=== mdio_master ===
**src/rtl/mdio_master.sv**
```systemverilog
// IEEE 802.3 Clause 22 MDIO master: one accepted command becomes one MDC/MDIO frame.
// Optional build macro MDIO_PREAMBLE_SUPPRESS_EN drops the 32-bit preamble.
module mdio_master #(
    parameter int CLK_DIV = 25
) (
    input  logic        clk_125,
    input  logic        sys_rst,
    input  logic        cmd_valid,
    output logic        cmd_ready,
    input  logic        cmd_write,
    input  logic [4:0]  cmd_phy_addr,
    input  logic [4:0]  cmd_reg_addr,
    input  logic [15:0] cmd_wdata,
    output logic        rsp_valid,
    output logic [15:0] rsp_rdata,
    output logic        rsp_err,
    output logic        mdc,
    output logic        mdio_o,
    output logic        mdio_oe,
    input  logic        mdio_i
);
    typedef enum logic [2:0] {IDLE, PRE, HDR, TA, DATA, DONE} state_t;

    localparam logic [7:0] DIV_LOAD = 8'(CLK_DIV - 1);

    state_t      state_q, state_d;
    logic [7:0]  div_q, div_d;
    logic [5:0]  bit_q, bit_d;
    logic [31:0] sh_q, sh_d;
    logic        wr_q, wr_d;
    logic        mdc_q, mdc_d;
    logic        mdio_o_q, mdio_o_d;
    logic        mdio_oe_q, mdio_oe_d;
    logic        mdio_in_q;
    logic [15:0] rx_q, rx_d;
    logic        ta_err_q, ta_err_d;
    logic [15:0] rdata_q, rdata_d;
    logic        err_q, err_d;
    logic [31:0] frame;
    logic        tick;
    logic        drive;

    // Everything after the preamble; read frames carry ones where the PHY owns the line.
    assign frame = {2'b01, cmd_write ? 2'b01 : 2'b10, cmd_phy_addr, cmd_reg_addr,
                    cmd_write ? {2'b10, cmd_wdata} : 18'h3FFFF};
    assign tick  = (div_q == 8'd0);

    always_comb begin
        state_d   = state_q;
        div_d     = div_q;
        bit_d     = bit_q;
        sh_d      = sh_q;
        wr_d      = wr_q;
        mdc_d     = mdc_q;
        mdio_o_d  = mdio_o_q;
        mdio_oe_d = mdio_oe_q;
        rx_d      = rx_q;
        ta_err_d  = ta_err_q;
        rdata_d   = rdata_q;
        err_d     = err_q;
        drive     = 1'b0;

        case (state_q)
            IDLE: begin
                div_d     = 8'd0;
                mdc_d     = 1'b0;
                mdio_o_d  = 1'b1;
                mdio_oe_d = 1'b0;
                if (cmd_valid) begin
                    wr_d      = cmd_write;
                    div_d     = DIV_LOAD;
                    mdio_oe_d = 1'b1;
`ifdef MDIO_PREAMBLE_SUPPRESS_EN
                    state_d   = HDR;
                    bit_d     = 6'd13;
                    mdio_o_d  = frame[31];
                    sh_d      = {frame[30:0], 1'b0};
`else
                    state_d   = PRE;
                    bit_d     = 6'd31;
                    mdio_o_d  = 1'b1;
                    sh_d      = frame;
`endif
                end
            end
            PRE, HDR, TA, DATA: begin
                if (!tick) begin
                    div_d = div_q - 8'd1;
                end else if (!mdc_q) begin
                    // Rising MDC tick: the PHY's bit has had a full low phase to settle.
                    mdc_d = 1'b1;
                    div_d = DIV_LOAD;
                    if (state_q == TA && bit_q == 6'd0) begin
                        ta_err_d = mdio_in_q;
                    end
                    if (state_q == DATA) begin
                        rx_d = {rx_q[14:0], mdio_in_q};
                    end
                end else begin
                    mdc_d = 1'b0;
                    div_d = DIV_LOAD;
                    if (bit_q != 6'd0) begin
                        bit_d = bit_q - 6'd1;
                    end else begin
                        case (state_q)
                            PRE:     begin state_d = HDR;  bit_d = 6'd13; end
                            HDR:     begin state_d = TA;   bit_d = 6'd1;  end
                            TA:      begin state_d = DATA; bit_d = 6'd15; end
                            default: begin state_d = DONE; bit_d = 6'd0;  end
                        endcase
                    end

                    if (state_d == PRE) begin
                        mdio_o_d  = 1'b1;
                        mdio_oe_d = 1'b1;
                    end else if (state_d == DONE) begin
                        div_d     = 8'd0;
                        mdio_o_d  = 1'b1;
                        mdio_oe_d = 1'b0;
                        rdata_d   = wr_q ? 16'h0000 : rx_q;
                        err_d     = !wr_q && ta_err_q;
                    end else begin
                        drive     = (state_d == HDR) || wr_q;
                        mdio_oe_d = drive;
                        mdio_o_d  = drive ? sh_q[31] : 1'b1;
                        sh_d      = {sh_q[30:0], 1'b0};
                    end
                end
            end
            DONE: begin
                state_d = IDLE;
            end
            default: begin
                state_d = IDLE;
            end
        endcase
    end

    always_ff @(posedge clk_125 or posedge sys_rst) begin
        if (sys_rst) begin
            state_q   <= IDLE;
            div_q     <= 8'd0;
            bit_q     <= 6'd0;
            sh_q      <= 32'd0;
            wr_q      <= 1'b0;
            mdc_q     <= 1'b0;
            mdio_o_q  <= 1'b1;
            mdio_oe_q <= 1'b0;
            mdio_in_q <= 1'b1;
            rx_q      <= 16'd0;
            ta_err_q  <= 1'b0;
            rdata_q   <= 16'd0;
            err_q     <= 1'b0;
        end else begin
            state_q   <= state_d;
            div_q     <= div_d;
            bit_q     <= bit_d;
            sh_q      <= sh_d;
            wr_q      <= wr_d;
            mdc_q     <= mdc_d;
            mdio_o_q  <= mdio_o_d;
            mdio_oe_q <= mdio_oe_d;
            mdio_in_q <= mdio_i;
            rx_q      <= rx_d;
            ta_err_q  <= ta_err_d;
            rdata_q   <= rdata_d;
            err_q     <= err_d;
        end
    end

    assign cmd_ready = (state_q == IDLE);
    assign rsp_valid = (state_q == DONE);
    assign rsp_rdata = rdata_q;
    assign rsp_err   = err_q;
    assign mdc       = mdc_q;
    assign mdio_o    = mdio_o_q;
    assign mdio_oe   = mdio_oe_q;

endmodule

```
**config.mk**
```make
export PLATFORM = sky130hd
export DESIGN_NAME = mdio_master
export DESIGN_NICKNAME = d
export VERILOG_FILES = /design/src/rtl/mdio_master.sv
export SDC_FILE = /design/constraint.sdc
export NUM_CORES = 1
export LEC_CHECK = 0
export ABC_AREA = 1
export CORE_ASPECT_RATIO = 1.25
export CORE_UTILIZATION = 60
export CTS_CLUSTER_SIZE = 14
export DETAILED_ROUTE_END_ITERATION = 10
export PLACE_DENSITY = 0.92
export SLEW_MARGIN = 20
export SYNTH_ARGS = -nofsm -noshare
export SYNTH_HDL_FRONTEND = slang
export SYNTH_SLANG_ARGS = --single-unit
```
**constraint.sdc**
```tcl
create_clock -name clk_125 -period 6.1 [get_ports clk_125]
set_input_delay 0.915 -clock clk_125 [delete_from_list [all_inputs] [get_ports clk_125]]
set_output_delay 0.915 -clock clk_125 [all_outputs]
set_load 0.02 [all_outputs]
```
### Signal wires on met2, mdio_master

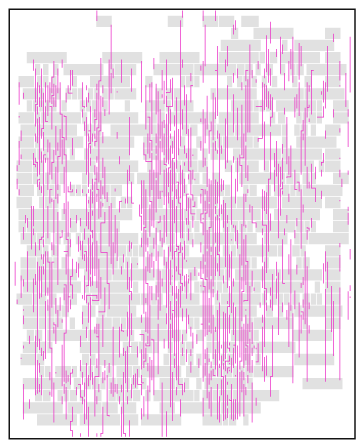
The wires run mostly vertical. The layer carries 4310 um of wire. 517 nets have wire on it. The layer holds 51% of the routed length.

==> reports/results.tsv <==
stage	metric	value	unit
layout	num-nonclk-inverters	61	
synthesis	top_cells_by_count	nand2_1, o21ai_0, dfrtp_1	
synthesis	synthesis.area	4280	um^2
synthesis	edf_count	0	
floorplanning	taps	90	
layout	drive_above_1_share	5.73	%
global_route	met1_usage	29.4	%
routing	wl_per_cell	12.3	um
cts	htreeDepth	3	
cts	ctsHoldBuffers	0	
synthesis	ys_area	4280	um^2
sta	finalHoldViolations	0	
worst_setup_path	cp-end-kind	output port	
worst_setup_path	critPathTopFamily	buffers and inverters	
sta	worst_slack	3.19	ns
routing	viasPerCell	5.35	
status	status	complete, no violations	
layout	top_area_cell_class	registers	
placement	place.gp.congestion	0.874	
synthesis	ys_seq_share	51.6	%
layout	regArea	2200	um^2
sta	post-route-min-period	2.91	ns
worst paths after layout:
kind	start	end	slack [ns]	cells past startpoint
worst max-delay path	state_q[0]	cmd_ready	3.19	4
worst min register to register	sh_q[25]	sh_q[25]	0.48	2
worst min-delay path	sh_q[25]	sh_q[25]	0.48	2
worst max register to register	state_q[0]	sh_q[31]	3.46	10
max in group asynchronous	sys_rst	mdio_oe	4.47	3
min in group asynchronous	sys_rst	rx_q[3]	1.09	3
worst reg2reg max path, stage by stage, from the launching register on:
cell,delay (ns)
dfrtp_1,0.46
nor2_1,0.27
nand2_2,0.12
nand3_2,0.38
nand2_1,0.19
nand2_1,0.16
nand2_4,0.11
nor2_8,0.45
inv_2,0.23
nand2_1,0.11
nand2_1,0.06
metrics by stage:
stage | hold slack (ns) | util [%]
6_report | 0.481 | 72.1
2_1_floorplan | 0.442 | -
3_5_place_dp | 0.461 | 69.3
3_3_place_gp | 0.456 | 69.3
4_1_cts | 0.485 | 72.1
5_1_grt | 0.511 | 72.1
where the power goes:
group	internal (mW)	total [mW]	leakage, nW	switching [mW]
Clock	0.173	0.379	0.0959	0.206
Combinational	0.295	0.881	1.17	0.587
Sequential	0.760	0.859	1.14	0.0992

=== serial_data_transmitter_flat ===
### Signal wires on met2, serial_data_transmitter_flat

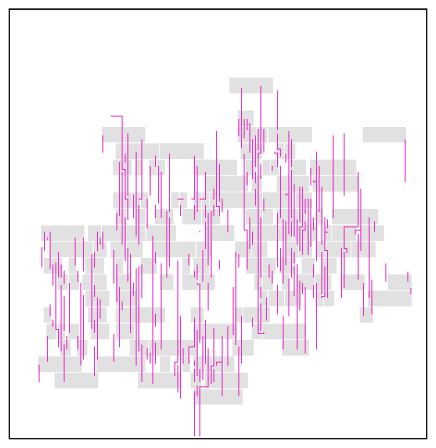
### Where the registers sit, serial_data_transmitter_flat

Other sequential cells in the stronger grey, the rest of the logic in the fainter grey.
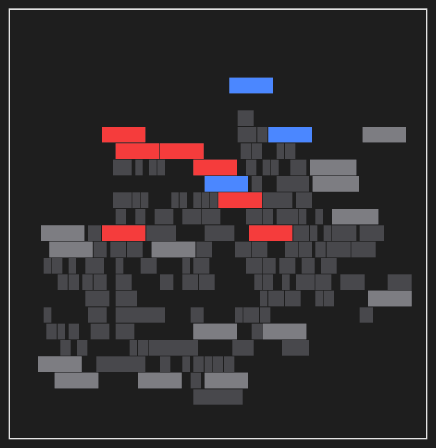
File: src/rtl/serial_data_transmitter_if.sv
// Word-in / bit-out bundle for the serial framer.
// The source drives in_data/in_valid and observes the line status.
interface serial_data_transmitter_if #(
  parameter int DATA_WIDTH = 7
);
  logic [DATA_WIDTH-1:0] in_data;
  logic                  in_valid;
  logic                  in_ready;
  logic                  out_data;
  logic                  busy;
  logic                  frame_done;

  modport master (
    output in_data, in_valid,
    input  in_ready, out_data, busy, frame_done
  );

  modport slave (
    input  in_data, in_valid,
    output in_ready, out_data, busy, frame_done
  );
endinterface

File: src/rtl/serial_data_transmitter.sv
// Parallel-to-serial framer: start(0), data LSB first, parity, stop(1); line idles high.
// A one-word holding register allows the next frame to follow with no idle gap.
module serial_data_transmitter #(
  parameter int DATA_WIDTH = 7,
  parameter bit PARITY_ODD = 1'b0
) (
  input logic                      clk,
  input logic                      reset,
  serial_data_transmitter_if.slave bus
);

  localparam int CW = (DATA_WIDTH > 1) ? $clog2(DATA_WIDTH) : 1;
  localparam logic [CW-1:0] CNT_LAST = CW'(DATA_WIDTH - 1);

  typedef enum logic [2:0] {IDLE, START, DATA, PARITY, STOP} state_e;

  state_e                state_q, state_d;
  logic [DATA_WIDTH-1:0] shift_q, shift_d;
  logic [DATA_WIDTH-1:0] hold_q, hold_d;
  logic                  hold_full_q, hold_full_d;
  logic                  parity_q, parity_d;
  logic [CW-1:0]         cnt_q, cnt_d;
  logic                  out_data_q, out_data_d;
  logic                  frame_done_q, frame_done_d;
  logic                  handshake;
  logic                  load;
  logic [DATA_WIDTH-1:0] load_word;

  always_ff @(posedge clk) begin
    if (reset) begin
      state_q      <= IDLE;
      shift_q      <= '0;
      hold_q       <= '0;
      hold_full_q  <= 1'b0;
      parity_q     <= 1'b0;
      cnt_q        <= '0;
      out_data_q   <= 1'b1;
      frame_done_q <= 1'b0;
    end else begin
      state_q      <= state_d;
      shift_q      <= shift_d;
      hold_q       <= hold_d;
      hold_full_q  <= hold_full_d;
      parity_q     <= parity_d;
      cnt_q        <= cnt_d;
      out_data_q   <= out_data_d;
      frame_done_q <= frame_done_d;
    end
  end

  // A handshake in STOP only happens with the hold empty, so it loads the shifter directly.
  always_comb begin
    state_d     = state_q;
    shift_d     = shift_q;
    hold_d      = hold_q;
    hold_full_d = hold_full_q;
    parity_d    = parity_q;
    cnt_d       = cnt_q;
    load        = 1'b0;
    load_word   = bus.in_data;
    case (state_q)
      IDLE: begin
        if (handshake) begin
          state_d = START;
          load    = 1'b1;
        end
      end
      START: begin
        state_d = DATA;
        cnt_d   = '0;
      end
      DATA: begin
        shift_d = shift_q >> 1;
        if (cnt_q == CNT_LAST) begin
          state_d = PARITY;
          cnt_d   = '0;
        end else begin
          cnt_d = cnt_q + CW'(1);
        end
      end
      PARITY: state_d = STOP;
      STOP: begin
        if (hold_full_q) begin
          state_d     = START;
          load        = 1'b1;
          load_word   = hold_q;
          hold_full_d = 1'b0;
        end else if (handshake) begin
          state_d = START;
          load    = 1'b1;
        end else begin
          state_d = IDLE;
        end
      end
      default: state_d = IDLE;
    endcase
    if (load) begin
      shift_d  = load_word;
      parity_d = (^load_word) ^ PARITY_ODD;
    end
    if (handshake && state_q != IDLE && state_q != STOP) begin
      hold_d      = bus.in_data;
      hold_full_d = 1'b1;
    end
  end

  // The line is registered, so its next value is decoded from the next state.
  always_comb begin
    out_data_d   = 1'b1;
    frame_done_d = 1'b0;
    case (state_d)
      START:   out_data_d = 1'b0;
      DATA:    out_data_d = shift_d[0];
      PARITY:  out_data_d = parity_q;
      STOP:    frame_done_d = 1'b1;
      default: out_data_d = 1'b1;
    endcase
  end

  assign handshake      = bus.in_valid & bus.in_ready;
  assign bus.in_ready   = (state_q == IDLE) | ~hold_full_q;
  assign bus.busy       = (state_q != IDLE);
  assign bus.out_data   = out_data_q;
  assign bus.frame_done = frame_done_q;

endmodule

File: src/flat_wrapper.sv
// flat-port wrapper written by rule: the top's interface ports become plain ports
module serial_data_transmitter_flat 
#(
  parameter int DATA_WIDTH = 7,
  parameter bit PARITY_ODD = 1'b0
)
  (clk, reset, bus_in_data, bus_in_valid, bus_in_ready, bus_out_data, bus_busy, bus_frame_done);
  serial_data_transmitter_if #(.DATA_WIDTH(DATA_WIDTH)) bus_i ();
  input logic clk;
  input logic reset;
  input wire logic [$bits(bus_i.in_data)-1:0] bus_in_data;
  input wire logic [$bits(bus_i.in_valid)-1:0] bus_in_valid;
  output wire logic [$bits(bus_i.in_ready)-1:0] bus_in_ready;
  output wire logic [$bits(bus_i.out_data)-1:0] bus_out_data;
  output wire logic [$bits(bus_i.busy)-1:0] bus_busy;
  output wire logic [$bits(bus_i.frame_done)-1:0] bus_frame_done;
  assign bus_i.in_data = bus_in_data;
  assign bus_i.in_valid = bus_in_valid;
  assign bus_in_ready = bus_i.in_ready;
  assign bus_out_data = bus_i.out_data;
  assign bus_busy = bus_i.busy;
  assign bus_frame_done = bus_i.frame_done;
  serial_data_transmitter #(.DATA_WIDTH(DATA_WIDTH), .PARITY_ODD(PARITY_ODD)) u_core (.clk(clk), .reset(reset), .bus(bus_i));
endmodule
File: config.mk
export PLATFORM = sky130hd
export DESIGN_NAME = serial_data_transmitter_flat
export DESIGN_NICKNAME = d
export VERILOG_FILES = /design/src/rtl/serial_data_transmitter_if.sv /design/src/rtl/serial_data_transmitter.sv /design/src/flat_wrapper.sv
export SDC_FILE = /design/constraint.sdc
export NUM_CORES = 1
export LEC_CHECK = 0
export CAP_MARGIN = 20
export CORE_AREA = 2 2 67 69
export CTS_CLUSTER_SIZE = 24
export DETAILED_ROUTE_END_ITERATION = 12
export DIE_AREA = 0 0 69 71
export DONT_BUFFER_PORTS = 1
export REMOVE_ABC_BUFFERS = 1
export SETUP_SLACK_MARGIN = 0.05
export SYNTH_ARGS = -nofsm -noshare
export SYNTH_HDL_FRONTEND = slang
export SYNTH_SLANG_ARGS = --single-unit
export TNS_END_PERCENT = 5
File: constraint.sdc
create_clock -name clk -period 1.6 [get_ports clk]
set_input_delay 0.4 -clock clk [delete_from_list [all_inputs] [get_ports clk]]
set_output_delay 0.4 -clock clk [all_outputs]
set_load 0.02 [all_outputs]
==> reports/results.tsv <==
stage	metric	value	unit
worst_setup_path	cp-start-kind	flop	
sta	setup_viol	3	
layout	final_common_cell	nand2_1	
sta	post-route-period-util	102	%
sta	fin_skew	0.00377	ns
worst_setup_path	crit_top_cell	buf_6	
synthesis	xor_area_share	11.1	%
layout	nets	157	
floorplanning	core_area	4200	um^2
placement	place_area	1300	um^2
sta	finalHoldViolations	0	
layout	n_antenna_cell	0	
placement	dpl.hpwl	1960	um
routing	drc_errors	0	
synthesis	ys_seq_share	40.0	%
floorplanning	fp.dieH	71	um
sta	worst_slack	-0.0321	ns
status	violations	setup timing	
cts	ctsHoldBuffers	0	
routing	ant_nets	0	
power_and_ir_drop	total_power	1.32	mW
worst_setup_path	cp-end-kind	output port	
synthesis	syn_avg_cell_area	8.78	um^2
routing	routed_wirelength	2610	um
synthesis	netlist_instances	137	
worst_setup_path	crit_chain	buf_6 -> or3_4 -> buf_6	
floorplanning	ios	14	
status	status	finished, violations left	
synthesis	ys_area	1200	um^2
Notes on 'Signal wires on met2' of serial_data_transmitter_flat above:
The longest straight run is 29.9 um. The wires run mostly vertical.

Notes on 'Where the registers sit' of serial_data_transmitter_flat above:
Key: blue = u_core.cnt_q [flops 3]; red = u_core.shift_q [flops 7]
Another 14 sequential cells are not coloured.

[worst max path at each step]
stage	startpoint	depth (start not counted)	slack, ns	endpoint
detailed placement	u_core.state_q[1]	4	-0.08	u_core.bus.out_data
CTS	u_core.state_q[1]	3	-0.04	bus_busy
global placement	u_core.state_q[0]	4	-0.02	u_core.bus.out_data
global route	u_core.state_q[1]	4	-0.08	u_core.bus.out_data
finish	u_core.state_q[1]	3	-0.03	bus_busy
floorplan	u_core.state_q[1]	4	-0.22	u_core.bus.out_data
[power by group]
part | leakage, nW | switching [mW] | total (mW) | internal (mW)
logic | 0.293 | 0.133 | 0.293 | 0.161
registers | 0.198 | 0.0366 | 0.681 | 0.644
clock network | 0.0216 | 0.183 | 0.351 | 0.168
total | 0.513 | 0.352 | 1.32 | 0.973
[cells by family after synthesis]
group / Yosys count
simple gates: 53
xor+xnor: 9
buf+inv: 9
compound gates: 38
flops: 24
mux: 4
[layer usage]
layer	vias to the layer above	track usage, %
met5	-	0
met4	0	3.27
met3	2	4.13
met2	15	19.3
met1	468	13.3
li1	504	-
[cell type report]
cell class              count  share of cell area [%]
flip-flops and latches     24                    34.6
clock buffers               3                    2.95
multi-input cells         104                    49.1
well taps                  52                    4.66
repair buffers             14                    8.59

=== dram_port_arbiter ===
==> config.mk <==
export PLATFORM = sky130hd
export DESIGN_NAME = dram_port_arbiter
export DESIGN_NICKNAME = d
export VERILOG_FILES = /design/src/rtl/dram_port_arbiter.sv
export SDC_FILE = /design/constraint.sdc
export NUM_CORES = 1
export LEC_CHECK = 0
export ABC_CLOCK_PERIOD_IN_PS = 2200
export CORE_AREA = 4 4 136 138
export DETAILED_ROUTE_END_ITERATION = 7
export DIE_AREA = 0 0 140 142
export PLACE_DENSITY_LB_ADDON = 0.3
export SETUP_SLACK_MARGIN = 0.5
export SLEW_MARGIN = 20
export SYNTH_ARGS = -nofsm -noshare
export SYNTH_HDL_FRONTEND = slang
export SYNTH_SLANG_ARGS = --single-unit
==> constraint.sdc <==
create_clock -name CLK -period 2.2 [get_ports CLK]
set_clock_uncertainty 0.05 [all_clocks]
set_input_delay 0.44 -clock CLK [delete_from_list [all_inputs] [get_ports CLK]]
set_output_delay 0.44 -clock CLK [all_outputs]
set_load 0.005 [all_outputs]
==> src/rtl/dram_port_arbiter.sv <==
`timescale 1ns/1ps
// Shares one DRAM controller port between PTW (M0, fixed priority, lockable) and CPU/DMA
// (M1/M2, round-robin); a completion watchdog aborts with an error if the DRAM never answers.
module dram_port_arbiter #(
   parameter int unsigned ADDR_W  = 32,
   parameter int unsigned TIMEOUT = 1023
) (
   input  logic                  CLK,
   input  logic                  RST_X,
   input  logic [2:0]            w_req,
   input  logic [2:0]            w_we,
   input  logic [3*ADDR_W-1:0]   w_addr,
   input  logic [95:0]           w_wdata,
   input  logic [11:0]           w_wstrb,
   input  logic                  w_lock,
   output logic [2:0]            w_ack,
   output logic [2:0]            w_err,
   output logic [31:0]           w_rdata,
   output logic [1:0]            w_grant,
   output logic                  w_dram_req,
   output logic                  w_dram_we,
   output logic [ADDR_W-1:0]     w_dram_addr,
   output logic [31:0]           w_dram_wdata,
   output logic [3:0]            w_dram_wstrb,
   input  logic                  w_dram_busy,
   input  logic                  w_dram_done,
   input  logic [31:0]           w_dram_rdata
);

   localparam int unsigned CNT_W      = $clog2(TIMEOUT + 1);
   localparam logic [1:0]  GRANT_NONE = 2'd3;

   typedef enum logic [1:0] {S_IDLE, S_ISSUE, S_WAIT, S_RESP} state_t;

   state_t              r_state;
   state_t              w_state_nxt;
   logic [CNT_W-1:0]    r_wdog;
   logic [1:0]          r_grant;
   logic                r_rr_m2;
   logic                r_lock;
   logic                r_lock_req;
   logic                r_err;
   logic                r_cmd_we;
   logic [ADDR_W-1:0]   r_cmd_addr;
   logic [31:0]         r_cmd_wdata;
   logic [3:0]          r_cmd_wstrb;
   logic [31:0]         r_rdata;

   logic [2:0]          w_elig;
   logic                w_win_valid;
   logic [1:0]          w_win;
   logic                w_sel_we;
   logic [ADDR_W-1:0]   w_sel_addr;
   logic [31:0]         w_sel_wdata;
   logic [3:0]          w_sel_wstrb;
   logic                w_timeout;

   // While M0 holds the lock, only M0 may win
   assign w_elig      = r_lock ? {2'b00, w_req[0]} : w_req;
   assign w_win_valid = |w_elig;
   assign w_timeout   = (r_wdog == CNT_W'(TIMEOUT - 1));

   always_comb begin
      w_win = 2'd0;
      if (w_elig[0])                    w_win = 2'd0;
      else if (w_elig[1] && w_elig[2])  w_win = r_rr_m2 ? 2'd2 : 2'd1;
      else if (w_elig[1])               w_win = 2'd1;
      else if (w_elig[2])               w_win = 2'd2;
   end

   always_comb begin
      w_sel_we    = w_we[0];
      w_sel_addr  = w_addr[0 +: ADDR_W];
      w_sel_wdata = w_wdata[0 +: 32];
      w_sel_wstrb = w_wstrb[0 +: 4];
      case (w_win)
         2'd1: begin
            w_sel_we    = w_we[1];
            w_sel_addr  = w_addr[ADDR_W +: ADDR_W];
            w_sel_wdata = w_wdata[32 +: 32];
            w_sel_wstrb = w_wstrb[4 +: 4];
         end
         2'd2: begin
            w_sel_we    = w_we[2];
            w_sel_addr  = w_addr[2*ADDR_W +: ADDR_W];
            w_sel_wdata = w_wdata[64 +: 32];
            w_sel_wstrb = w_wstrb[8 +: 4];
         end
         default: ;
      endcase
   end

   always_ff @(posedge CLK or negedge RST_X) begin
      if (!RST_X) r_state <= S_IDLE;
      else        r_state <= w_state_nxt;
   end

   always_comb begin
      w_state_nxt = r_state;
      case (r_state)
         S_IDLE:  if (w_win_valid)              w_state_nxt = S_ISSUE;
         S_ISSUE: if (!w_dram_busy)             w_state_nxt = S_WAIT;
         S_WAIT:  if (w_dram_done || w_timeout) w_state_nxt = S_RESP;
         S_RESP:                                w_state_nxt = S_IDLE;
         default:                               w_state_nxt = S_IDLE;
      endcase
   end

   // Command strobe follows busy in the same cycle so it fires exactly when busy falls
   always_comb begin
      w_dram_req = 1'b0;
      w_ack      = 3'b000;
      w_err      = 3'b000;
      if (r_state == S_ISSUE) w_dram_req = ~w_dram_busy;
      if (r_state == S_RESP) begin
         case (r_grant)
            2'd0:    w_ack = 3'b001;
            2'd1:    w_ack = 3'b010;
            2'd2:    w_ack = 3'b100;
            default: w_ack = 3'b000;
         endcase
      end
      if (r_err) w_err = w_ack;
   end

   always_ff @(posedge CLK or negedge RST_X) begin
      if (!RST_X) begin
         r_wdog      <= '0;
         r_grant     <= GRANT_NONE;
         r_rr_m2     <= 1'b0;
         r_lock      <= 1'b0;
         r_lock_req  <= 1'b0;
         r_err       <= 1'b0;
         r_cmd_we    <= 1'b0;
         r_cmd_addr  <= '0;
         r_cmd_wdata <= '0;
         r_cmd_wstrb <= '0;
         r_rdata     <= '0;
      end else begin
         case (r_state)
            S_IDLE: begin
               if (w_win_valid) begin
                  r_grant     <= w_win;
                  r_cmd_we    <= w_sel_we;
                  r_cmd_addr  <= w_sel_addr;
                  r_cmd_wdata <= w_sel_wdata;
                  r_cmd_wstrb <= w_sel_wstrb;
                  r_lock_req  <= w_lock;
               end
            end
            S_ISSUE: if (!w_dram_busy) r_wdog <= '0;
            S_WAIT: begin
               if (r_wdog != CNT_W'(TIMEOUT)) r_wdog <= r_wdog + CNT_W'(1);
               if (w_dram_done) begin
                  r_err <= 1'b0;
                  if (!r_cmd_we) r_rdata <= w_dram_rdata;
               end else if (w_timeout) begin
                  r_err <= 1'b1;
               end
            end
            S_RESP: begin
               if (r_grant == 2'd1)      r_rr_m2 <= 1'b1;
               else if (r_grant == 2'd2) r_rr_m2 <= 1'b0;
               if (r_grant == 2'd0)      r_lock  <= r_lock_req;
               r_grant <= GRANT_NONE;
            end
            default: ;
         endcase
      end
   end

   assign w_rdata      = r_rdata;
   assign w_grant      = r_grant;
   assign w_dram_we    = r_cmd_we;
   assign w_dram_addr  = r_cmd_addr;
   assign w_dram_wdata = r_cmd_wdata;
   assign w_dram_wstrb = r_cmd_wstrb;

endmodule
==> reports/results.tsv <==
stage	metric	value	unit
status	status	complete, no violations	
sta	slew_headroom	55.8	%
layout	stdcell_area	13300	um^2
synthesis	top_area_cell	dfrtp_1	
routing	drc_errors	0	
synthesis	synthDominantCellAreaShare	47.9	%
worst_setup_path	timing.rr.end	w_dram_wstrb[0]	
sta	post-route-min-period	2.04	ns
worst_setup_path	endpoint	w_dram_wstrb[0]	
synthesis	async_reset_ff_share	100	%
synthesis	topCombFamilyByArea	AND-OR/OR-AND gates	
placement	place_area	10200	um^2
floorplanning	core_area	17200	um^2
worst_setup_path	reg2reg_from	r_lock	
synthesis	ys_sh_adder	2.66	%
power_and_ir_drop	leakagePower	6.22	nW
power_and_ir_drop	total_power	15.1	mW
sta	finalHoldViolations	0	
floorplanning	ios	357	
sta	whs	0.306	ns
layout	final_common_cell	clkdlybuf4s50_1	
job	max-cap-violations	0	
floorplanning	fp_util	35.6	%
cts	ctsHoldBuffers	1	
synthesis	synth_flops	119	
power_and_ir_drop	power_density	1140	nW/um^2
synthesis	fp_nets	918	
worst_setup_path	cp-end-kind	flop	
routing	ant_nets	0	
synthesis	ys_warn_count	0	
cts	cts_tree	yes	
cts	post_cts_buffers	38	
synthesis	aoi_share	23.9	%
global_route	grt_pass1_wl	42000	um
synthesis	syn_avg_cell_area	9.28	um^2
synthesis	netlist_instances	658	
synthesis	ys_seq_share	48.8	%
worst_setup_path	cp_slowest_stage_delay	0.43	ns
global_route	grt_busiest_layer	met2	
synthesis	synth-main-ff-cell	dfrtp_1	
global_route	grt.met2_usage	49.9	%
synthesis	mux_share	6.76	%
cts	cts.sinks	119	
cts	cts_buffers	17	
sta	setup_viol	0	
[where the power goes]
part | switching [mW] | internal [mW]
clock network | 1.12 | 1.82
logic | 3.57 | 4.82
registers | 0.644 | 3.18
total | 5.33 | 9.81
[final cells by class]
cell class	count	area, um^2	area share, %
Timing Repair Buffer	474	5540	41.7
Multi-Input combinational cell	476	3810	28.7
Sequential cell	119	2990	22.5
Clock buffer	18	439	3.31
Tap cell	225	282	2.12
Clock inverter	14	173	1.30
Inverter	10	47.5	0.358
Antenna cell	1	2.50	0.0189
[synth_stat cells, types with 5 or more instances]
cell type / count
nand3_1: 8
mux2_2: 34
a22oi_1: 69
clkbuf_1: 27
buf_4: 8
a21oi_1: 79
nor3_1: 6
nor2_1: 73
buf_2: 13
nand2_1: 75
ha_1: 13
inv_1: 10
o21ai_0: 74
dfrtp_1: 117
and3_1: 5
[per-stage QoR]
stage | util, % | setup WS [ns]
3_5_place_dp | 59.4 | -0.240
4_1_cts | 71.8 | 0.232
2_1_floorplan | - | 0.399
6_report | 77.3 | 0.163
5_1_grt | 77.3 | 0.0824
3_3_place_gp | 59.4 | -0.202
### Port wiring, dram_port_arbiter

Bar = 50 um.
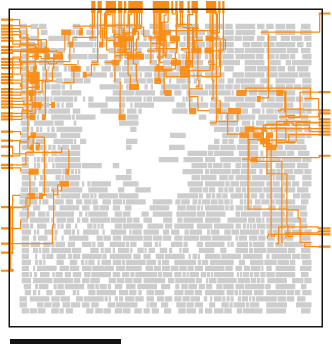
Key: orange = w_addr [bits 96, direction input, end cells 64, buffers 96, wire 3230 um]

### Signal wires on met2, dram_port_arbiter

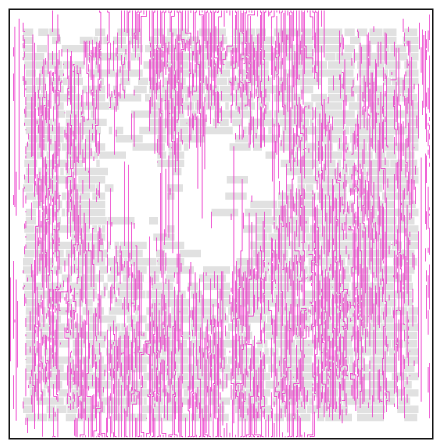
The longest straight run is 80.9 um. The layer holds 54% of the routed length. 1200 nets have wire on it. The layer carries 16500 um of wire. The wires run mostly vertical.


=== wb_queue ===
===== src/rtl/wb_pkg.sv =====
// Shared widths, default depth and the queued writeback entry type.
package wb_pkg;

  localparam int ADDR_W        = 5;
  localparam int DATA_W        = 32;
  localparam int DEPTH_DEFAULT = 4;

  typedef struct packed {
    logic [ADDR_W-1:0] addr;
    logic [DATA_W-1:0] data;
  } wb_entry_t;

endpackage


===== src/rtl/wb_fwd_match.sv =====
// Youngest-match lookup of one register read address across the occupied queue slots.
module wb_fwd_match
  import wb_pkg::*;
#(
  parameter int DEPTH = DEPTH_DEFAULT,
  parameter int PTR_W = $clog2(DEPTH),
  parameter int CNT_W = $clog2(DEPTH) + 1
) (
  input  wb_entry_t         entries [DEPTH],
  input  logic [PTR_W-1:0]  head,
  input  logic [CNT_W-1:0]  count,
  input  logic [ADDR_W-1:0] query,
  output logic              hit,
  output logic [DATA_W-1:0] data
);

  logic [PTR_W-1:0] idx;

  // Walk from oldest to youngest so the last match seen is the youngest one.
  always_comb begin
    hit  = 1'b0;
    data = '0;
    idx  = '0;
    for (int i = 0; i < DEPTH; i++) begin
      idx = head + PTR_W'(i);
      if ((CNT_W'(i) < count) && (query != '0) && (entries[idx].addr == query)) begin
        hit  = 1'b1;
        data = entries[idx].data;
      end
    end
  end

endmodule


===== src/rtl/wb_queue.sv =====
// In-order writeback queue in front of the register file write port, with read forwarding.
module wb_queue
  import wb_pkg::*;
#(
  parameter int DEPTH = DEPTH_DEFAULT,
  parameter int PTR_W = $clog2(DEPTH),
  parameter int CNT_W = $clog2(DEPTH) + 1
) (
  input  logic              clk,
  input  logic              reset,
  input  logic              in_valid,
  output logic              in_ready,
  input  logic [ADDR_W-1:0] in_addr,
  input  logic [DATA_W-1:0] in_data,
  input  logic              drain_en,
  input  logic              flush,
  output logic              WE3,
  output logic [ADDR_W-1:0] A3,
  output logic [DATA_W-1:0] WD3,
  input  logic [ADDR_W-1:0] A1,
  input  logic [ADDR_W-1:0] A2,
  output logic              fwd1_hit,
  output logic              fwd2_hit,
  output logic [DATA_W-1:0] fwd1_data,
  output logic [DATA_W-1:0] fwd2_data,
  output logic [CNT_W-1:0]  count,
  output logic              full,
  output logic              empty
);

  wb_entry_t        mem [DEPTH];
  logic [PTR_W-1:0] head;
  logic [PTR_W-1:0] tail;
  logic [CNT_W-1:0] count_q;
  logic             push;
  logic             pop;

  assign count    = count_q;
  assign full     = (count_q == CNT_W'(DEPTH));
  assign empty    = (count_q == '0);
  assign in_ready = !full || drain_en;

  // Writes to r0 are acknowledged but never occupy a slot.
  assign push = in_valid && in_ready && !flush && (in_addr != '0);
  assign pop  = WE3 && !flush;

  assign WE3 = !empty && drain_en;
  assign A3  = empty ? '0 : mem[head].addr;
  assign WD3 = empty ? '0 : mem[head].data;

  // Flush wins over push and pop; an empty count also hides the unreset entry data.
  always_ff @(posedge clk or negedge reset) begin
    if (!reset) begin
      head    <= '0;
      tail    <= '0;
      count_q <= '0;
    end else if (flush) begin
      head    <= '0;
      tail    <= '0;
      count_q <= '0;
    end else begin
      if (push) tail <= tail + PTR_W'(1);
      if (pop)  head <= head + PTR_W'(1);
      count_q <= count_q + CNT_W'(push) - CNT_W'(pop);
    end
  end

  always_ff @(posedge clk) begin
    if (push) begin
      mem[tail].addr <= in_addr;
      mem[tail].data <= in_data;
    end
  end

  wb_fwd_match #(.DEPTH(DEPTH), .PTR_W(PTR_W), .CNT_W(CNT_W)) u_fwd1 (
    .entries (mem),
    .head    (head),
    .count   (count_q),
    .query   (A1),
    .hit     (fwd1_hit),
    .data    (fwd1_data)
  );

  wb_fwd_match #(.DEPTH(DEPTH), .PTR_W(PTR_W), .CNT_W(CNT_W)) u_fwd2 (
    .entries (mem),
    .head    (head),
    .count   (count_q),
    .query   (A2),
    .hit     (fwd2_hit),
    .data    (fwd2_data)
  );

endmodule


===== config.mk =====
export PLATFORM = sky130hd
export DESIGN_NAME = wb_queue
export DESIGN_NICKNAME = d
export VERILOG_FILES = /design/src/rtl/wb_pkg.sv /design/src/rtl/wb_fwd_match.sv /design/src/rtl/wb_queue.sv
export SDC_FILE = /design/constraint.sdc
export NUM_CORES = 1
export LEC_CHECK = 0
export CORE_UTILIZATION = 58
export DETAILED_ROUTE_END_ITERATION = 16
export PLACE_DENSITY = 0.83
export SLEW_MARGIN = 10
export SYNTH_ARGS = -nofsm -noshare
export SYNTH_HDL_FRONTEND = slang
export SYNTH_SLANG_ARGS = --single-unit

===== constraint.sdc =====
create_clock -name clk -period 7.4 [get_ports clk]
set_input_delay 1.11 -clock clk [delete_from_list [all_inputs] [get_ports clk]]
set_output_delay 1.11 -clock clk [all_outputs]
set_load 0.02 [all_outputs]

### Congestion heat map, wb_queue

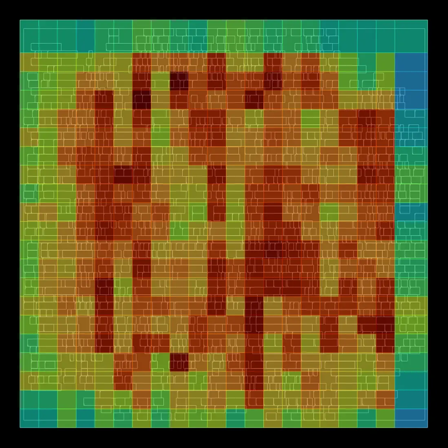
final core utilization: 70.1%
GRT busiest layer: met2
met2 Track Usage GR: 57.2%

### M1 wires, wb_queue

Supply wires on this layer in grey.
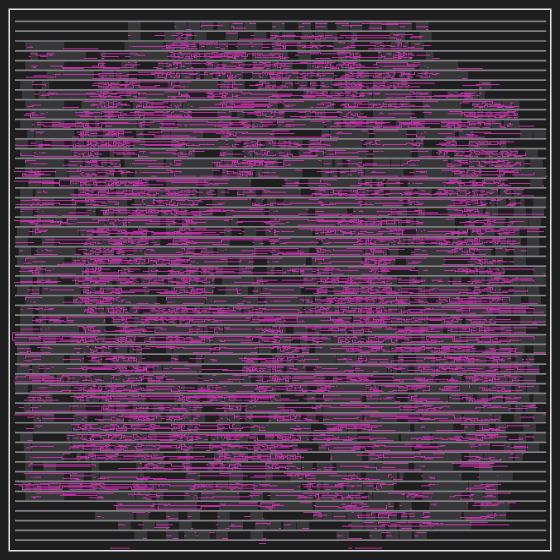
The wires run mostly horizontal. The longest straight run is 42.3 um. 1348 nets have wire on it. The layer carries 14700 um of wire.

### Where the registers sit, wb_queue

Other sequential cells in the stronger grey, the rest of the logic in the fainter grey.
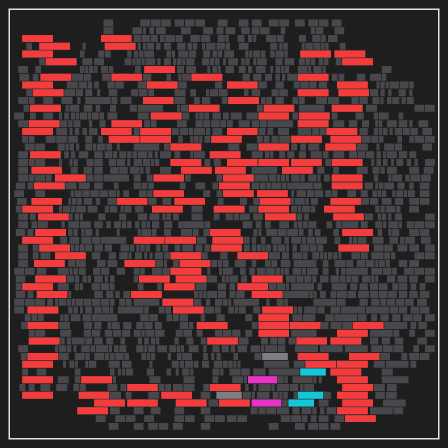
Key: red = mem [flops 148, where spread over the die]; cyan = count [flops 3]; magenta = head [flops 2]
Another 2 sequential cells are not coloured.

==> reports/results.tsv <==
stage	metric	value	unit
job	max-cap-violations	0	
synthesis	top_area_cell	edfxtp_1	
layout	final_cell_mix	clkdlybuf4s50_1, edfxtp_1, and2_1, nor2_1, o221ai_1	
synthesis	synth-main-ff-cell	edfxtp_1	
worst_setup_path	crit_buf_inv	2	
synthesis	synthDominantCellAreaShare	35.0	%
synthesis	netlist_instances	1353	
worst_setup_path	crit_chain	buf_4 -> mux2_2 -> o21ai_1 -> xor2_1 -> or4b_1 -> nand2_2 -> o31ai_1 -> clkdlybuf4s50_1	
worst_setup_path	critPathMaxFanout	58	
global_route	grt_pass1_vias	11200	
sta	worstMarginPinSlew	1.20	ns
worst_setup_path	r2r_slack	4.16	ns
layout	final_common_cell	clkdlybuf4s50_1	
routing	wl_per_cell	23.1	um
power_and_ir_drop	total_power	3.88	mW
sta	fin_skew	0.00978	ns
sta	setup-tns-final	0	ns
placement	place.gp.congestion	0.968	
layout	nets	1484	
status	status	complete, no violations	
floorplanning	fp.dieH	150	um
worst_setup_path	critical_path_class	reg -> out	
cts	worstSkewPairLatency	0.43	ns
synthesis	simple_gate_share	17.4	%
floorplanning	ios	162	
synthesis	fp_nets	1414	
sta	post-route-min-period	6.65	ns
worst_setup_path	worstPathRequired	6.29	ns
layout	area_delta_synth_final	17.3	%
routing	dr_total_vias	12000	
synthesis	xor_area_share	2.82	%
floorplanning	fp_util	59.7	%
floorplanning	dieArea	22500	um^2
cts	ctsHoldBuffers	0	
sta	setup_viol	0	
floorplanning	die_w	150	um
synthesis	synthesis.area	12700	um^2
global_route	grt_pass1_wl	60600	um
sta	finalMaxSlewViolations	0	
worst_setup_path	crit_path_top_delay_cell	or4b_1	
synthesis	edf_count	148	
synthesis	ys_sh_adder	0.945	%
-- flip-flops by register name, summed over array words and instances (netlist names) --
| register | flops |
|---|---|
| count | 3 |
| head | 2 |
| mem | 148 |
| tail | 2 |
-- metal layers --
metal	track usage, %	share of wire, %	up-vias
met5	0	0	-
met4	17.2	4.0	0
met3	6.07	12	152
met2	57.2	47	885
met1	45.7	37	5636
li1	-	-	5321
-- worst paths after layout --
kind	start	to	cells past startpoint
min in group asynchronous	reset	head[0]	1
min reg2reg	tail[0]	tail[0]	1
max	head[1]	fwd2_data[2]	8
max in group asynchronous	reset	head[1]	1
min	tail[0]	tail[0]	1
max reg2reg	count[1]	count[2]	13
-- cell type report --
| type | instances | share of cell area, % |
|---|---|---|
| inverter | 11 | 0.294 |
| antenna | 3 | 0.0503 |
| clock buffer | 20 | 3.06 |
| timing repair buffer | 190 | 12.3 |
| sequential | 155 | 31.0 |
| clock inverter | 12 | 0.789 |
| multi-input combinational | 1048 | 50.2 |
| tap | 275 | 2.31 |
-- power by group --
group / total, mW / internal (mW) / switching, mW
logic: 1.93 / 0.772 / 1.16
registers: 1.09 / 1.03 / 0.0664
clock network: 0.856 / 0.483 / 0.373
total: 3.88 / 2.28 / 1.60

=== secjmp_guard_ctrl ===
### Port wiring, secjmp_guard_ctrl

Bar = 20 um.
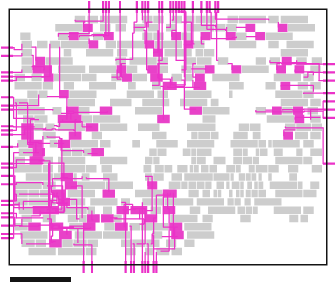
### Where the registers sit, secjmp_guard_ctrl

Other sequential cells in the stronger grey, the rest of the logic in the fainter grey.
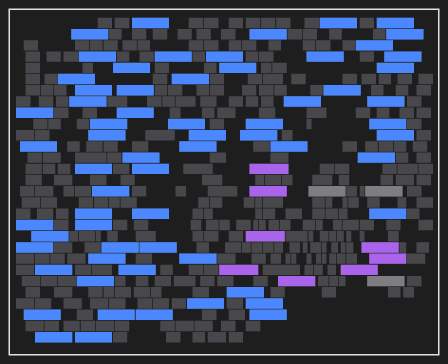
### Signal wires on met2, secjmp_guard_ctrl

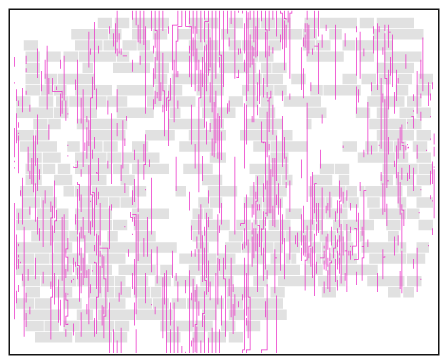
**src/rtl/secjmp_guard_ctrl.sv**
```systemverilog
// Jump-security guard between fetch and decode: squashes null-target jumps, counts them, locks the stream.
// Optional macro SECJMP_GUARD_TRAP_EN substitutes TRAP_WORD for squashed words instead of zero.
module secjmp_guard_ctrl #(
  parameter logic [5:0]  JMP_OPCODE  = 6'd2,
  parameter int unsigned LOCK_THRESH = 4,
  parameter int unsigned CNT_W       = 8,
  parameter logic [63:0] TRAP_WORD   = 64'h0000_0000_0000_000D
) (
  input  logic             clk,
  input  logic             rst_n,
  input  logic             in_valid,
  output logic             in_ready,
  input  logic [63:0]      in_data,
  output logic             out_valid,
  input  logic             out_ready,
  output logic [63:0]      out_data,
  input  logic             clear_i,
  output logic             viol_o,
  output logic [CNT_W-1:0] viol_cnt,
  output logic             locked
);

`ifdef SECJMP_GUARD_TRAP_EN
  localparam logic [63:0] SQUASH_WORD = TRAP_WORD;
`else
  localparam logic [63:0] SQUASH_WORD = 64'h0;
`endif

  localparam logic [CNT_W-1:0] LOCK_THRESH_C = CNT_W'(LOCK_THRESH);
  localparam logic [CNT_W-1:0] CNT_MAX       = {CNT_W{1'b1}};

  typedef enum logic {
    ST_RUN    = 1'b0,
    ST_LOCKED = 1'b1
  } state_e;

  state_e            state_q, state_d;
  logic [63:0]       data_q, data_d;
  logic              valid_q, valid_d;
  logic              viol_q, viol_d;
  logic [CNT_W-1:0]  cnt_q, cnt_d;

  logic [5:0]        opcode;
  logic [25:0]       target;
  logic              is_viol;
  logic              accept_in;
  logic              drain_out;
  logic [CNT_W-1:0]  cnt_inc;
  logic              unused_trap;

  // Keeps TRAP_WORD referenced in the default build where it has no role.
  assign unused_trap = ^TRAP_WORD;

  assign opcode  = in_data[31:26];
  assign target  = in_data[25:0];
  assign is_viol = (opcode == JMP_OPCODE) && (target == 26'd0);

  assign in_ready  = (state_q == ST_LOCKED) || !valid_q || out_ready;
  assign accept_in = in_valid && in_ready;
  assign drain_out = valid_q && out_ready;

  assign cnt_inc = (cnt_q == CNT_MAX) ? cnt_q : cnt_q + 1'b1;

  always_ff @(posedge clk or negedge rst_n) begin
    if (!rst_n) begin
      state_q <= ST_RUN;
      data_q  <= 64'h0;
      valid_q <= 1'b0;
      viol_q  <= 1'b0;
      cnt_q   <= '0;
    end else begin
      state_q <= state_d;
      data_q  <= data_d;
      valid_q <= valid_d;
      viol_q  <= viol_d;
      cnt_q   <= cnt_d;
    end
  end

  // In LOCKED, accepted words are dropped; only the existing output word may drain.
  always_comb begin
    state_d = state_q;
    data_d  = data_q;
    valid_d = valid_q;
    viol_d  = 1'b0;
    cnt_d   = cnt_q;

    if (drain_out) begin
      valid_d = 1'b0;
    end

    case (state_q)
      ST_RUN: begin
        if (accept_in) begin
          valid_d = 1'b1;
          data_d  = is_viol ? SQUASH_WORD : in_data;
          if (is_viol) begin
            viol_d = 1'b1;
            cnt_d  = cnt_inc;
            if (cnt_inc >= LOCK_THRESH_C) begin
              state_d = ST_LOCKED;
            end
          end
        end
      end
      ST_LOCKED: begin
        state_d = ST_LOCKED;
      end
      default: begin
        state_d = ST_RUN;
      end
    endcase

    // Clear wins over a same-cycle violation: squash and pulse still happen, count and lock do not.
    if (clear_i) begin
      cnt_d   = '0;
      state_d = ST_RUN;
    end
  end

  assign out_valid = valid_q;
  assign out_data  = data_q;
  assign viol_o    = viol_q;
  assign viol_cnt  = cnt_q;
  assign locked    = (state_q == ST_LOCKED);

endmodule

```
**config.mk**
```make
export PLATFORM = sky130hd
export DESIGN_NAME = secjmp_guard_ctrl
export DESIGN_NICKNAME = d
export VERILOG_FILES = /design/src/rtl/secjmp_guard_ctrl.sv
export SDC_FILE = /design/constraint.sdc
export NUM_CORES = 1
export LEC_CHECK = 0
export CAP_MARGIN = 20
export CORE_ASPECT_RATIO = 0.8
export CORE_UTILIZATION = 37
export CTS_CLUSTER_SIZE = 16
export DETAILED_ROUTE_END_ITERATION = 12
export HOLD_SLACK_MARGIN = 0.02
export PLACE_DENSITY = 0.73
export SLEW_MARGIN = 20
export SYNTH_ARGS = -nofsm -noshare
export SYNTH_HDL_FRONTEND = slang
export SYNTH_SLANG_ARGS = --single-unit
export TNS_END_PERCENT = 1
```
**constraint.sdc**
```tcl
create_clock -name clk -period 1.89 [get_ports clk]
set_input_delay 0.378 -clock clk [delete_from_list [all_inputs] [get_ports clk]]
set_output_delay 0.378 -clock clk [all_outputs]
set_load 0.03 [all_outputs]
```
==> reports/results.tsv <==
stage	metric	value	unit
synthesis	aoi_share	12.8	%
sta	worst_slack	-0.0143	ns
layout	nets	462	
synthesis	syn_avg_cell_area	13.7	um^2
layout	logic_gates	133	
worst_setup_path	worstPathArrival	2.17	ns
routing	drt_first_pass_iters	4	
layout	num-clock-buffers	11	
placement	io_buffers	144	
layout	comb_area_share	23.2	%
synthesis	mux_share	12.5	%
global_route	grt_usage	19.7	%
worst_setup_path	cp-start-kind	input port	
global_route	grt_busiest_layer	met2	
global_route	grt.met2_usage	29.8	%
global_route	overflow	0	
routing	dr_total_vias	2541	
floorplanning	fp_util	38.4	%
status	status	finished, violations left	
layout	final.fill_count	636	
layout	nonClkBufAreaFrac	33.8	%
floorplanning	ios	145	
routing	drt-initial-drc-count	71	
sta	fin_skew	0.00988	ns
synthesis	top_cell	dfrtp_1	
sta	worstMarginPinSlew	0.473	ns
power_and_ir_drop	p_comb_share	31.2	%
worst_setup_path	crit_path_top_delay_cell	or4_4	
layout	clkCellAreaFrac	3.37	%
layout	seq_area_share	36.9	%
sta	setup_viol	1	
routing	wl_per_cell	16.3	um
power_and_ir_drop	p_clk_share	24.8	%
power_and_ir_drop	p_sw	1.42	mW
layout	final_cell_mix	clkdlybuf4s50_1, dfrtp_1, mux2_2, a22o_1, buf_4	
synthesis	xor_area_share	0.286	%
status	violations	setup timing	
layout	largest_reg_flops	64	
cts	clkTransAtPathRegs	0.08	ns
layout	regArea	1880	um^2
cts	cts_buffer_depth	2	
power_and_ir_drop	p_int	2.94	mW
worst_setup_path	crit_chain	clkdlybuf4s50_1 -> nor4b_2 -> nand4_1 -> or2_4 -> or4_4 -> a21oi_2	
## Picture notes: 'Port wiring' of secjmp_guard_ctrl
Key: magenta = in_data [bits 64, direction input, end cells 72, buffers 71, wire 1700 um]

## Picture notes: 'Where the registers sit' of secjmp_guard_ctrl
Key: blue = out_data [flops 64, where spread over the die]; purple = viol_cnt [flops 8]

## Picture notes: 'Signal wires on met2' of secjmp_guard_ctrl
The wires run mostly vertical. The layer holds 46% of the routed length. The longest straight run is 28.0 um.

## through the flow
| stage | hold slack (ns) | std cells |
|---|---|---|
| finish | 0.327 | 505 |
| CTS | 0.426 | 501 |
| global placement | 0.364 | 485 |
| detailed placement | 0.369 | 485 |
| global route | 0.320 | 505 |
| floorplan | 0.0824 | 224 |
## power by group through the flow
stage / sequential [mW] / clock (mW) / combinational (mW)
2_1_floorplan: 2.34 / 0 / 0.264
3_3_place_gp: 1.93 / 0 / 1.36
3_5_place_dp: 1.94 / 0 / 1.37
4_1_cts: 1.91 / 1.12 / 1.37
5_1_grt: 1.94 / 1.18 / 1.42
6_report: 1.92 / 1.08 / 1.36
## path summary, 6_finish.rpt
| path | cells past startpoint | start | end | slack, ns |
|---|---|---|---|---|
| setup / recovery | 6 | in_data[27] | viol_cnt[5] | -0.01 |
| hold / removal | 2 | in_data[10] | out_data[10] | 0.33 |
| setup reg to reg | 6 | viol_cnt[1] | viol_cnt[5] | 0.01 |
| hold reg to reg | 1 | out_data[22] | out_data[22] | 0.51 |
| max in group asynchronous | 3 | rst_n | viol_cnt[1] | 0.77 |
| min in group asynchronous | 2 | rst_n | out_data[40] | 0.52 |

=== fetch_unit ===
### Signal wires on met2, fetch_unit

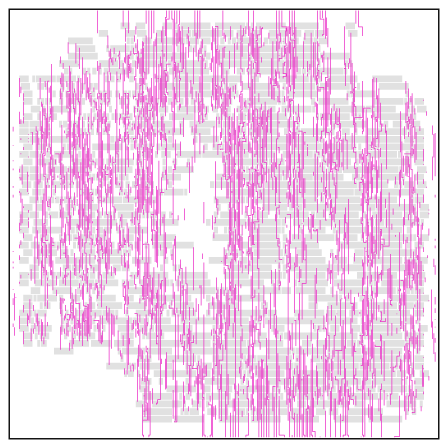
### Where the registers sit, fetch_unit

Other sequential cells in the stronger grey, the rest of the logic in the fainter grey.
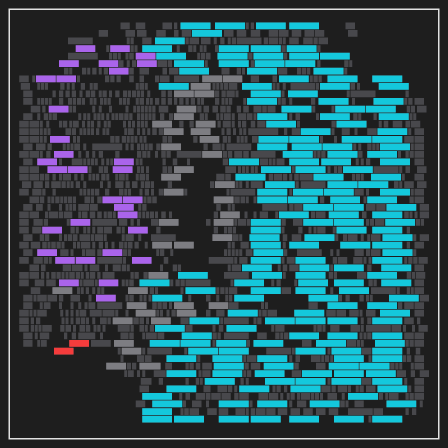
$ cat config.mk
export PLATFORM = sky130hd
export DESIGN_NAME = fetch_unit
export DESIGN_NICKNAME = d
export VERILOG_FILES = /design/src/rtl/fetch_pkg.sv /design/src/rtl/fetch_fifo.sv /design/src/rtl/fetch_unit.sv
export SDC_FILE = /design/constraint.sdc
export NUM_CORES = 1
export LEC_CHECK = 0
export ABC_AREA = 1
export ABC_CLOCK_PERIOD_IN_PS = 9600
export CORE_MARGIN = 3
export CORE_UTILIZATION = 53
export DETAILED_ROUTE_END_ITERATION = 7
export PLACE_DENSITY = 0.83
export SYNTH_ARGS = -nofsm -noshare
export SYNTH_HDL_FRONTEND = slang
export SYNTH_SLANG_ARGS = --single-unit
$ cat constraint.sdc
create_clock -name clk -period 9.6 [get_ports clk]
set_input_delay 2.88 -clock clk [delete_from_list [all_inputs] [get_ports clk]]
set_output_delay 2.88 -clock clk [all_outputs]
set_load 0.005 [all_outputs]
$ cat src/rtl/fetch_pkg.sv
// Shared types and constants for the instruction fetch stage.
package fetch_pkg;

   typedef enum logic [1:0] {
      BOOT = 2'd0,
      RUN  = 2'd1,
      HALT = 2'd2
   } fetch_state_e;

   localparam logic [31:0] DEFAULT_RESET_PC = 32'h0000_0000;
   localparam logic [31:0] NOP              = 32'h0000_0013;
   localparam int unsigned INSTR_WIDTH      = 32;

endpackage

$ cat src/rtl/fetch_fifo.sv
// Synchronous FIFO with flush that buffers fetched {Instr, PC, PCPlus4} toward decode.
// Push and pop may coincide, including at full.
module fetch_fifo #(
   parameter int WIDTH = 96,
   parameter int DEPTH = 2
) (
   input  logic                   clk,
   input  logic                   rst_n,
   input  logic                   i_flush,
   input  logic                   i_push,
   input  logic [WIDTH-1:0]       i_data,
   input  logic                   i_pop,
   output logic [WIDTH-1:0]       o_data,
   output logic [$clog2(DEPTH):0] o_count,
   output logic                   o_empty
);
   localparam int AW = $clog2(DEPTH);
   localparam int CW = AW + 1;

   logic [WIDTH-1:0] r_mem [DEPTH];
   logic [AW-1:0]    r_wr_ptr;
   logic [AW-1:0]    r_rd_ptr;
   logic [CW-1:0]    r_count;
   logic             w_full;
   logic             w_do_push;
   logic             w_do_pop;

   assign o_empty   = (r_count == '0);
   assign w_full    = (r_count == CW'(DEPTH));
   assign w_do_pop  = i_pop & ~o_empty & ~i_flush;
   assign w_do_push = i_push & (~w_full | w_do_pop) & ~i_flush;

   // NOTE: sequential state uses non-blocking assignments so every register samples pre-edge values.
   always_ff @(posedge clk) begin
      if (!rst_n || i_flush) begin
         r_wr_ptr <= '0;
         r_rd_ptr <= '0;
         r_count  <= '0;
      end else begin
         if (w_do_push) r_wr_ptr <= r_wr_ptr + AW'(1);
         if (w_do_pop)  r_rd_ptr <= r_rd_ptr + AW'(1);
         r_count <= r_count + CW'(w_do_push) - CW'(w_do_pop);
      end
   end

   // NOTE: storage is not reset; only pointers and count need a defined value, the head is qualified by o_empty.
   always_ff @(posedge clk) begin
      if (w_do_push) r_mem[r_wr_ptr] <= i_data;
   end

   assign o_data  = r_mem[r_rd_ptr];
   assign o_count = r_count;

endmodule

$ cat src/rtl/fetch_unit.sv
// Instruction fetch stage: owns the fetch PC, drives a synchronous instruction memory,
// resolves taken branches/jumps and buffers fetched instructions toward decode.
module fetch_unit
   import fetch_pkg::*;
#(
   parameter int                    DATA_WIDTH = 32,
   parameter logic [DATA_WIDTH-1:0] RESET_PC   = DATA_WIDTH'(DEFAULT_RESET_PC),
   parameter int                    FIFO_DEPTH = 2
) (
   input  logic                  clk,
   input  logic                  rst_n,
   input  logic                  Branch,
   input  logic                  Jump,
   input  logic [2:0]            funct3,
   input  logic                  Zero,
   input  logic [DATA_WIDTH-1:0] PCTarget,
   input  logic                  halt,
   output logic                  imem_en,
   output logic [DATA_WIDTH-1:0] imem_addr,
   input  logic [31:0]           imem_rdata,
   output logic                  instr_valid,
   input  logic                  instr_ready,
   output logic [31:0]           Instr,
   output logic [DATA_WIDTH-1:0] PC,
   output logic [DATA_WIDTH-1:0] PCPlus4,
   output logic                  misalign_err
);
   localparam int PAYLOAD_W = INSTR_WIDTH + 2 * DATA_WIDTH;
   localparam int CNT_W     = $clog2(FIFO_DEPTH) + 1;
   localparam int OCC_W     = CNT_W + 1;
   localparam logic [DATA_WIDTH-1:0] PC_STEP = DATA_WIDTH'(4);

   fetch_state_e          r_state;
   fetch_state_e          w_state_next;
   logic [DATA_WIDTH-1:0] r_fetch_pc;
   logic [DATA_WIDTH-1:0] r_resp_pc;
   logic                  r_inflight;
   logic                  r_misalign_err;
   logic                  w_taken;
   logic                  w_redirect;
   logic                  w_target_misaligned;
   logic                  w_bad_redirect;
   logic                  w_issue;
   logic                  w_push;
   logic                  w_pop;
   logic                  w_room;
   logic                  w_empty;
   logic                  w_unused;
   logic [OCC_W-1:0]      w_occ_next;
   logic [CNT_W-1:0]      w_count;
   logic [PAYLOAD_W-1:0]  w_push_data;
   logic [PAYLOAD_W-1:0]  w_head;

   // Zero is from SUB (BEQ/BNE) or SLT/SLTU (ordered compares); funct3[2]^funct3[0] flips the sense.
   // funct3[1] (signed vs unsigned) is already folded into Zero by the datapath.
   assign w_taken             = Jump | (Branch & (Zero ^ funct3[2] ^ funct3[0]));
   assign w_unused            = funct3[1];
   assign w_redirect          = w_taken;
   assign w_target_misaligned = |PCTarget[1:0];
   assign w_bad_redirect      = w_redirect & w_target_misaligned;

   assign w_pop  = instr_valid & instr_ready & ~w_redirect;
   assign w_push = r_inflight & ~w_redirect;

   // Occupancy once this cycle's response lands and any pop completes; a request issued now lands next cycle.
   assign w_occ_next = OCC_W'(w_count) + OCC_W'(r_inflight) - OCC_W'(w_pop);
   assign w_room     = (w_occ_next < OCC_W'(FIFO_DEPTH));
   assign w_issue    = (r_state == RUN) & w_room & ~w_redirect & ~halt;

   assign imem_en   = w_issue;
   assign imem_addr = r_fetch_pc;

   // NOTE: next-state is defaulted before the case so no path leaves it unassigned and infers a latch.
   always_comb begin
      w_state_next = r_state;
      unique case (r_state)
         BOOT: w_state_next = RUN;
         RUN: begin
            if (halt || w_bad_redirect) w_state_next = HALT;
         end
         HALT: begin
            if (!halt && !r_misalign_err && !w_bad_redirect) w_state_next = RUN;
         end
         default: w_state_next = BOOT;
      endcase
   end

   always_ff @(posedge clk) begin
      if (!rst_n) begin
         r_state        <= BOOT;
         r_fetch_pc     <= RESET_PC;
         r_resp_pc      <= '0;
         r_inflight     <= 1'b0;
         r_misalign_err <= 1'b0;
      end else begin
         r_state    <= w_state_next;
         r_inflight <= w_issue;
         if (w_issue) r_resp_pc <= r_fetch_pc;
         if (w_redirect) begin
            if (w_target_misaligned) r_misalign_err <= 1'b1;
            else                     r_fetch_pc     <= PCTarget;
         end else if (w_issue) begin
            r_fetch_pc <= r_fetch_pc + PC_STEP;
         end
      end
   end

   assign w_push_data = {imem_rdata, r_resp_pc, r_resp_pc + PC_STEP};

   fetch_fifo #(
      .WIDTH (PAYLOAD_W),
      .DEPTH (FIFO_DEPTH)
   ) u_fifo (
      .clk     (clk),
      .rst_n   (rst_n),
      .i_flush (w_redirect),
      .i_push  (w_push),
      .i_data  (w_push_data),
      .i_pop   (w_pop),
      .o_data  (w_head),
      .o_count (w_count),
      .o_empty (w_empty)
   );

   assign instr_valid  = ~w_empty;
   assign Instr        = instr_valid ? w_head[PAYLOAD_W-1 -: INSTR_WIDTH]      : '0;
   assign PC           = instr_valid ? w_head[2*DATA_WIDTH-1 -: DATA_WIDTH]    : '0;
   assign PCPlus4      = instr_valid ? w_head[DATA_WIDTH-1:0]                  : '0;
   assign misalign_err = r_misalign_err;

endmodule

==> reports/results.tsv <==
stage	metric	value	unit
synthesis	top_area_cell	edfxtp_1	
cts	post_cts_buffers	0	
placement	place_area	13800	um^2
hold_path	hp-class	reg -> reg	
floorplanning	core_area	21300	um^2
worst_setup_path	startpoint	Zero	
power_and_ir_drop	switching_share	21.4	%
layout	drive_above_1_share	6.05	%
synthesis	ys_cells	1235	
synthesis	syn_avg_cell_area	9.39	um^2
routing	viasPerCell	5.38	
layout	final_cells	1712	
power_and_ir_drop	powerComb	0.140	mW
floorplanning	fp_util	54.5	%
worst_setup_path	cp-end-kind	output port	
worst_setup_path	worstPathArrival	5.86	ns
sta	rsz0062_at_grt	false	
synthesis	synth.distinct_cells	34	
placement	dpl.hpwl	18700	um
synthesis	ys_warn_count	0	
layout	final_common_cell	nand2_1	
sta	fmax	0.114	GHz
synthesis	fp_nets	1315	
synthesis	synth_flops	261	
sta	post-route-min-period	8.74	ns
worst_setup_path	cp_slowest_stage_delay	0.57	ns
worst_setup_path	reg2reg_from	u_fifo.o_count[1]	
cts	cts_tree	yes	
sta	setup-tns-final	0	ns
cts	cts_buffers	26	
status	status	complete, no violations	
About 'Signal wires on met2' of fetch_unit:
The layer holds 48% of the routed length. 1175 nets have wire on it. The wires run mostly vertical.

About 'Where the registers sit' of fetch_unit:
Key: cyan = u_fifo.r_mem [flops 188]; red = r_state [flops 2]; purple = imem_addr [flops 32]

kinds of logic (layout without fill, tap and decap cells):
logic type	Yosys count	count (layout)	synth area share (%)
AND/OR/NAND/NOR	577	577	20.7
flip-flops	261	261	61.3
AND-OR/OR-AND	211	211	9.10
buffers and inverters	141	343	5.26
XOR/XNOR	39	39	2.94
adder cells (fa/ha/maj)	6	6	0.712
routing by layer:
layer	routed length, um	part of all wire [%]	track usage, %
met5	0	0	0
met4	561	2.0	5.72
met3	2330	8.2	3.97
met2	13600	48	38.0
met1	12000	42	33.5
synth_stat cells (all sizes together):
cell type and instances:
a21oi 152, xnor2 8, nand2 391, edfxtp 188, nor3b 1, ha 5
o21ai 59, nand3b 1, nand3 51, nand4 13, xor2 31, nor3 9
dfxtp 73, fa 1, inv 83, nor4 3, clkbuf 25, buf 33
or2 2, nor2 106
cell type report:
cell class                      count  area [um^2]
Clock buffer                       34          712
Clock inverter                     14          156
Fill cell                        1555         6650
Inverter                           83          315
Multi-Input combinational cell    833         3900
Sequential cell                   261         7110
Tap cell                          275          344
Timing Repair Buffer              212         2100

=== tff_count_ctrl ===
### Where the registers sit, tff_count_ctrl

Other sequential cells in the stronger grey, the rest of the logic in the fainter grey.
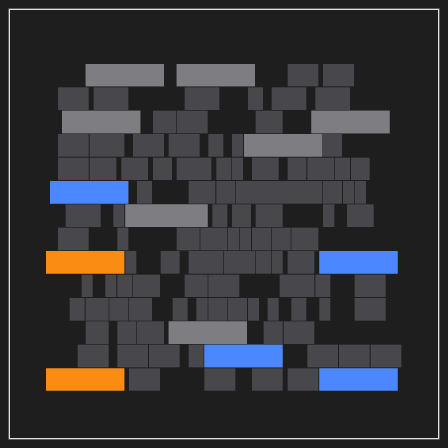
### Signal wires on met2, tff_count_ctrl

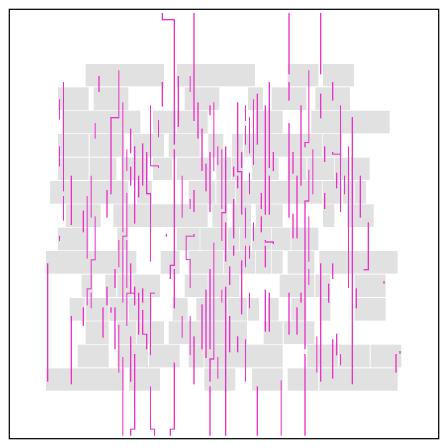
### Port wiring, tff_count_ctrl

Bar = 10 um.
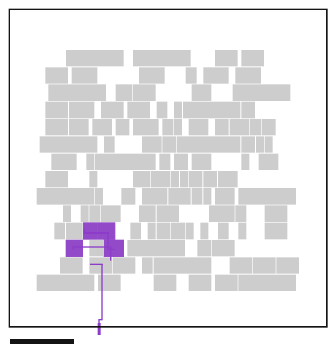
$ cat src/rtl/tff_ctrl_pkg.sv
// Shared types and constants for the T flip-flop counter controller.
package tff_ctrl_pkg;

    localparam int unsigned DefaultWidth = 4;

    typedef enum logic [1:0] {
        StIdle  = 2'd0,
        StRun   = 2'd1,
        StPause = 2'd2
    } state_e;

endpackage

$ cat src/rtl/tff_bank.sv
// Bank of WIDTH T flip-flops: each bit toggles when its t input is high.
module tff_bank
    import tff_ctrl_pkg::*;
#(
    parameter int unsigned WIDTH = DefaultWidth
) (
    input  logic             clk,
    input  logic             reset,
    input  logic [WIDTH-1:0] t,
    output logic [WIDTH-1:0] q
);

    for (genvar i = 0; i < WIDTH; i++) begin : g_cell
        always_ff @(posedge clk or negedge reset) begin
            if (!reset) begin
                q[i] <= 1'b0;
            end else begin
                q[i] <= q[i] ^ t[i];
            end
        end
    end

endmodule

$ cat src/rtl/tff_count_ctrl.sv
// Sequencer producing the toggle vector for a TFF counter bank: up/down, load,
// pause/resume and wrap or one-shot termination at a latched limit.
module tff_count_ctrl
    import tff_ctrl_pkg::*;
#(
    parameter int unsigned WIDTH = DefaultWidth
) (
    input  logic             clk,
    input  logic             reset,
    input  logic             start,
    input  logic             stop,
    input  logic             up_dn,
    input  logic             wrap,
    input  logic             load,
    input  logic [WIDTH-1:0] load_val,
    input  logic [WIDTH-1:0] limit,
    output logic [WIDTH-1:0] q,
    output logic             busy,
    output logic             tc,
    output logic             done
);

    state_e           state_q, state_d;
    logic [WIDTH-1:0] lim_q, lim_d;
    logic             dir_q, dir_d;
    logic             wrap_q, wrap_d;
    logic             done_q, done_d;
    logic [WIDTH-1:0] t, cnt_t, term, restart;
    logic             at_term, carry;

    tff_bank #(
        .WIDTH(WIDTH)
    ) u_bank (
        .clk  (clk),
        .reset(reset),
        .t    (t),
        .q    (q)
    );

    always_comb begin
        term    = dir_q ? lim_q : '0;
        restart = dir_q ? '0 : lim_q;
        at_term = (q == term);
        busy    = (state_q != StIdle);
        tc      = (state_q == StRun) && at_term;
        done    = done_q;
    end

    // Ripple-enable toggle chain: bit i flips when all lower bits are 1 (up) or 0 (down).
    always_comb begin
        cnt_t = '0;
        carry = 1'b1;
        for (int i = 0; i < WIDTH; i++) begin
            cnt_t[i] = carry;
            carry    = carry & (dir_q ? q[i] : ~q[i]);
        end
    end

    always_comb begin
        state_d = state_q;
        lim_d   = lim_q;
        dir_d   = dir_q;
        wrap_d  = wrap_q;
        done_d  = 1'b0;
        t       = '0;
        if (load) begin
            t       = q ^ load_val;
            state_d = StIdle;
        end else begin
            unique case (state_q)
                StIdle: begin
                    if (!stop && start) begin
                        lim_d   = limit;
                        dir_d   = up_dn;
                        wrap_d  = wrap;
                        state_d = StRun;
                    end
                end
                StRun: begin
                    if (stop) begin
                        state_d = StPause;
                    end else if (!at_term) begin
                        t = cnt_t;
                    end else if (wrap_q) begin
                        t = q ^ restart;
                    end else begin
                        state_d = StIdle;
                        done_d  = 1'b1;
                    end
                end
                StPause: begin
                    if (!stop && start) begin
                        state_d = StRun;
                    end
                end
                default: state_d = StIdle;
            endcase
        end
    end

    always_ff @(posedge clk or negedge reset) begin
        if (!reset) begin
            state_q <= StIdle;
            lim_q   <= '0;
            dir_q   <= 1'b1;
            wrap_q  <= 1'b0;
            done_q  <= 1'b0;
        end else begin
            state_q <= state_d;
            lim_q   <= lim_d;
            dir_q   <= dir_d;
            wrap_q  <= wrap_d;
            done_q  <= done_d;
        end
    end

endmodule

$ cat config.mk
export PLATFORM = sky130hd
export DESIGN_NAME = tff_count_ctrl
export DESIGN_NICKNAME = d
export VERILOG_FILES = /design/src/rtl/tff_ctrl_pkg.sv /design/src/rtl/tff_bank.sv /design/src/rtl/tff_count_ctrl.sv
export SDC_FILE = /design/constraint.sdc
export NUM_CORES = 1
export LEC_CHECK = 0
export CAP_MARGIN = 15
export CORE_MARGIN = 4
export CORE_UTILIZATION = 50
export CTS_CLUSTER_DIAMETER = 200
export DETAILED_ROUTE_END_ITERATION = 8
export PLACE_DENSITY_LB_ADDON = 0.1
export SLEW_MARGIN = 40
export SYNTH_ARGS = -nofsm -noshare
export SYNTH_HDL_FRONTEND = slang
export SYNTH_SLANG_ARGS = --single-unit
$ cat constraint.sdc
create_clock -name clk -period 5.3 [get_ports clk]
set_input_delay 1.06 -clock clk [delete_from_list [all_inputs] [get_ports clk]]
set_output_delay 1.06 -clock clk [all_outputs]
set_load 0.01 [all_outputs]
==> reports/results.tsv <==
stage	metric	value	unit
worst_setup_path	reg2reg_from	dir_q	
power_and_ir_drop	switching_share	32.8	%
worst_setup_path	worstPathArrival	2.32	ns
worst_setup_path	crit_cells	5	
sta	fin_skew	0.00288	ns
global_route	grt_usage	15.4	%
power_and_ir_drop	powerComb	0.0988	mW
layout	top_area_cell_class	combinational gates	
layout	drive_above_1_share	12.6	%
hold_path	hp-class	reg -> reg	
layout	nets	127	
layout	num-nonclk-inverters	1	
synthesis	synthesis.area	871	um^2
layout	final_cell_mix	clkdlybuf4s50_1, dfrtp_1, nand2_1, mux2_2	
synthesis	ys_cells	91	
status	status	complete, no violations	
placement	place.gp.congestion	0.801	
worst_setup_path	crit_path_top_delay_cell	dfstp_2	
floorplanning	fp_util	55.2	%
cts	cts_tree	yes	
sta	whs	0.595	ns
synthesis	xor_area_share	9.05	%
layout	seq_area_share	29.8	%
sta	finalHoldViolations	0	
sta	fmax	0.296	GHz
cts	post_cts_buffers	0	
global_route	grt_pass1_vias	668	
worst_setup_path	critical_path_class	reg -> out	
placement	dpl.hpwl	1290	um
routing	wl_per_cell	13.6	um
synthesis	aoi_share	11.4	%
global_route	overflow	0	
layout	fin_util	69.6	%
layout	final_common_cell	clkdlybuf4s50_1	
routing	wl_met1	782	um
job	tool_warnings	26	
worst_setup_path	worstPathRequired	4.24	ns
worst_setup_path	r2r_slack	3.03	ns
placement	dp.cells	123	
routing	route.met3.wl	83	um
Notes on 'Where the registers sit' of tff_count_ctrl above:
Key: orange = state_q [flops 2]; blue = u_bank.q [flops 4]

Notes on 'Signal wires on met2' of tff_count_ctrl above:
The wires run mostly vertical. The layer carries 830 um of wire. The layer holds 48% of the routed length.

Notes on 'Port wiring' of tff_count_ctrl above:
Key: purple = stop [bits 1, direction input, end cells 4, buffers 1, wire 27.8 um]

-- cell families (layout without fill, tap and decap cells) --
| family | count (synthesis) | count (layout) |
|---|---|---|
| AOI/OAI and AO/OA | 13 | 13 |
| DFF | 13 | 13 |
| xor gates and xnor gates | 9 | 9 |
| and+or+nand+nor | 39 | 39 |
| buffers and inverters | 6 | 26 |
| muxes | 11 | 11 |
-- registers in the layout, indices dropped and copies added, names as in the netlist --
name	flops
done	1
u_bank.q	4
wrap_q	1
state_q	2
lim_q	4
dir_q	1
-- worst register-to-register path, stage by stage (launching register included) --
cell,delay (ns)
dfstp_2,0.66
nand4b_1,0.14
o22a_1,0.24
a32oi_4,0.27
mux2i_1,0.25
mux2_1,0.34
a221o_1,0.26
-- synth_stat cells, types with 2 or more instances --
library cell,count,share of area [%]
a31oi_1,2,1.4
nor2_1,7,3.0
mux2_2,8,10
nand2_1,8,3.4
nand2b_1,6,4.3
o21ai_0,4,2.3
nand3_1,2,1.1
nand4_1,2,1.4
buf_2,3,1.7
mux2i_1,2,2.3
xor2_1,2,2.0
a21oi_1,4,2.3
nor3_1,3,1.7
nand3b_1,2,1.7
dfrtp_1,12,34
xnor2_1,7,7.0

=== alu_pipe ===
===== src/rtl/alu_pipe.sv =====
// Two-stage pipelined WIDTH-bit ALU with valid/ready flow control, status flags and a pass-through tag.
// S1 registers the operation, S2 registers the computed result; all outputs come straight from S2.
module alu_pipe #(
  parameter int WIDTH = 8,
  parameter int TAG_W = 4
) (
  input  logic             clk,
  input  logic             rst_n,
  input  logic             in_valid,
  output logic             in_ready,
  input  logic [WIDTH-1:0] in_a,
  input  logic [WIDTH-1:0] in_b,
  input  logic [3:0]       in_op,
  input  logic [TAG_W-1:0] in_tag,
  output logic             out_valid,
  input  logic             out_ready,
  output logic [WIDTH:0]   out_result,
  output logic [TAG_W-1:0] out_tag,
  output logic             out_carry,
  output logic             out_zero,
  output logic             out_neg,
  output logic             out_ovf,
  output logic             out_err
);

  typedef enum logic [3:0] {
    OP_PASSA = 4'b0000,
    OP_ADD   = 4'b0001,
    OP_SUB   = 4'b0010,
    OP_INCA  = 4'b0011,
    OP_DECA  = 4'b0100,
    OP_INCB  = 4'b0101,
    OP_DECB  = 4'b0110,
    OP_PASSB = 4'b0111,
    OP_OR    = 4'b1000,
    OP_XOR   = 4'b1001,
    OP_AND   = 4'b1010,
    OP_NOTA  = 4'b1011,
    OP_SHL   = 4'b1100,
    OP_SHR   = 4'b1101,
    OP_SHA   = 4'b1110,
    OP_ILL   = 4'b1111
  } op_e;

  localparam logic [WIDTH-1:0] ONE = {{(WIDTH-1){1'b0}}, 1'b1};

  // Stage 1 registers
  logic             r_s1_valid;
  logic [WIDTH-1:0] r_s1_a;
  logic [WIDTH-1:0] r_s1_b;
  op_e              r_s1_op;
  logic [TAG_W-1:0] r_s1_tag;

  // Stage 2 registers
  logic             r_s2_valid;
  logic [WIDTH:0]   r_s2_result;
  logic [TAG_W-1:0] r_s2_tag;
  logic             r_s2_zero;
  logic             r_s2_neg;
  logic             r_s2_ovf;
  logic             r_s2_err;

  // Handshake
  logic w_s1_adv;
  logic w_s2_adv;

  // Datapath
  logic [WIDTH-1:0] w_x;
  logic [WIDTH-1:0] w_y;
  logic             w_arith;
  logic             w_sub;
  logic [WIDTH:0]   w_sum;
  logic             w_sum_ovf;
  logic [WIDTH:0]   w_res;
  logic             w_ovf;
  logic             w_err;
  logic             w_zero;

  assign w_s2_adv = ~r_s2_valid | out_ready;
  assign w_s1_adv = ~r_s1_valid | w_s2_adv;
  assign in_ready = w_s1_adv;

  // Arithmetic ops share one adder/subtractor; the opcode only picks its operands.
  always_comb begin
    w_x     = r_s1_a;
    w_y     = r_s1_b;
    w_arith = 1'b0;
    w_sub   = 1'b0;
    case (r_s1_op)
      OP_ADD:  begin w_arith = 1'b1; end
      OP_SUB:  begin w_arith = 1'b1; w_sub = 1'b1; end
      OP_INCA: begin w_arith = 1'b1; w_y = ONE; end
      OP_DECA: begin w_arith = 1'b1; w_y = ONE; w_sub = 1'b1; end
      OP_INCB: begin w_arith = 1'b1; w_x = r_s1_b; w_y = ONE; end
      OP_DECB: begin w_arith = 1'b1; w_x = r_s1_b; w_y = ONE; w_sub = 1'b1; end
      default: begin w_arith = 1'b0; end
    endcase
  end

  always_comb begin
    w_sum = '0;
    if (w_sub) begin
      w_sum = {1'b0, w_x} - {1'b0, w_y};
    end else begin
      w_sum = {1'b0, w_x} + {1'b0, w_y};
    end
  end

  always_comb begin
    w_sum_ovf = 1'b0;
    if (w_sub) begin
      w_sum_ovf = (w_x[WIDTH-1] != w_y[WIDTH-1]) && (w_sum[WIDTH-1] != w_x[WIDTH-1]);
    end else begin
      w_sum_ovf = (w_x[WIDTH-1] == w_y[WIDTH-1]) && (w_sum[WIDTH-1] != w_x[WIDTH-1]);
    end
  end

  always_comb begin
    w_res = '0;
    w_ovf = 1'b0;
    w_err = 1'b0;
    if (w_arith) begin
      w_res = w_sum;
      w_ovf = w_sum_ovf;
    end else begin
      case (r_s1_op)
        OP_PASSA: w_res = {1'b0, r_s1_a};
        OP_PASSB: w_res = {1'b0, r_s1_b};
        OP_OR:    w_res = {1'b0, r_s1_a | r_s1_b};
        OP_XOR:   w_res = {1'b0, r_s1_a ^ r_s1_b};
        OP_AND:   w_res = {1'b0, r_s1_a & r_s1_b};
        OP_NOTA:  w_res = {1'b0, ~r_s1_a};
        OP_SHL:   w_res = {r_s1_a[WIDTH-1], r_s1_a[WIDTH-2:0], 1'b0};
        OP_SHR:   w_res = {r_s1_a[0], 1'b0, r_s1_a[WIDTH-1:1]};
        OP_SHA:   w_res = {r_s1_a[0], r_s1_a[WIDTH-1], r_s1_a[WIDTH-1:1]};
        OP_ILL:   w_err = 1'b1;
        default:  w_res = '0;
      endcase
    end
  end

  // Illegal opcode forces every flag except err low, including zero.
  assign w_zero = ~w_err & (w_res[WIDTH-1:0] == '0);

  always_ff @(posedge clk or negedge rst_n) begin
    if (!rst_n) begin
      r_s1_valid <= 1'b0;
      r_s1_a     <= '0;
      r_s1_b     <= '0;
      r_s1_op    <= OP_PASSA;
      r_s1_tag   <= '0;
    end else if (w_s1_adv) begin
      r_s1_valid <= in_valid;
      if (in_valid) begin
        r_s1_a   <= in_a;
        r_s1_b   <= in_b;
        r_s1_op  <= op_e'(in_op);
        r_s1_tag <= in_tag;
      end
    end
  end

  always_ff @(posedge clk or negedge rst_n) begin
    if (!rst_n) begin
      r_s2_valid  <= 1'b0;
      r_s2_result <= '0;
      r_s2_tag    <= '0;
      r_s2_zero   <= 1'b0;
      r_s2_neg    <= 1'b0;
      r_s2_ovf    <= 1'b0;
      r_s2_err    <= 1'b0;
    end else if (w_s2_adv) begin
      r_s2_valid <= r_s1_valid;
      if (r_s1_valid) begin
        r_s2_result <= w_res;
        r_s2_tag    <= r_s1_tag;
        r_s2_zero   <= w_zero;
        r_s2_neg    <= w_res[WIDTH-1];
        r_s2_ovf    <= w_ovf;
        r_s2_err    <= w_err;
      end
    end
  end

  assign out_valid  = r_s2_valid;
  assign out_result = r_s2_result;
  assign out_tag    = r_s2_tag;
  assign out_carry  = r_s2_result[WIDTH];
  assign out_zero   = r_s2_zero;
  assign out_neg    = r_s2_neg;
  assign out_ovf    = r_s2_ovf;
  assign out_err    = r_s2_err;

endmodule


===== config.mk =====
export PLATFORM = sky130hd
export DESIGN_NAME = alu_pipe
export DESIGN_NICKNAME = d
export VERILOG_FILES = /design/src/rtl/alu_pipe.sv
export SDC_FILE = /design/constraint.sdc
export NUM_CORES = 1
export LEC_CHECK = 0
export CORE_MARGIN = 4
export CORE_UTILIZATION = 25
export DETAILED_ROUTE_END_ITERATION = 10
export PLACE_DENSITY = 0.43
export SYNTH_ARGS = -nofsm -noshare
export SYNTH_HDL_FRONTEND = slang
export SYNTH_SLANG_ARGS = --single-unit
export TNS_END_PERCENT = 30

===== constraint.sdc =====
create_clock -name clk -period 6.3 [get_ports clk]
set_input_delay 0.945 -clock clk [delete_from_list [all_inputs] [get_ports clk]]
set_output_delay 0.945 -clock clk [all_outputs]
set_load 0.01 [all_outputs]

### Where the registers sit, alu_pipe

Other sequential cells in the stronger grey, the rest of the logic in the fainter grey.
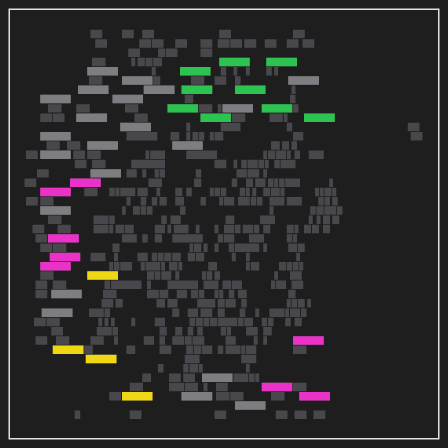
Key: magenta = r_s1_b [flops 8]; green = out_result [flops 9, where top middle]; yellow = r_s1_op [flops 4, where bottom left]
Another 21 sequential cells are not coloured.

### M1 wires, alu_pipe

Supply wires on this layer in grey.
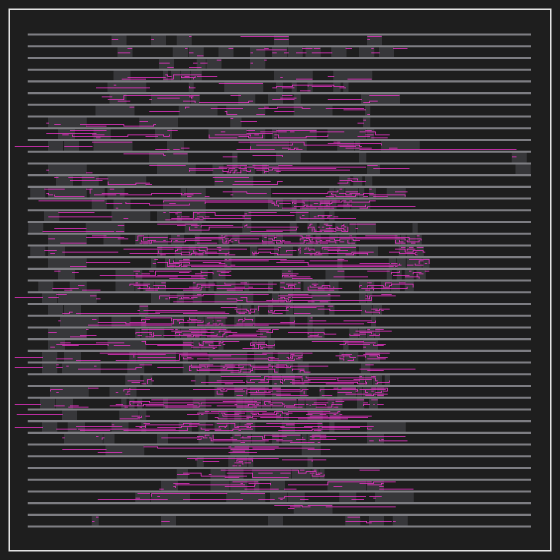
The layer holds 45% of the routed length. The wires run mostly horizontal. The layer carries 4720 um of wire. 425 nets have wire on it.

==> reports/results.tsv <==
stage	metric	value	unit
synthesis	edf_count	0	
layout	comb_area_share	52.2	%
hold_path	hp-class	reg -> reg	
hold_path	whs_path_depth	2	
worst_setup_path	reg2reg_from	r_s1_op[1]	
cts	worstSkewPairLatency	0.29	ns
layout	stdcell_area	4160	um^2
routing	wl_per_cell	17.4	um
synthesis	synth-main-ff-cell	dfrtp_1	
sta	finalMaxSlewViolations	0	
synthesis	ys_sh_adder	9.30	%
global_route	grt_pass1_wl	17100	um
worst_setup_path	crit_chain	buf_4 -> nor2_1 -> nor3_1 -> nor2_1 -> a31oi_1 -> o21a_1 -> fa_1 -> xor2_1 -> o211ai_1 -> a2111oi_2 -> o21ai_0 -> or4_1 -> o41ai_2	
sta	setup-tns-final	0	ns
synthesis	synth_flops	42	
layout	nonClkBufAreaFrac	11.9	%
layout	nets	475	
sta	post-route-min-period	4.37	ns
worst_setup_path	ff2ff_path_depth	13	
status	status	complete, no violations	
power_and_ir_drop	power_density	328	nW/um^2
floorplanning	ios	48	
layout	buffers	51	
power_and_ir_drop	leakagePower	1.72	nW
layout	clkCellAreaFrac	3.43	%
floorplanning	rows	42	
### Signal wires on met2, alu_pipe

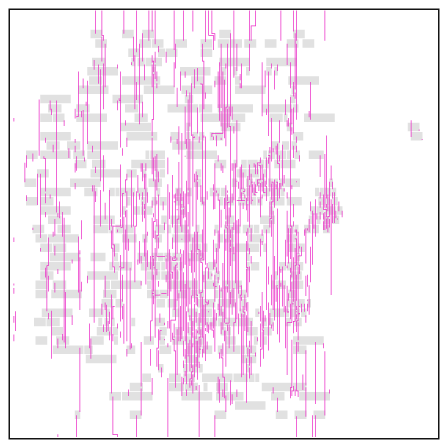
The layer carries 4960 um of wire. The layer holds 48% of the routed length.

==> sequential cells by signal, indices dropped and copies added (netlist names) <==
signal / flops
out_valid: 1
out_result: 9
out_ovf: 1
out_zero: 1
out_tag: 4
r_s1_valid: 1
r_s1_tag: 4
r_s1_b: 8
out_err: 1
r_s1_op: 4
r_s1_a: 8
==> how the worst max path moves through the flow <==
stage,from,to,slack [ns],depth (start not counted)
final,r_s1_op[1],out_zero,1.93,13
after floorplan,r_s1_op[0],out_zero,2.56,16
after CTS,r_s1_op[1],out_zero,1.97,13
after detailed placement,r_s1_op[1],out_zero,2.00,13
after global routing,r_s1_op[1],out_zero,1.55,13
after global placement,r_s1_op[2],out_zero,2.04,13
==> cell families (layout without fill, tap and decap cells) <==
family,after synthesis,count (layout)
AND/OR/NAND/NOR,116,116
XOR/XNOR,6,6
AND-OR/OR-AND,118,118
multiplexers,36,36
buffers and inverters,46,80
flip-flops,42,42
adder cells (fa/ha/maj),25,25
==> routing by layer <==
layer  global-route usage [%]  vias up  part of all wire (%)
met5                        0        -                     0
met4                     4.34        0                   2.4
met3                     2.22       14                   4.9
met2                     21.6       97                    48
met1                     18.1     1531                    45
li1                         -     1492                     -

=== seg7_scan_display_flat ===
`src/rtl/seg7_pkg.sv`:
```
// seg7_pkg: definitions shared by the seven-segment scan display.
//   - SEG_0..SEG_9, SEG_DASH, SEG_OFF: segment patterns {g,f,e,d,c,b,a} in
//     active-high form, so a 1 means the segment is lit.
//   - scan_state_t: the two scan states, GAP and DRIVE.
//   - calc_div(): the number of clocks each digit slot lasts.
package seg7_pkg;

   localparam logic [6:0] SEG_0    = 7'h3F;
   localparam logic [6:0] SEG_1    = 7'h06;
   localparam logic [6:0] SEG_2    = 7'h5B;
   localparam logic [6:0] SEG_3    = 7'h4F;
   localparam logic [6:0] SEG_4    = 7'h66;
   localparam logic [6:0] SEG_5    = 7'h6D;
   localparam logic [6:0] SEG_6    = 7'h7D;
   localparam logic [6:0] SEG_7    = 7'h07;
   localparam logic [6:0] SEG_8    = 7'h7F;
   localparam logic [6:0] SEG_9    = 7'h6F;
   localparam logic [6:0] SEG_DASH = 7'h40;
   localparam logic [6:0] SEG_OFF  = 7'h00;

   typedef enum logic {
      GAP   = 1'b0,
      DRIVE = 1'b1
   } scan_state_t;

   // A full frame visits every digit once, so each slot lasts
   // clk / (refresh * digits) clocks.
   function automatic int calc_div(input int clk_hz, input int refresh_hz,
                                   input int n_digits);
      return clk_hz / (refresh_hz * n_digits);
   endfunction

endpackage

```
`src/rtl/seg7_scan_display_if.sv`:
```
// seg7_scan_display_if: the signals between the BCD counter chain and the
// display pins.
//   DIGITS : packed BCD value; digit 0 is in [3:0] and is the rightmost digit
//   LOAD   : capture request for DIGITS
//   SEGS   : segment drive {g,f,e,d,c,b,a}
//   AN     : digit enables
//   FRAME  : one-cycle pulse at the start of every scan frame
// Modport master belongs to the producer of DIGITS; modport slave belongs to
// the display driver.
interface seg7_scan_display_if #(
   parameter int N_DIGITS = 4
);
   logic [4*N_DIGITS-1:0] DIGITS;
   logic                  LOAD;
   logic [6:0]            SEGS;
   logic [N_DIGITS-1:0]   AN;
   logic                  FRAME;

   modport master (output DIGITS, LOAD, input SEGS, AN, FRAME);
   modport slave  (input DIGITS, LOAD, output SEGS, AN, FRAME);
endinterface

```
`src/rtl/bcd_to_seg7.sv`:
```
// bcd_to_seg7: combinational nibble-to-segment decoder.
//   digit : BCD nibble. Values 10..15 decode to a dash.
//   segs  : pattern {g,f,e,d,c,b,a} at pin polarity, inverted when ACTIVE_LOW=1.
module bcd_to_seg7
   import seg7_pkg::*;
#(
   parameter bit ACTIVE_LOW = 1'b1
) (
   input  logic [3:0] digit,
   output logic [6:0] segs
);

   logic [6:0] pattern;

   always_comb begin
      case (digit)
         4'd0:    pattern = SEG_0;
         4'd1:    pattern = SEG_1;
         4'd2:    pattern = SEG_2;
         4'd3:    pattern = SEG_3;
         4'd4:    pattern = SEG_4;
         4'd5:    pattern = SEG_5;
         4'd6:    pattern = SEG_6;
         4'd7:    pattern = SEG_7;
         4'd8:    pattern = SEG_8;
         4'd9:    pattern = SEG_9;
         default: pattern = SEG_DASH;
      endcase
      segs = ACTIVE_LOW ? ~pattern : pattern;
   end

endmodule

```
`src/rtl/seg7_scan_display.sv`:
```
// seg7_scan_display: time-multiplexed N-digit common-anode seven-segment
// driver. It contains a refresh prescaler, a GAP/DRIVE scan FSM, a tear-free
// snapshot of the incoming value, and registered outputs.
//   CLK, RST : clock and asynchronous active-high reset
//   bus      : seg7_scan_display_if.slave (DIGITS, LOAD in; SEGS, AN, FRAME out)
// Optional macro LEADING_ZERO_BLANK_EN blanks the digits above the
// most-significant nonzero digit. Those digits are still scanned, but their
// segments stay off.
module seg7_scan_display
   import seg7_pkg::*;
#(
   parameter int CLK_FREQ_HZ = 50000000,
   parameter int REFRESH_HZ  = 1000,
   parameter int N_DIGITS    = 4,
   parameter bit ACTIVE_LOW  = 1'b1
) (
   input  logic                 CLK,
   input  logic                 RST,
   seg7_scan_display_if.slave   bus
);

   localparam int DIV   = calc_div(CLK_FREQ_HZ, REFRESH_HZ, N_DIGITS);
   localparam int CNT_W = (DIV > 1) ? $clog2(DIV) : 1;
   localparam int IDX_W = (N_DIGITS > 1) ? $clog2(N_DIGITS) : 1;
   localparam logic [6:0]          SEG_PINS_OFF = ACTIVE_LOW ? ~SEG_OFF : SEG_OFF;
   localparam logic [N_DIGITS-1:0] AN_PINS_OFF  = {N_DIGITS{ACTIVE_LOW}};

   if (DIV < 2) begin : g_div_check
      $error("seg7_scan_display: slot length DIV must be at least 2");
   end
   if (N_DIGITS < 1 || N_DIGITS > 8) begin : g_ndig_check
      $error("seg7_scan_display: N_DIGITS must be in 1..8");
   end

   logic [CNT_W-1:0]      presc_cnt;
   logic                  tick;
   scan_state_t           state, state_nxt;
   logic [IDX_W-1:0]      idx, idx_nxt;
   logic                  wrap;
   logic [4*N_DIGITS-1:0] display, pending;
   logic                  pend_flag;
   logic [3:0]            cur_digit;
   logic                  cur_blank;
   logic [6:0]            dec_segs;
   logic [N_DIGITS-1:0]   an_sel;
   logic [6:0]            segs_p1;
   logic [N_DIGITS-1:0]   an_p1;
   logic                  frame_p1;

   // ---- prescaler: one tick per digit slot ----
   assign tick = (presc_cnt == CNT_W'(DIV - 1));

   always_ff @(posedge CLK or posedge RST) begin
      if (RST)       presc_cnt <= '0;
      else if (tick) presc_cnt <= '0;
      else           presc_cnt <= presc_cnt + CNT_W'(1);
   end

   // ---- scan FSM ----
   always_ff @(posedge CLK or posedge RST) begin
      if (RST) begin
         state <= GAP;
         idx   <= '0;
      end else begin
         state <= state_nxt;
         idx   <= idx_nxt;
      end
   end

   always_comb begin
      state_nxt = state;
      idx_nxt   = idx;
      wrap      = 1'b0;
      case (state)
         GAP: state_nxt = DRIVE;
         DRIVE: begin
            if (tick) begin
               state_nxt = GAP;
               if (idx == IDX_W'(N_DIGITS - 1)) begin
                  idx_nxt = '0;
                  wrap    = 1'b1;
               end else begin
                  idx_nxt = idx + IDX_W'(1);
               end
            end
         end
         default: state_nxt = GAP;
      endcase
   end

   // ---- snapshot: the display only changes at a frame boundary ----
   // A LOAD on the wrap edge itself goes straight to the display, so the
   // newest value wins and nothing is left pending.
   always_ff @(posedge CLK or posedge RST) begin
      if (RST) begin
         display   <= '0;
         pending   <= '0;
         pend_flag <= 1'b0;
      end else begin
         if (bus.LOAD) pending <= bus.DIGITS;
         if (wrap && bus.LOAD) begin
            display   <= bus.DIGITS;
            pend_flag <= 1'b0;
         end else if (wrap && pend_flag) begin
            display   <= pending;
            pend_flag <= 1'b0;
         end else if (bus.LOAD) begin
            pend_flag <= 1'b1;
         end
      end
   end

`ifdef LEADING_ZERO_BLANK_EN
   // Bit i is set when digit i and every digit above it are zero.
   // Digit 0 is never blanked.
   function automatic logic [N_DIGITS-1:0] calc_blank(input logic [4*N_DIGITS-1:0] v);
      logic seen;
      calc_blank = '0;
      seen       = 1'b0;
      for (int i = N_DIGITS - 1; i >= 1; i--) begin
         if (v[i*4 +: 4] != 4'd0) seen = 1'b1;
         calc_blank[i] = !seen;
      end
   endfunction

   logic [N_DIGITS-1:0] blank_mask;

   always_ff @(posedge CLK or posedge RST) begin
      if (RST)                      blank_mask <= calc_blank('0);
      else if (wrap && bus.LOAD)    blank_mask <= calc_blank(bus.DIGITS);
      else if (wrap && pend_flag)   blank_mask <= calc_blank(pending);
   end

   always_comb begin
      cur_blank = 1'b0;
      for (int i = 0; i < N_DIGITS; i++)
         if (idx == IDX_W'(i)) cur_blank = blank_mask[i];
   end
`else
   assign cur_blank = 1'b0;
`endif

   // ---- digit select and decode ----
   always_comb begin
      cur_digit = '0;
      an_sel    = '0;
      for (int i = 0; i < N_DIGITS; i++) begin
         an_sel[i] = (idx == IDX_W'(i));
         if (idx == IDX_W'(i)) cur_digit = display[i*4 +: 4];
      end
   end

   bcd_to_seg7 #(.ACTIVE_LOW(ACTIVE_LOW)) u_dec (
      .digit (cur_digit),
      .segs  (dec_segs)
   );

   // ---- output registers: follow the state being entered ----
   // The outputs take the next state's values, so AN is off during the GAP
   // cycle itself. In GAP, SEGS keep their previous value.
   always_ff @(posedge CLK or posedge RST) begin
      if (RST) begin
         segs_p1  <= SEG_PINS_OFF;
         an_p1    <= AN_PINS_OFF;
         frame_p1 <= 1'b0;
      end else begin
         frame_p1 <= wrap;
         if (state_nxt == DRIVE) begin
            an_p1   <= ACTIVE_LOW ? ~an_sel : an_sel;
            segs_p1 <= cur_blank ? SEG_PINS_OFF : dec_segs;
         end else begin
            an_p1   <= AN_PINS_OFF;
         end
      end
   end

   assign bus.SEGS  = segs_p1;
   assign bus.AN    = an_p1;
   assign bus.FRAME = frame_p1;

endmodule

```
`src/flat_wrapper.sv`:
```
// flat-port wrapper written by rule: the top's interface ports become plain ports
module seg7_scan_display_flat import seg7_pkg::*;
#(
   parameter int CLK_FREQ_HZ = 50000000,
   parameter int REFRESH_HZ  = 1000,
   parameter int N_DIGITS    = 4,
   parameter bit ACTIVE_LOW  = 1'b1
)
  (CLK, RST, bus_DIGITS, bus_LOAD, bus_SEGS, bus_AN, bus_FRAME);
  seg7_scan_display_if #(.N_DIGITS(N_DIGITS)) bus_i ();
  input  logic CLK;
  input  logic RST;
  input wire logic [$bits(bus_i.DIGITS)-1:0] bus_DIGITS;
  input wire logic [$bits(bus_i.LOAD)-1:0] bus_LOAD;
  output wire logic [$bits(bus_i.SEGS)-1:0] bus_SEGS;
  output wire logic [$bits(bus_i.AN)-1:0] bus_AN;
  output wire logic [$bits(bus_i.FRAME)-1:0] bus_FRAME;
  assign bus_i.DIGITS = bus_DIGITS;
  assign bus_i.LOAD = bus_LOAD;
  assign bus_SEGS = bus_i.SEGS;
  assign bus_AN = bus_i.AN;
  assign bus_FRAME = bus_i.FRAME;
  seg7_scan_display #(.CLK_FREQ_HZ(CLK_FREQ_HZ), .REFRESH_HZ(REFRESH_HZ), .N_DIGITS(N_DIGITS), .ACTIVE_LOW(ACTIVE_LOW)) u_core (.CLK(CLK), .RST(RST), .bus(bus_i));
endmodule
```
`config.mk`:
```
export PLATFORM = sky130hd
export DESIGN_NAME = seg7_scan_display_flat
export DESIGN_NICKNAME = d
export VERILOG_FILES = /design/src/rtl/seg7_pkg.sv /design/src/rtl/seg7_scan_display_if.sv /design/src/rtl/bcd_to_seg7.sv /design/src/rtl/seg7_scan_display.sv /design/src/flat_wrapper.sv
export SDC_FILE = /design/constraint.sdc
export NUM_CORES = 1
export LEC_CHECK = 0
export CORE_AREA = 3 3 80 90
export CTS_CLUSTER_DIAMETER = 60
export DETAILED_ROUTE_END_ITERATION = 8
export DIE_AREA = 0 0 83 93
export PLACE_DENSITY = 0.67
export SLEW_MARGIN = 20
export SYNTH_ARGS = -nofsm -noshare
export SYNTH_HDL_FRONTEND = slang
export SYNTH_SLANG_ARGS = --single-unit
```
`constraint.sdc`:
```
create_clock -name CLK -period 2.1 [get_ports CLK]
set_input_delay 0.42 -clock CLK [delete_from_list [all_inputs] [get_ports CLK]]
set_output_delay 0.42 -clock CLK [all_outputs]
set_load 0.1 [all_outputs]
```
### Where the registers sit, seg7_scan_display_flat

Other sequential cells in the stronger grey, the rest of the logic in the fainter grey.
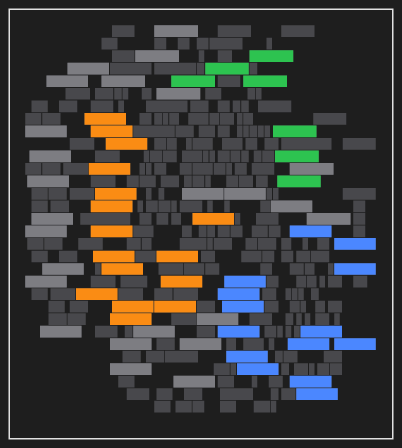
Key: orange = u_core.display [flops 16]; blue = u_core.presc_cnt [flops 14, where bottom right]; green = u_core.bus.SEGS [flops 7]

==> worst max path at each step <==
stage	from	end	slack (ns)	cells after the start
after global placement	u_core.presc_cnt[8]	u_core.display[14]	-0.007	5
after detailed placement	u_core.idx[0]	u_core.bus.SEGS[4]	-0.06	9
final	u_core.presc_cnt[8]	u_core.display[0]	-0.04	5
after floorplan	u_core.presc_cnt[8]	u_core.display[0]	-0.04	6
after global routing	u_core.presc_cnt[8]	u_core.display[0]	-0.13	5
after CTS	u_core.presc_cnt[8]	u_core.display[3]	-0.03	5
==> power by group <==
| part | switching [mW] | internal [mW] | total (mW) | leakage, nW |
|---|---|---|---|---|
| clock network | 0.466 | 0.703 | 1.17 | 0.110 |
| logic | 0.0531 | 0.0682 | 0.121 | 0.853 |
| registers | 0.00768 | 1.23 | 1.23 | 0.757 |
==> layout make-up <==
| class | count | share of cell area (%) |
|---|---|---|
| Inverter | 11 | 1.14 |
| Clock buffer | 11 | 3.67 |
| Multi-Input combinational cell | 155 | 34.3 |
| Clock inverter | 5 | 2.11 |
| Sequential cell | 62 | 40.7 |
| Tap cell | 82 | 2.66 |
| Timing Repair Buffer | 58 | 15.4 |
==> reports/results.tsv <==
stage	metric	value	unit
status	status	finished, violations left	
status	violations	setup timing	
power_and_ir_drop	total_power	2.52	mW
layout	fin_util	59.8	%
sta	fin_skew	0.0111	ns
cts	worstSkewPairLatency	0.34	ns
synthesis	mux_share	14.7	%
global_route	grt_pass1_wl	9420	um
global_route	grt_max_degree	35	
cts	post_cts_resized	6	
worst_setup_path	timing.rr.end	u_core.display[0]	
global_route	grt.met2_usage	25.8	%
layout	area_delta_synth_final	35.5	%
global_route	met3_usage	4.67	%
power_and_ir_drop	leakagePower	1.72	nW
sta	worst_slack	-0.0441	ns
sta	setup_viol	8	
job	tool_warnings	36	
cts	cts_buffers	9	
worst_setup_path	critPathTopFamily	simple AND/OR/NAND/NOR gates	
sta	whs	0.395	ns
sta	finalHoldViolations	0	

=== sma_stream ===
--- src/rtl/sma_stream.sv ---
// Streaming simple-moving-average filter over a power-of-two window of signed samples.
// Registered output with valid strobe, window-filled flag and synchronous flush.
module sma_stream #(
    parameter int DATA_W   = 16,
    parameter int LOG2_WIN = 2
) (
    input  logic                     clk,
    input  logic                     rst,
    input  logic                     x_valid,
    input  logic signed [DATA_W-1:0] x,
    input  logic                     flush,
    output logic                     y_valid,
    output logic signed [DATA_W-1:0] y,
    output logic                     y_full
);

    localparam int N     = 1 << LOG2_WIN;
    localparam int ACC_W = DATA_W + LOG2_WIN;
    localparam logic [LOG2_WIN:0] FILL_MAX  = (LOG2_WIN + 1)'(N);
    localparam logic [LOG2_WIN:0] FILL_LAST = (LOG2_WIN + 1)'(N - 1);

    logic signed [DATA_W-1:0] buf_mem [N];

    logic [LOG2_WIN-1:0]      ptr_q,     ptr_d;
    logic [LOG2_WIN:0]        fill_q,    fill_d;
    logic signed [ACC_W-1:0]  acc_q,     acc_d;
    logic signed [DATA_W-1:0] y_q,       y_d;
    logic                     y_valid_q, y_valid_d;
    logic                     y_full_q,  y_full_d;

    logic                     accept;
    logic                     win_full;
    logic signed [DATA_W-1:0] old_sample;
    logic signed [ACC_W-1:0]  old_ext;
    logic signed [ACC_W-1:0]  x_ext;
    logic signed [ACC_W-1:0]  acc_next;

    // NOTE: every variable written here gets a default first, so no latch is inferred.
    always_comb begin
        accept     = x_valid && !flush;
        win_full   = (fill_q == FILL_MAX);
        // Until the window is full the slot under ptr holds stale data and counts as zero.
        old_sample = win_full ? buf_mem[ptr_q] : '0;
        old_ext    = {{LOG2_WIN{old_sample[DATA_W-1]}}, old_sample};
        x_ext      = {{LOG2_WIN{x[DATA_W-1]}}, x};
        acc_next   = acc_q - old_ext + x_ext;

        ptr_d     = ptr_q;
        fill_d    = fill_q;
        acc_d     = acc_q;
        y_d       = y_q;
        y_valid_d = 1'b0;
        y_full_d  = y_full_q;

        if (flush) begin
            ptr_d    = '0;
            fill_d   = '0;
            acc_d    = '0;
            y_full_d = 1'b0;
        end else if (x_valid) begin
            ptr_d     = ptr_q + 1'b1;
            fill_d    = win_full ? fill_q : fill_q + 1'b1;
            acc_d     = acc_next;
            // Dropping the low LOG2_WIN bits of the signed sum is a flooring divide by N.
            y_d       = acc_next[ACC_W-1:LOG2_WIN];
            y_valid_d = 1'b1;
            y_full_d  = (fill_q >= FILL_LAST);
        end
    end

    // NOTE: sequential state uses non-blocking assignments only.
    always_ff @(posedge clk or negedge rst) begin
        if (!rst) begin
            ptr_q     <= '0;
            fill_q    <= '0;
            acc_q     <= '0;
            y_q       <= '0;
            y_valid_q <= 1'b0;
            y_full_q  <= 1'b0;
        end else begin
            ptr_q     <= ptr_d;
            fill_q    <= fill_d;
            acc_q     <= acc_d;
            y_q       <= y_d;
            y_valid_q <= y_valid_d;
            y_full_q  <= y_full_d;
        end
    end

    // NOTE: the sample buffer is deliberately not reset; fill_q masks its stale contents.
    always_ff @(posedge clk) begin
        if (accept) begin
            buf_mem[ptr_q] <= x;
        end
    end

    assign y_valid = y_valid_q;
    assign y       = y_q;
    assign y_full  = y_full_q;

endmodule

--- config.mk ---
export PLATFORM = sky130hd
export DESIGN_NAME = sma_stream
export DESIGN_NICKNAME = d
export VERILOG_FILES = /design/src/rtl/sma_stream.sv
export SDC_FILE = /design/constraint.sdc
export NUM_CORES = 1
export LEC_CHECK = 0
export CORE_MARGIN = 5
export CORE_UTILIZATION = 56
export CTS_BUF_LIST = sky130_fd_sc_hd__clkbuf_4
export CTS_CLUSTER_DIAMETER = 200
export DETAILED_ROUTE_END_ITERATION = 8
export PLACE_DENSITY = 0.79
export SETUP_SLACK_MARGIN = 0.1
export SLEW_MARGIN = 20
export SYNTH_ARGS = -nofsm -noshare
export SYNTH_HDL_FRONTEND = slang
export SYNTH_SLANG_ARGS = --single-unit
export TNS_END_PERCENT = 5
--- constraint.sdc ---
create_clock -name clk -period 4.1 [get_ports clk]
set_input_delay 0.615 -clock clk [delete_from_list [all_inputs] [get_ports clk]]
set_output_delay 0.615 -clock clk [all_outputs]
set_load 0.05 [all_outputs]
==> reports/results.tsv <==
stage	metric	value	unit
placement	dpl.hpwl	8070	um
synthesis	simple_gate_share	10.6	%
worst_setup_path	reg2reg_from	ptr_q[0]	
cts	root_buffer	clkbuf_4	
layout	final_cells	661	
worst_setup_path	worstPathArrival	4.18	ns
cts	worstSkewPairLatency	0.46	ns
synthesis	synth-main-ff-cell	edfxtp_1	
global_route	grt_busiest_layer	met2	
global_route	grt_pass1_vias	3531	
layout	combGateArea	2390	um^2
cts	cts_buffer_depth	2	
cts	post_cts_resized	0	
power_and_ir_drop	peakVddDrop	0.000308	V
sta	post-route-min-period	3.78	ns
status	status	complete, no violations	
worst_setup_path	critical_path_class	reg -> reg	
sta	slew_headroom	37.3	%
==> worst min-delay path by stage <==
| stage | from | to | depth (start not counted) |
|---|---|---|---|
| CTS | rst | acc_q[11] | 1 |
| global route | rst | acc_q[11] | 1 |
| detailed placement | y[11] | y[11] | 2 |
| floorplan | rst | acc_q[0] | 0 |
| finish | rst | ptr_q[0] | 1 |
| global placement | y[7] | y[7] | 2 |
==> power by group through the flow <==
| stage | Sequential, mW | Combinational, mW | Clock (mW) |
|---|---|---|---|
| floorplan | 1.64 | 1.18 | 0 |
| global placement | 1.38 | 1.93 | 0 |
| detailed placement | 1.38 | 1.95 | 0 |
| CTS | 1.36 | 1.96 | 0.502 |
| global route | 1.38 | 2.18 | 0.543 |
| finish | 1.36 | 1.98 | 0.486 |
==> area by class of cell <==
| class | count | share of cell area (%) |
|---|---|---|
| Sequential cell | 105 | 46.1 |
| Multi-Input combinational cell | 280 | 37.4 |
| Timing Repair Buffer | 51 | 7.56 |
| Inverter | 75 | 4.41 |
| Tap cell | 133 | 2.60 |
| Clock buffer | 10 | 1.18 |
| Clock inverter | 6 | 0.685 |
| Antenna cell | 1 | 0.0392 |
### Where the registers sit, sma_stream

Other sequential cells in the stronger grey, the rest of the logic in the fainter grey.
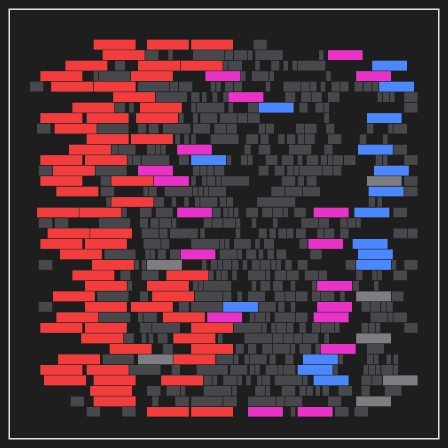
Key: blue = y [flops 16]; magenta = acc_q [flops 18]; red = buf_mem [flops 64]

### Port wiring, sma_stream

Bar = 20 um.
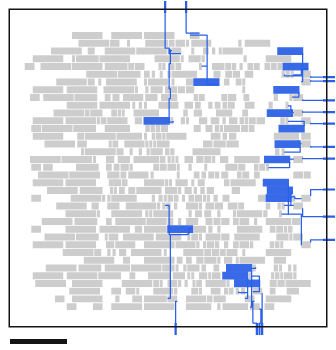
Key: blue = y [bits 16, direction output, end cells 16, buffers 16, wire 379 um]


=== fp_exp_align_flat ===
### Port wiring, fp_exp_align_flat

Bar = 20 um.
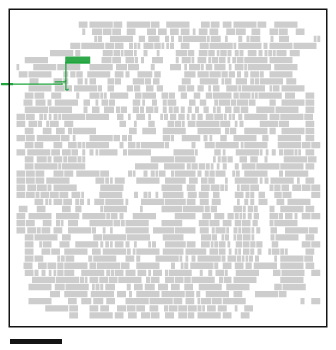
===== config.mk =====
export PLATFORM = sky130hd
export DESIGN_NAME = fp_exp_align_flat
export DESIGN_NICKNAME = d
export VERILOG_FILES = /design/src/rtl/fp_exp_align_pkg.sv /design/src/rtl/fp_exp_align_if.sv /design/src/rtl/fp_exp_align_shifter.sv /design/src/rtl/fp_exp_align.sv /design/src/flat_wrapper.sv
export SDC_FILE = /design/constraint.sdc
export NUM_CORES = 1
export LEC_CHECK = 0
export CAP_MARGIN = 20
export CORE_MARGIN = 2
export CORE_UTILIZATION = 54
export CTS_BUF_LIST = sky130_fd_sc_hd__clkbuf_4
export DETAILED_ROUTE_END_ITERATION = 8
export PLACE_DENSITY = 0.84
export RECOVER_POWER = 100
export SYNTH_ARGS = -nofsm -noshare
export SYNTH_HDL_FRONTEND = slang
export SYNTH_SLANG_ARGS = --single-unit

===== constraint.sdc =====
create_clock -name clk -period 2.3 [get_ports clk]
set_input_delay 0.23 -clock clk [delete_from_list [all_inputs] [get_ports clk]]
set_output_delay 0.23 -clock clk [all_outputs]
set_load 0.05 [all_outputs]

===== src/rtl/fp_exp_align_pkg.sv =====
// Shared defaults and types for the FPU adder exponent-compare / mantissa-align front end.
package fp_exp_align_pkg;

  localparam int EXP_W_DEF = 8;
  localparam int MAN_W_DEF = 24;
  localparam int GRD_W_DEF = 3;

  // One aligned operand pair as it leaves the block (default widths).
  typedef struct packed {
    logic                               a_gr_b;
    logic [EXP_W_DEF-1:0]               e_big;
    logic [EXP_W_DEF-1:0]               diff;
    logic [MAN_W_DEF+GRD_W_DEF-1:0]     m_big;
    logic [MAN_W_DEF+GRD_W_DEF-1:0]     m_small;
  } fp_align_t;

  // Width of a mantissa once the guard bits are appended below its LSB.
  function automatic int align_w(input int man_w, input int grd_w);
    return man_w + grd_w;
  endfunction

endpackage


===== src/rtl/fp_exp_align_if.sv =====
// Operand-in / aligned-result-out bundle with valid/ready on both sides.
// master: the environment (drives operands, consumes results); slave: the aligner.
interface fp_exp_align_if
  import fp_exp_align_pkg::*;
#(
  parameter int EXP_W = EXP_W_DEF,
  parameter int MAN_W = MAN_W_DEF,
  parameter int GRD_W = GRD_W_DEF
) ();

  logic                   in_valid;
  logic                   in_ready;
  logic [EXP_W-1:0]       ea;
  logic [EXP_W-1:0]       eb;
  logic [MAN_W-1:0]       ma;
  logic [MAN_W-1:0]       mb;

  logic                   out_valid;
  logic                   out_ready;
  logic                   a_gr_b;
  logic [EXP_W-1:0]       e_big;
  logic [EXP_W-1:0]       diff;
  logic [MAN_W+GRD_W-1:0] m_big;
  logic [MAN_W+GRD_W-1:0] m_small;

  modport master (
    output in_valid, ea, eb, ma, mb, out_ready,
    input  in_ready, out_valid, a_gr_b, e_big, diff, m_big, m_small
  );

  modport slave (
    input  in_valid, ea, eb, ma, mb, out_ready,
    output in_ready, out_valid, a_gr_b, e_big, diff, m_big, m_small
  );

endinterface


===== src/rtl/fp_exp_align_shifter.sv =====
// Combinational log2 barrel right shifter with saturating shift amount and
// a sticky flag that ORs every bit pushed out past the LSB.
module fp_exp_align_shifter #(
  parameter int EXP_W = 8,
  parameter int W     = 27
) (
  input  logic [W-1:0]     din_i,
  input  logic [EXP_W-1:0] amt_i,
  output logic [W-1:0]     dout_o,
  output logic             sticky_o
);

  // Enough stages to cover any in-range amount 0..W-1.
  localparam int SH_W = $clog2(W);

  logic [SH_W:0][W-1:0] stage;
  logic [SH_W:0]        stk;
  logic                 sat;

  assign stage[0] = din_i;
  assign stk[0]   = 1'b0;

  // Stage gi shifts by 2**gi and collects the bits it drops into the sticky chain.
  generate
    for (genvar gi = 0; gi < SH_W; gi++) begin : g_stage
      assign stage[gi+1] = amt_i[gi] ? (stage[gi] >> (1 << gi)) : stage[gi];
      assign stk[gi+1]   = stk[gi] | (amt_i[gi] & (|stage[gi][(1<<gi)-1:0]));
    end
  endgenerate

  // Any amount at or beyond the full width flushes the whole value.
  assign sat      = ({{(32-EXP_W){1'b0}}, amt_i} >= 32'(W));
  assign dout_o   = sat ? '0 : stage[SH_W];
  assign sticky_o = sat ? (|din_i) : stk[SH_W];

endmodule


===== src/rtl/fp_exp_align.sv =====
// Two-stage pipelined exponent compare + mantissa align for the FPU adder.
// S1 registers the compare/swap, S2 registers the shifted small mantissa.
// Optional build macro: FP_ALIGN_STICKY_EN folds the shifted-out bits into m_small[0].
module fp_exp_align
  import fp_exp_align_pkg::*;
#(
  parameter int EXP_W = EXP_W_DEF,
  parameter int MAN_W = MAN_W_DEF,
  parameter int GRD_W = GRD_W_DEF
) (
  input  logic          clk,
  input  logic          rst_n,
  fp_exp_align_if.slave bus
);

  localparam int W = align_w(MAN_W, GRD_W);

  // Handshake
  logic s1_ready;
  logic s2_ready;

  // Stage 1 state
  logic             s1_valid_q, s1_valid_d;
  logic             s1_a_gr_b_q, s1_a_gr_b_d;
  logic [EXP_W-1:0] s1_e_big_q, s1_e_big_d;
  logic [EXP_W-1:0] s1_diff_q, s1_diff_d;
  logic [MAN_W-1:0] s1_m_big_q, s1_m_big_d;
  logic [MAN_W-1:0] s1_m_small_q, s1_m_small_d;

  // Stage 2 state
  logic             s2_valid_q, s2_valid_d;
  logic             s2_a_gr_b_q, s2_a_gr_b_d;
  logic [EXP_W-1:0] s2_e_big_q, s2_e_big_d;
  logic [EXP_W-1:0] s2_diff_q, s2_diff_d;
  logic [W-1:0]     s2_m_big_q, s2_m_big_d;
  logic [W-1:0]     s2_m_small_q, s2_m_small_d;

  // Compare: one extra bit on the subtract so the borrow tells us which is larger.
  logic [EXP_W:0]   sub_ab;
  logic             a_ge_b;
  logic [EXP_W-1:0] sub_ba;

  assign sub_ab = {1'b0, bus.ea} - {1'b0, bus.eb};
  assign a_ge_b = ~sub_ab[EXP_W];
  assign sub_ba = bus.eb - bus.ea;

  // S2 can take new data when empty or when its current result leaves this cycle.
  assign s2_ready     = ~s2_valid_q | bus.out_ready;
  assign s1_ready     = ~s1_valid_q | s2_ready;
  assign bus.in_ready = s1_ready;

  // Stage 1 next state: compare exponents and swap operands so "big" has the larger exponent.
  always_comb begin
    s1_valid_d   = s1_valid_q;
    s1_a_gr_b_d  = s1_a_gr_b_q;
    s1_e_big_d   = s1_e_big_q;
    s1_diff_d    = s1_diff_q;
    s1_m_big_d   = s1_m_big_q;
    s1_m_small_d = s1_m_small_q;
    if (s1_ready) begin
      s1_valid_d = bus.in_valid;
    end
    if (s1_ready && bus.in_valid) begin
      s1_a_gr_b_d  = a_ge_b;
      s1_e_big_d   = a_ge_b ? bus.ea : bus.eb;
      s1_diff_d    = a_ge_b ? sub_ab[EXP_W-1:0] : sub_ba;
      s1_m_big_d   = a_ge_b ? bus.ma : bus.mb;
      s1_m_small_d = a_ge_b ? bus.mb : bus.ma;
    end
  end

  // Stage 1 registers
  always_ff @(posedge clk or negedge rst_n) begin
    if (!rst_n) begin
      s1_valid_q   <= 1'b0;
      s1_a_gr_b_q  <= 1'b0;
      s1_e_big_q   <= '0;
      s1_diff_q    <= '0;
      s1_m_big_q   <= '0;
      s1_m_small_q <= '0;
    end else begin
      s1_valid_q   <= s1_valid_d;
      s1_a_gr_b_q  <= s1_a_gr_b_d;
      s1_e_big_q   <= s1_e_big_d;
      s1_diff_q    <= s1_diff_d;
      s1_m_big_q   <= s1_m_big_d;
      s1_m_small_q <= s1_m_small_d;
    end
  end

  // Alignment shift of the small mantissa (guard bits appended as zeros).
  logic [W-1:0] sh_out;
  logic         sh_sticky;
  logic [W-1:0] m_small_w;

  fp_exp_align_shifter #(
    .EXP_W (EXP_W),
    .W     (W)
  ) u_shifter (
    .din_i    ({s1_m_small_q, {GRD_W{1'b0}}}),
    .amt_i    (s1_diff_q),
    .dout_o   (sh_out),
    .sticky_o (sh_sticky)
  );

`ifdef FP_ALIGN_STICKY_EN
  assign m_small_w = {sh_out[W-1:1], sh_out[0] | sh_sticky};
`else
  // Truncating build: shifted-out bits are simply dropped.
  logic unused_sticky;
  assign unused_sticky = sh_sticky;
  assign m_small_w     = sh_out;
`endif

  // Stage 2 next state: capture the aligned pair when S1 hands over.
  always_comb begin
    s2_valid_d   = s2_valid_q;
    s2_a_gr_b_d  = s2_a_gr_b_q;
    s2_e_big_d   = s2_e_big_q;
    s2_diff_d    = s2_diff_q;
    s2_m_big_d   = s2_m_big_q;
    s2_m_small_d = s2_m_small_q;
    if (s2_ready) begin
      s2_valid_d = s1_valid_q;
    end
    if (s2_ready && s1_valid_q) begin
      s2_a_gr_b_d  = s1_a_gr_b_q;
      s2_e_big_d   = s1_e_big_q;
      s2_diff_d    = s1_diff_q;
      s2_m_big_d   = {s1_m_big_q, {GRD_W{1'b0}}};
      s2_m_small_d = m_small_w;
    end
  end

  // Stage 2 registers (drive the outputs directly, so they hold while stalled)
  always_ff @(posedge clk or negedge rst_n) begin
    if (!rst_n) begin
      s2_valid_q   <= 1'b0;
      s2_a_gr_b_q  <= 1'b0;
      s2_e_big_q   <= '0;
      s2_diff_q    <= '0;
      s2_m_big_q   <= '0;
      s2_m_small_q <= '0;
    end else begin
      s2_valid_q   <= s2_valid_d;
      s2_a_gr_b_q  <= s2_a_gr_b_d;
      s2_e_big_q   <= s2_e_big_d;
      s2_diff_q    <= s2_diff_d;
      s2_m_big_q   <= s2_m_big_d;
      s2_m_small_q <= s2_m_small_d;
    end
  end

  assign bus.out_valid = s2_valid_q;
  assign bus.a_gr_b    = s2_a_gr_b_q;
  assign bus.e_big     = s2_e_big_q;
  assign bus.diff      = s2_diff_q;
  assign bus.m_big     = s2_m_big_q;
  assign bus.m_small   = s2_m_small_q;

endmodule


===== src/flat_wrapper.sv =====
// flat-port wrapper written by rule: the top's interface ports become plain ports
module fp_exp_align_flat import fp_exp_align_pkg::*;
#(
  parameter int EXP_W = EXP_W_DEF,
  parameter int MAN_W = MAN_W_DEF,
  parameter int GRD_W = GRD_W_DEF
)
  (clk, rst_n, bus_in_valid, bus_ea, bus_eb, bus_ma, bus_mb, bus_out_ready, bus_in_ready, bus_out_valid, bus_a_gr_b, bus_e_big, bus_diff, bus_m_big, bus_m_small);
  fp_exp_align_if #(.EXP_W(EXP_W), .MAN_W(MAN_W), .GRD_W(GRD_W)) bus_i ();
  input  logic clk;
  input  logic rst_n;
  input wire logic [$bits(bus_i.in_valid)-1:0] bus_in_valid;
  input wire logic [$bits(bus_i.ea)-1:0] bus_ea;
  input wire logic [$bits(bus_i.eb)-1:0] bus_eb;
  input wire logic [$bits(bus_i.ma)-1:0] bus_ma;
  input wire logic [$bits(bus_i.mb)-1:0] bus_mb;
  input wire logic [$bits(bus_i.out_ready)-1:0] bus_out_ready;
  output wire logic [$bits(bus_i.in_ready)-1:0] bus_in_ready;
  output wire logic [$bits(bus_i.out_valid)-1:0] bus_out_valid;
  output wire logic [$bits(bus_i.a_gr_b)-1:0] bus_a_gr_b;
  output wire logic [$bits(bus_i.e_big)-1:0] bus_e_big;
  output wire logic [$bits(bus_i.diff)-1:0] bus_diff;
  output wire logic [$bits(bus_i.m_big)-1:0] bus_m_big;
  output wire logic [$bits(bus_i.m_small)-1:0] bus_m_small;
  assign bus_i.in_valid = bus_in_valid;
  assign bus_i.ea = bus_ea;
  assign bus_i.eb = bus_eb;
  assign bus_i.ma = bus_ma;
  assign bus_i.mb = bus_mb;
  assign bus_i.out_ready = bus_out_ready;
  assign bus_in_ready = bus_i.in_ready;
  assign bus_out_valid = bus_i.out_valid;
  assign bus_a_gr_b = bus_i.a_gr_b;
  assign bus_e_big = bus_i.e_big;
  assign bus_diff = bus_i.diff;
  assign bus_m_big = bus_i.m_big;
  assign bus_m_small = bus_i.m_small;
  fp_exp_align #(.EXP_W(EXP_W), .MAN_W(MAN_W), .GRD_W(GRD_W)) u_core (.clk(clk), .rst_n(rst_n), .bus(bus_i));
endmodule

==> reports/results.tsv <==
stage	metric	value	unit
status	status	complete, no violations	
global_route	grt.met2_usage	37.3	%
hold_path	hold_end	u_core.s1_valid_q	
worst_setup_path	ff2ff_path_depth	7	
power_and_ir_drop	power_clock	1.32	mW
job	max-cap-violations	0	
synthesis	synth_flops	135	
layout	combGateArea	3660	um^2
routing	wl_per_cell	16.7	um
layout	final_cell_mix	dfrtp_1, nand2_1, o21ai_0, mux2i_1, dlygate4sd3_1	
hold_path	hold_start	bus_in_valid	
sta	fmax	0.458	GHz
routing	dr_total_vias	5786	
synthesis	syn_avg_cell_area	10.8	um^2
synthesis	synth.distinct_cells	61	
global_route	grt_max_degree	93	
global_route	grt_pass1_vias	5735	
cts	cts.sinks	135	
layout	n_antenna_cell	1	
power_and_ir_drop	p_seq_share	39.1	%
cts	cts_buffer_depth	2	
layout	num-nonclk-inverters	23	
sta	rsz0062_at_grt	false	
placement	dpl_worst_slack	-0.428	ns
synthesis	mux_share	23.1	%
sta	post-route-min-period	2.18	ns
floorplanning	rows	42	
worst_setup_path	startpoint	bus_ea[0]	
worst_setup_path	cp-start-kind	input port	
job	tool_warnings	35	
layout	final.fill_count	1030	
cts	ctsHoldBuffers	1	
synthesis	synthesis.area	7420	um^2
sta	worst_slack	0.117	ns
synthesis	synth-main-ff-cell	dfrtp_1	
power_and_ir_drop	leakagePower	4.40	nW
synthesis	top_cells_by_count	dfrtp_1, nand2_1, mux2i_1	
layout	area_delta_synth_final	25.9	%
layout	comb_area_share	39.1	%
About 'Port wiring' of fp_exp_align_flat:
Key: green = bus_out_valid [bits 1, direction output, end cells 1, buffers 1, wire 44.7 um]

-- state kept, by name, indices dropped and copies added, names as in the netlist --
signal,cells
u_core.s1_m_small_q,24
u_core.bus.diff,8
u_core.bus.out_valid,1
u_core.s1_valid_q,1
u_core.s1_m_big_q,24
u_core.s1_a_gr_b_q,1
u_core.bus.m_small,27
u_core.s1_e_big_q,8
u_core.bus.a_gr_b,1
u_core.bus.m_big,24
u_core.bus.e_big,8
u_core.s1_diff_q,8
-- metrics by stage --
step | cell area, um^2 | hold slack (ns) | utilization (%) | power, mW | std cells
final | 9350 | 0.315 | 70.0 | 8.33 | 1033
after global routing | 9350 | 0.313 | 70.0 | 8.77 | 1033
after CTS | 9390 | 0.167 | 70.3 | 8.52 | 1032
after detailed placement | 9160 | 0.215 | 68.6 | 7.20 | 999
after global placement | 9160 | 0.212 | 68.6 | 7.09 | 999
after floorplan | 7430 | -0.0656 | - | 5.90 | 686
-- critical path, cell delays in order --
cell and delay (ns):
clkdlybuf4s50_1 0.49, inv_1 0.07, ha_1 0.19, fa_1 0.38
and3b_1 0.30, o21a_4 0.19, nor2_8 0.05, buf_4 0.18
clkbuf_1 0.19, mux2i_1 0.25, o21ai_0 0.11


==> layout pictures side by side <==
Where the registers sit.
Other sequential cells in the stronger grey, the rest of the logic in the fainter grey.
picture 1
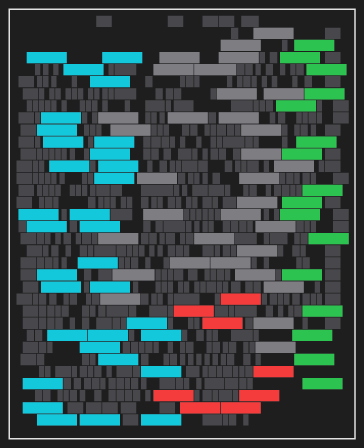
picture 2
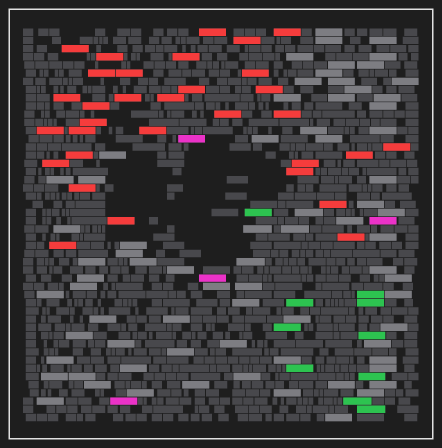
picture 3
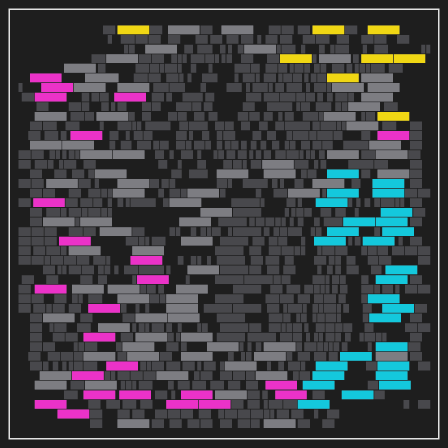
| picture | from |
|---|---|
| picture 3 | fp_exp_align_flat |
| picture 1 | mdio_master |
| picture 2 | dram_port_arbiter |
Of these, most cells: picture 2
Of these, fewest sequential cells: picture 1

Key to picture 3:
Key: magenta = u_core.bus.m_big [flops 24]; yellow = u_core.bus.e_big [flops 8, where top right]; cyan = u_core.bus.m_small [flops 27]
Another 76 sequential cells are not coloured.


==> notes/layouts.md <==
Pictures saved along the way, in no particular order.

Port wiring.
(a)
Bar = 20 um.
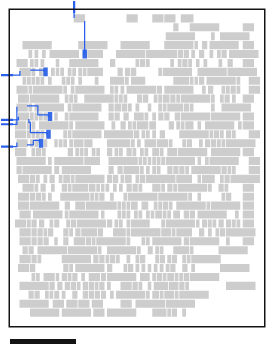
(b)
Bar = 50 um.
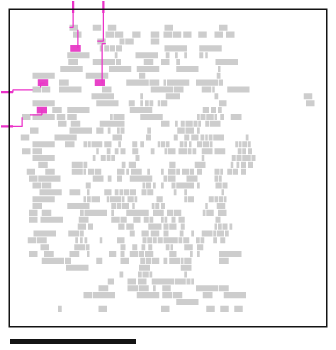
(c)
Bar = 50 um.
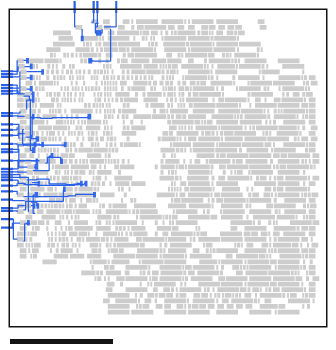
(d)
Bar = 20 um.
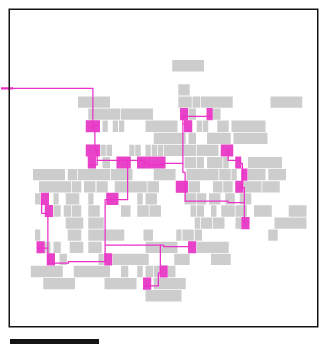
(e)
Bar = 20 um.
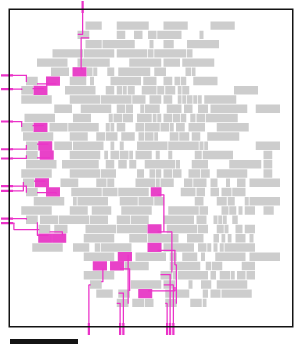
(f)
Bar = 50 um.
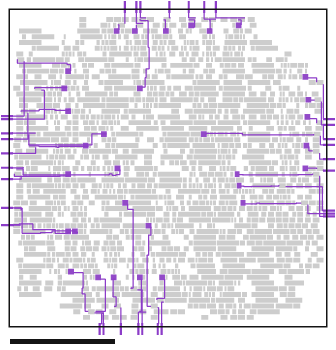
- fewest cells: (d)
- smallest die: (d)
(f) comes from wb_queue.
(b) comes from alu_pipe.
(d) comes from serial_data_transmitter_flat.
(a) comes from mdio_master.
(c) comes from fetch_unit.
(e) comes from seg7_scan_display_flat.

Key to (c):
Key: blue = PCTarget [bits 32, direction input, end cells 31, buffers 32, wire 643 um]

Power and IR drop assume default switching activity.
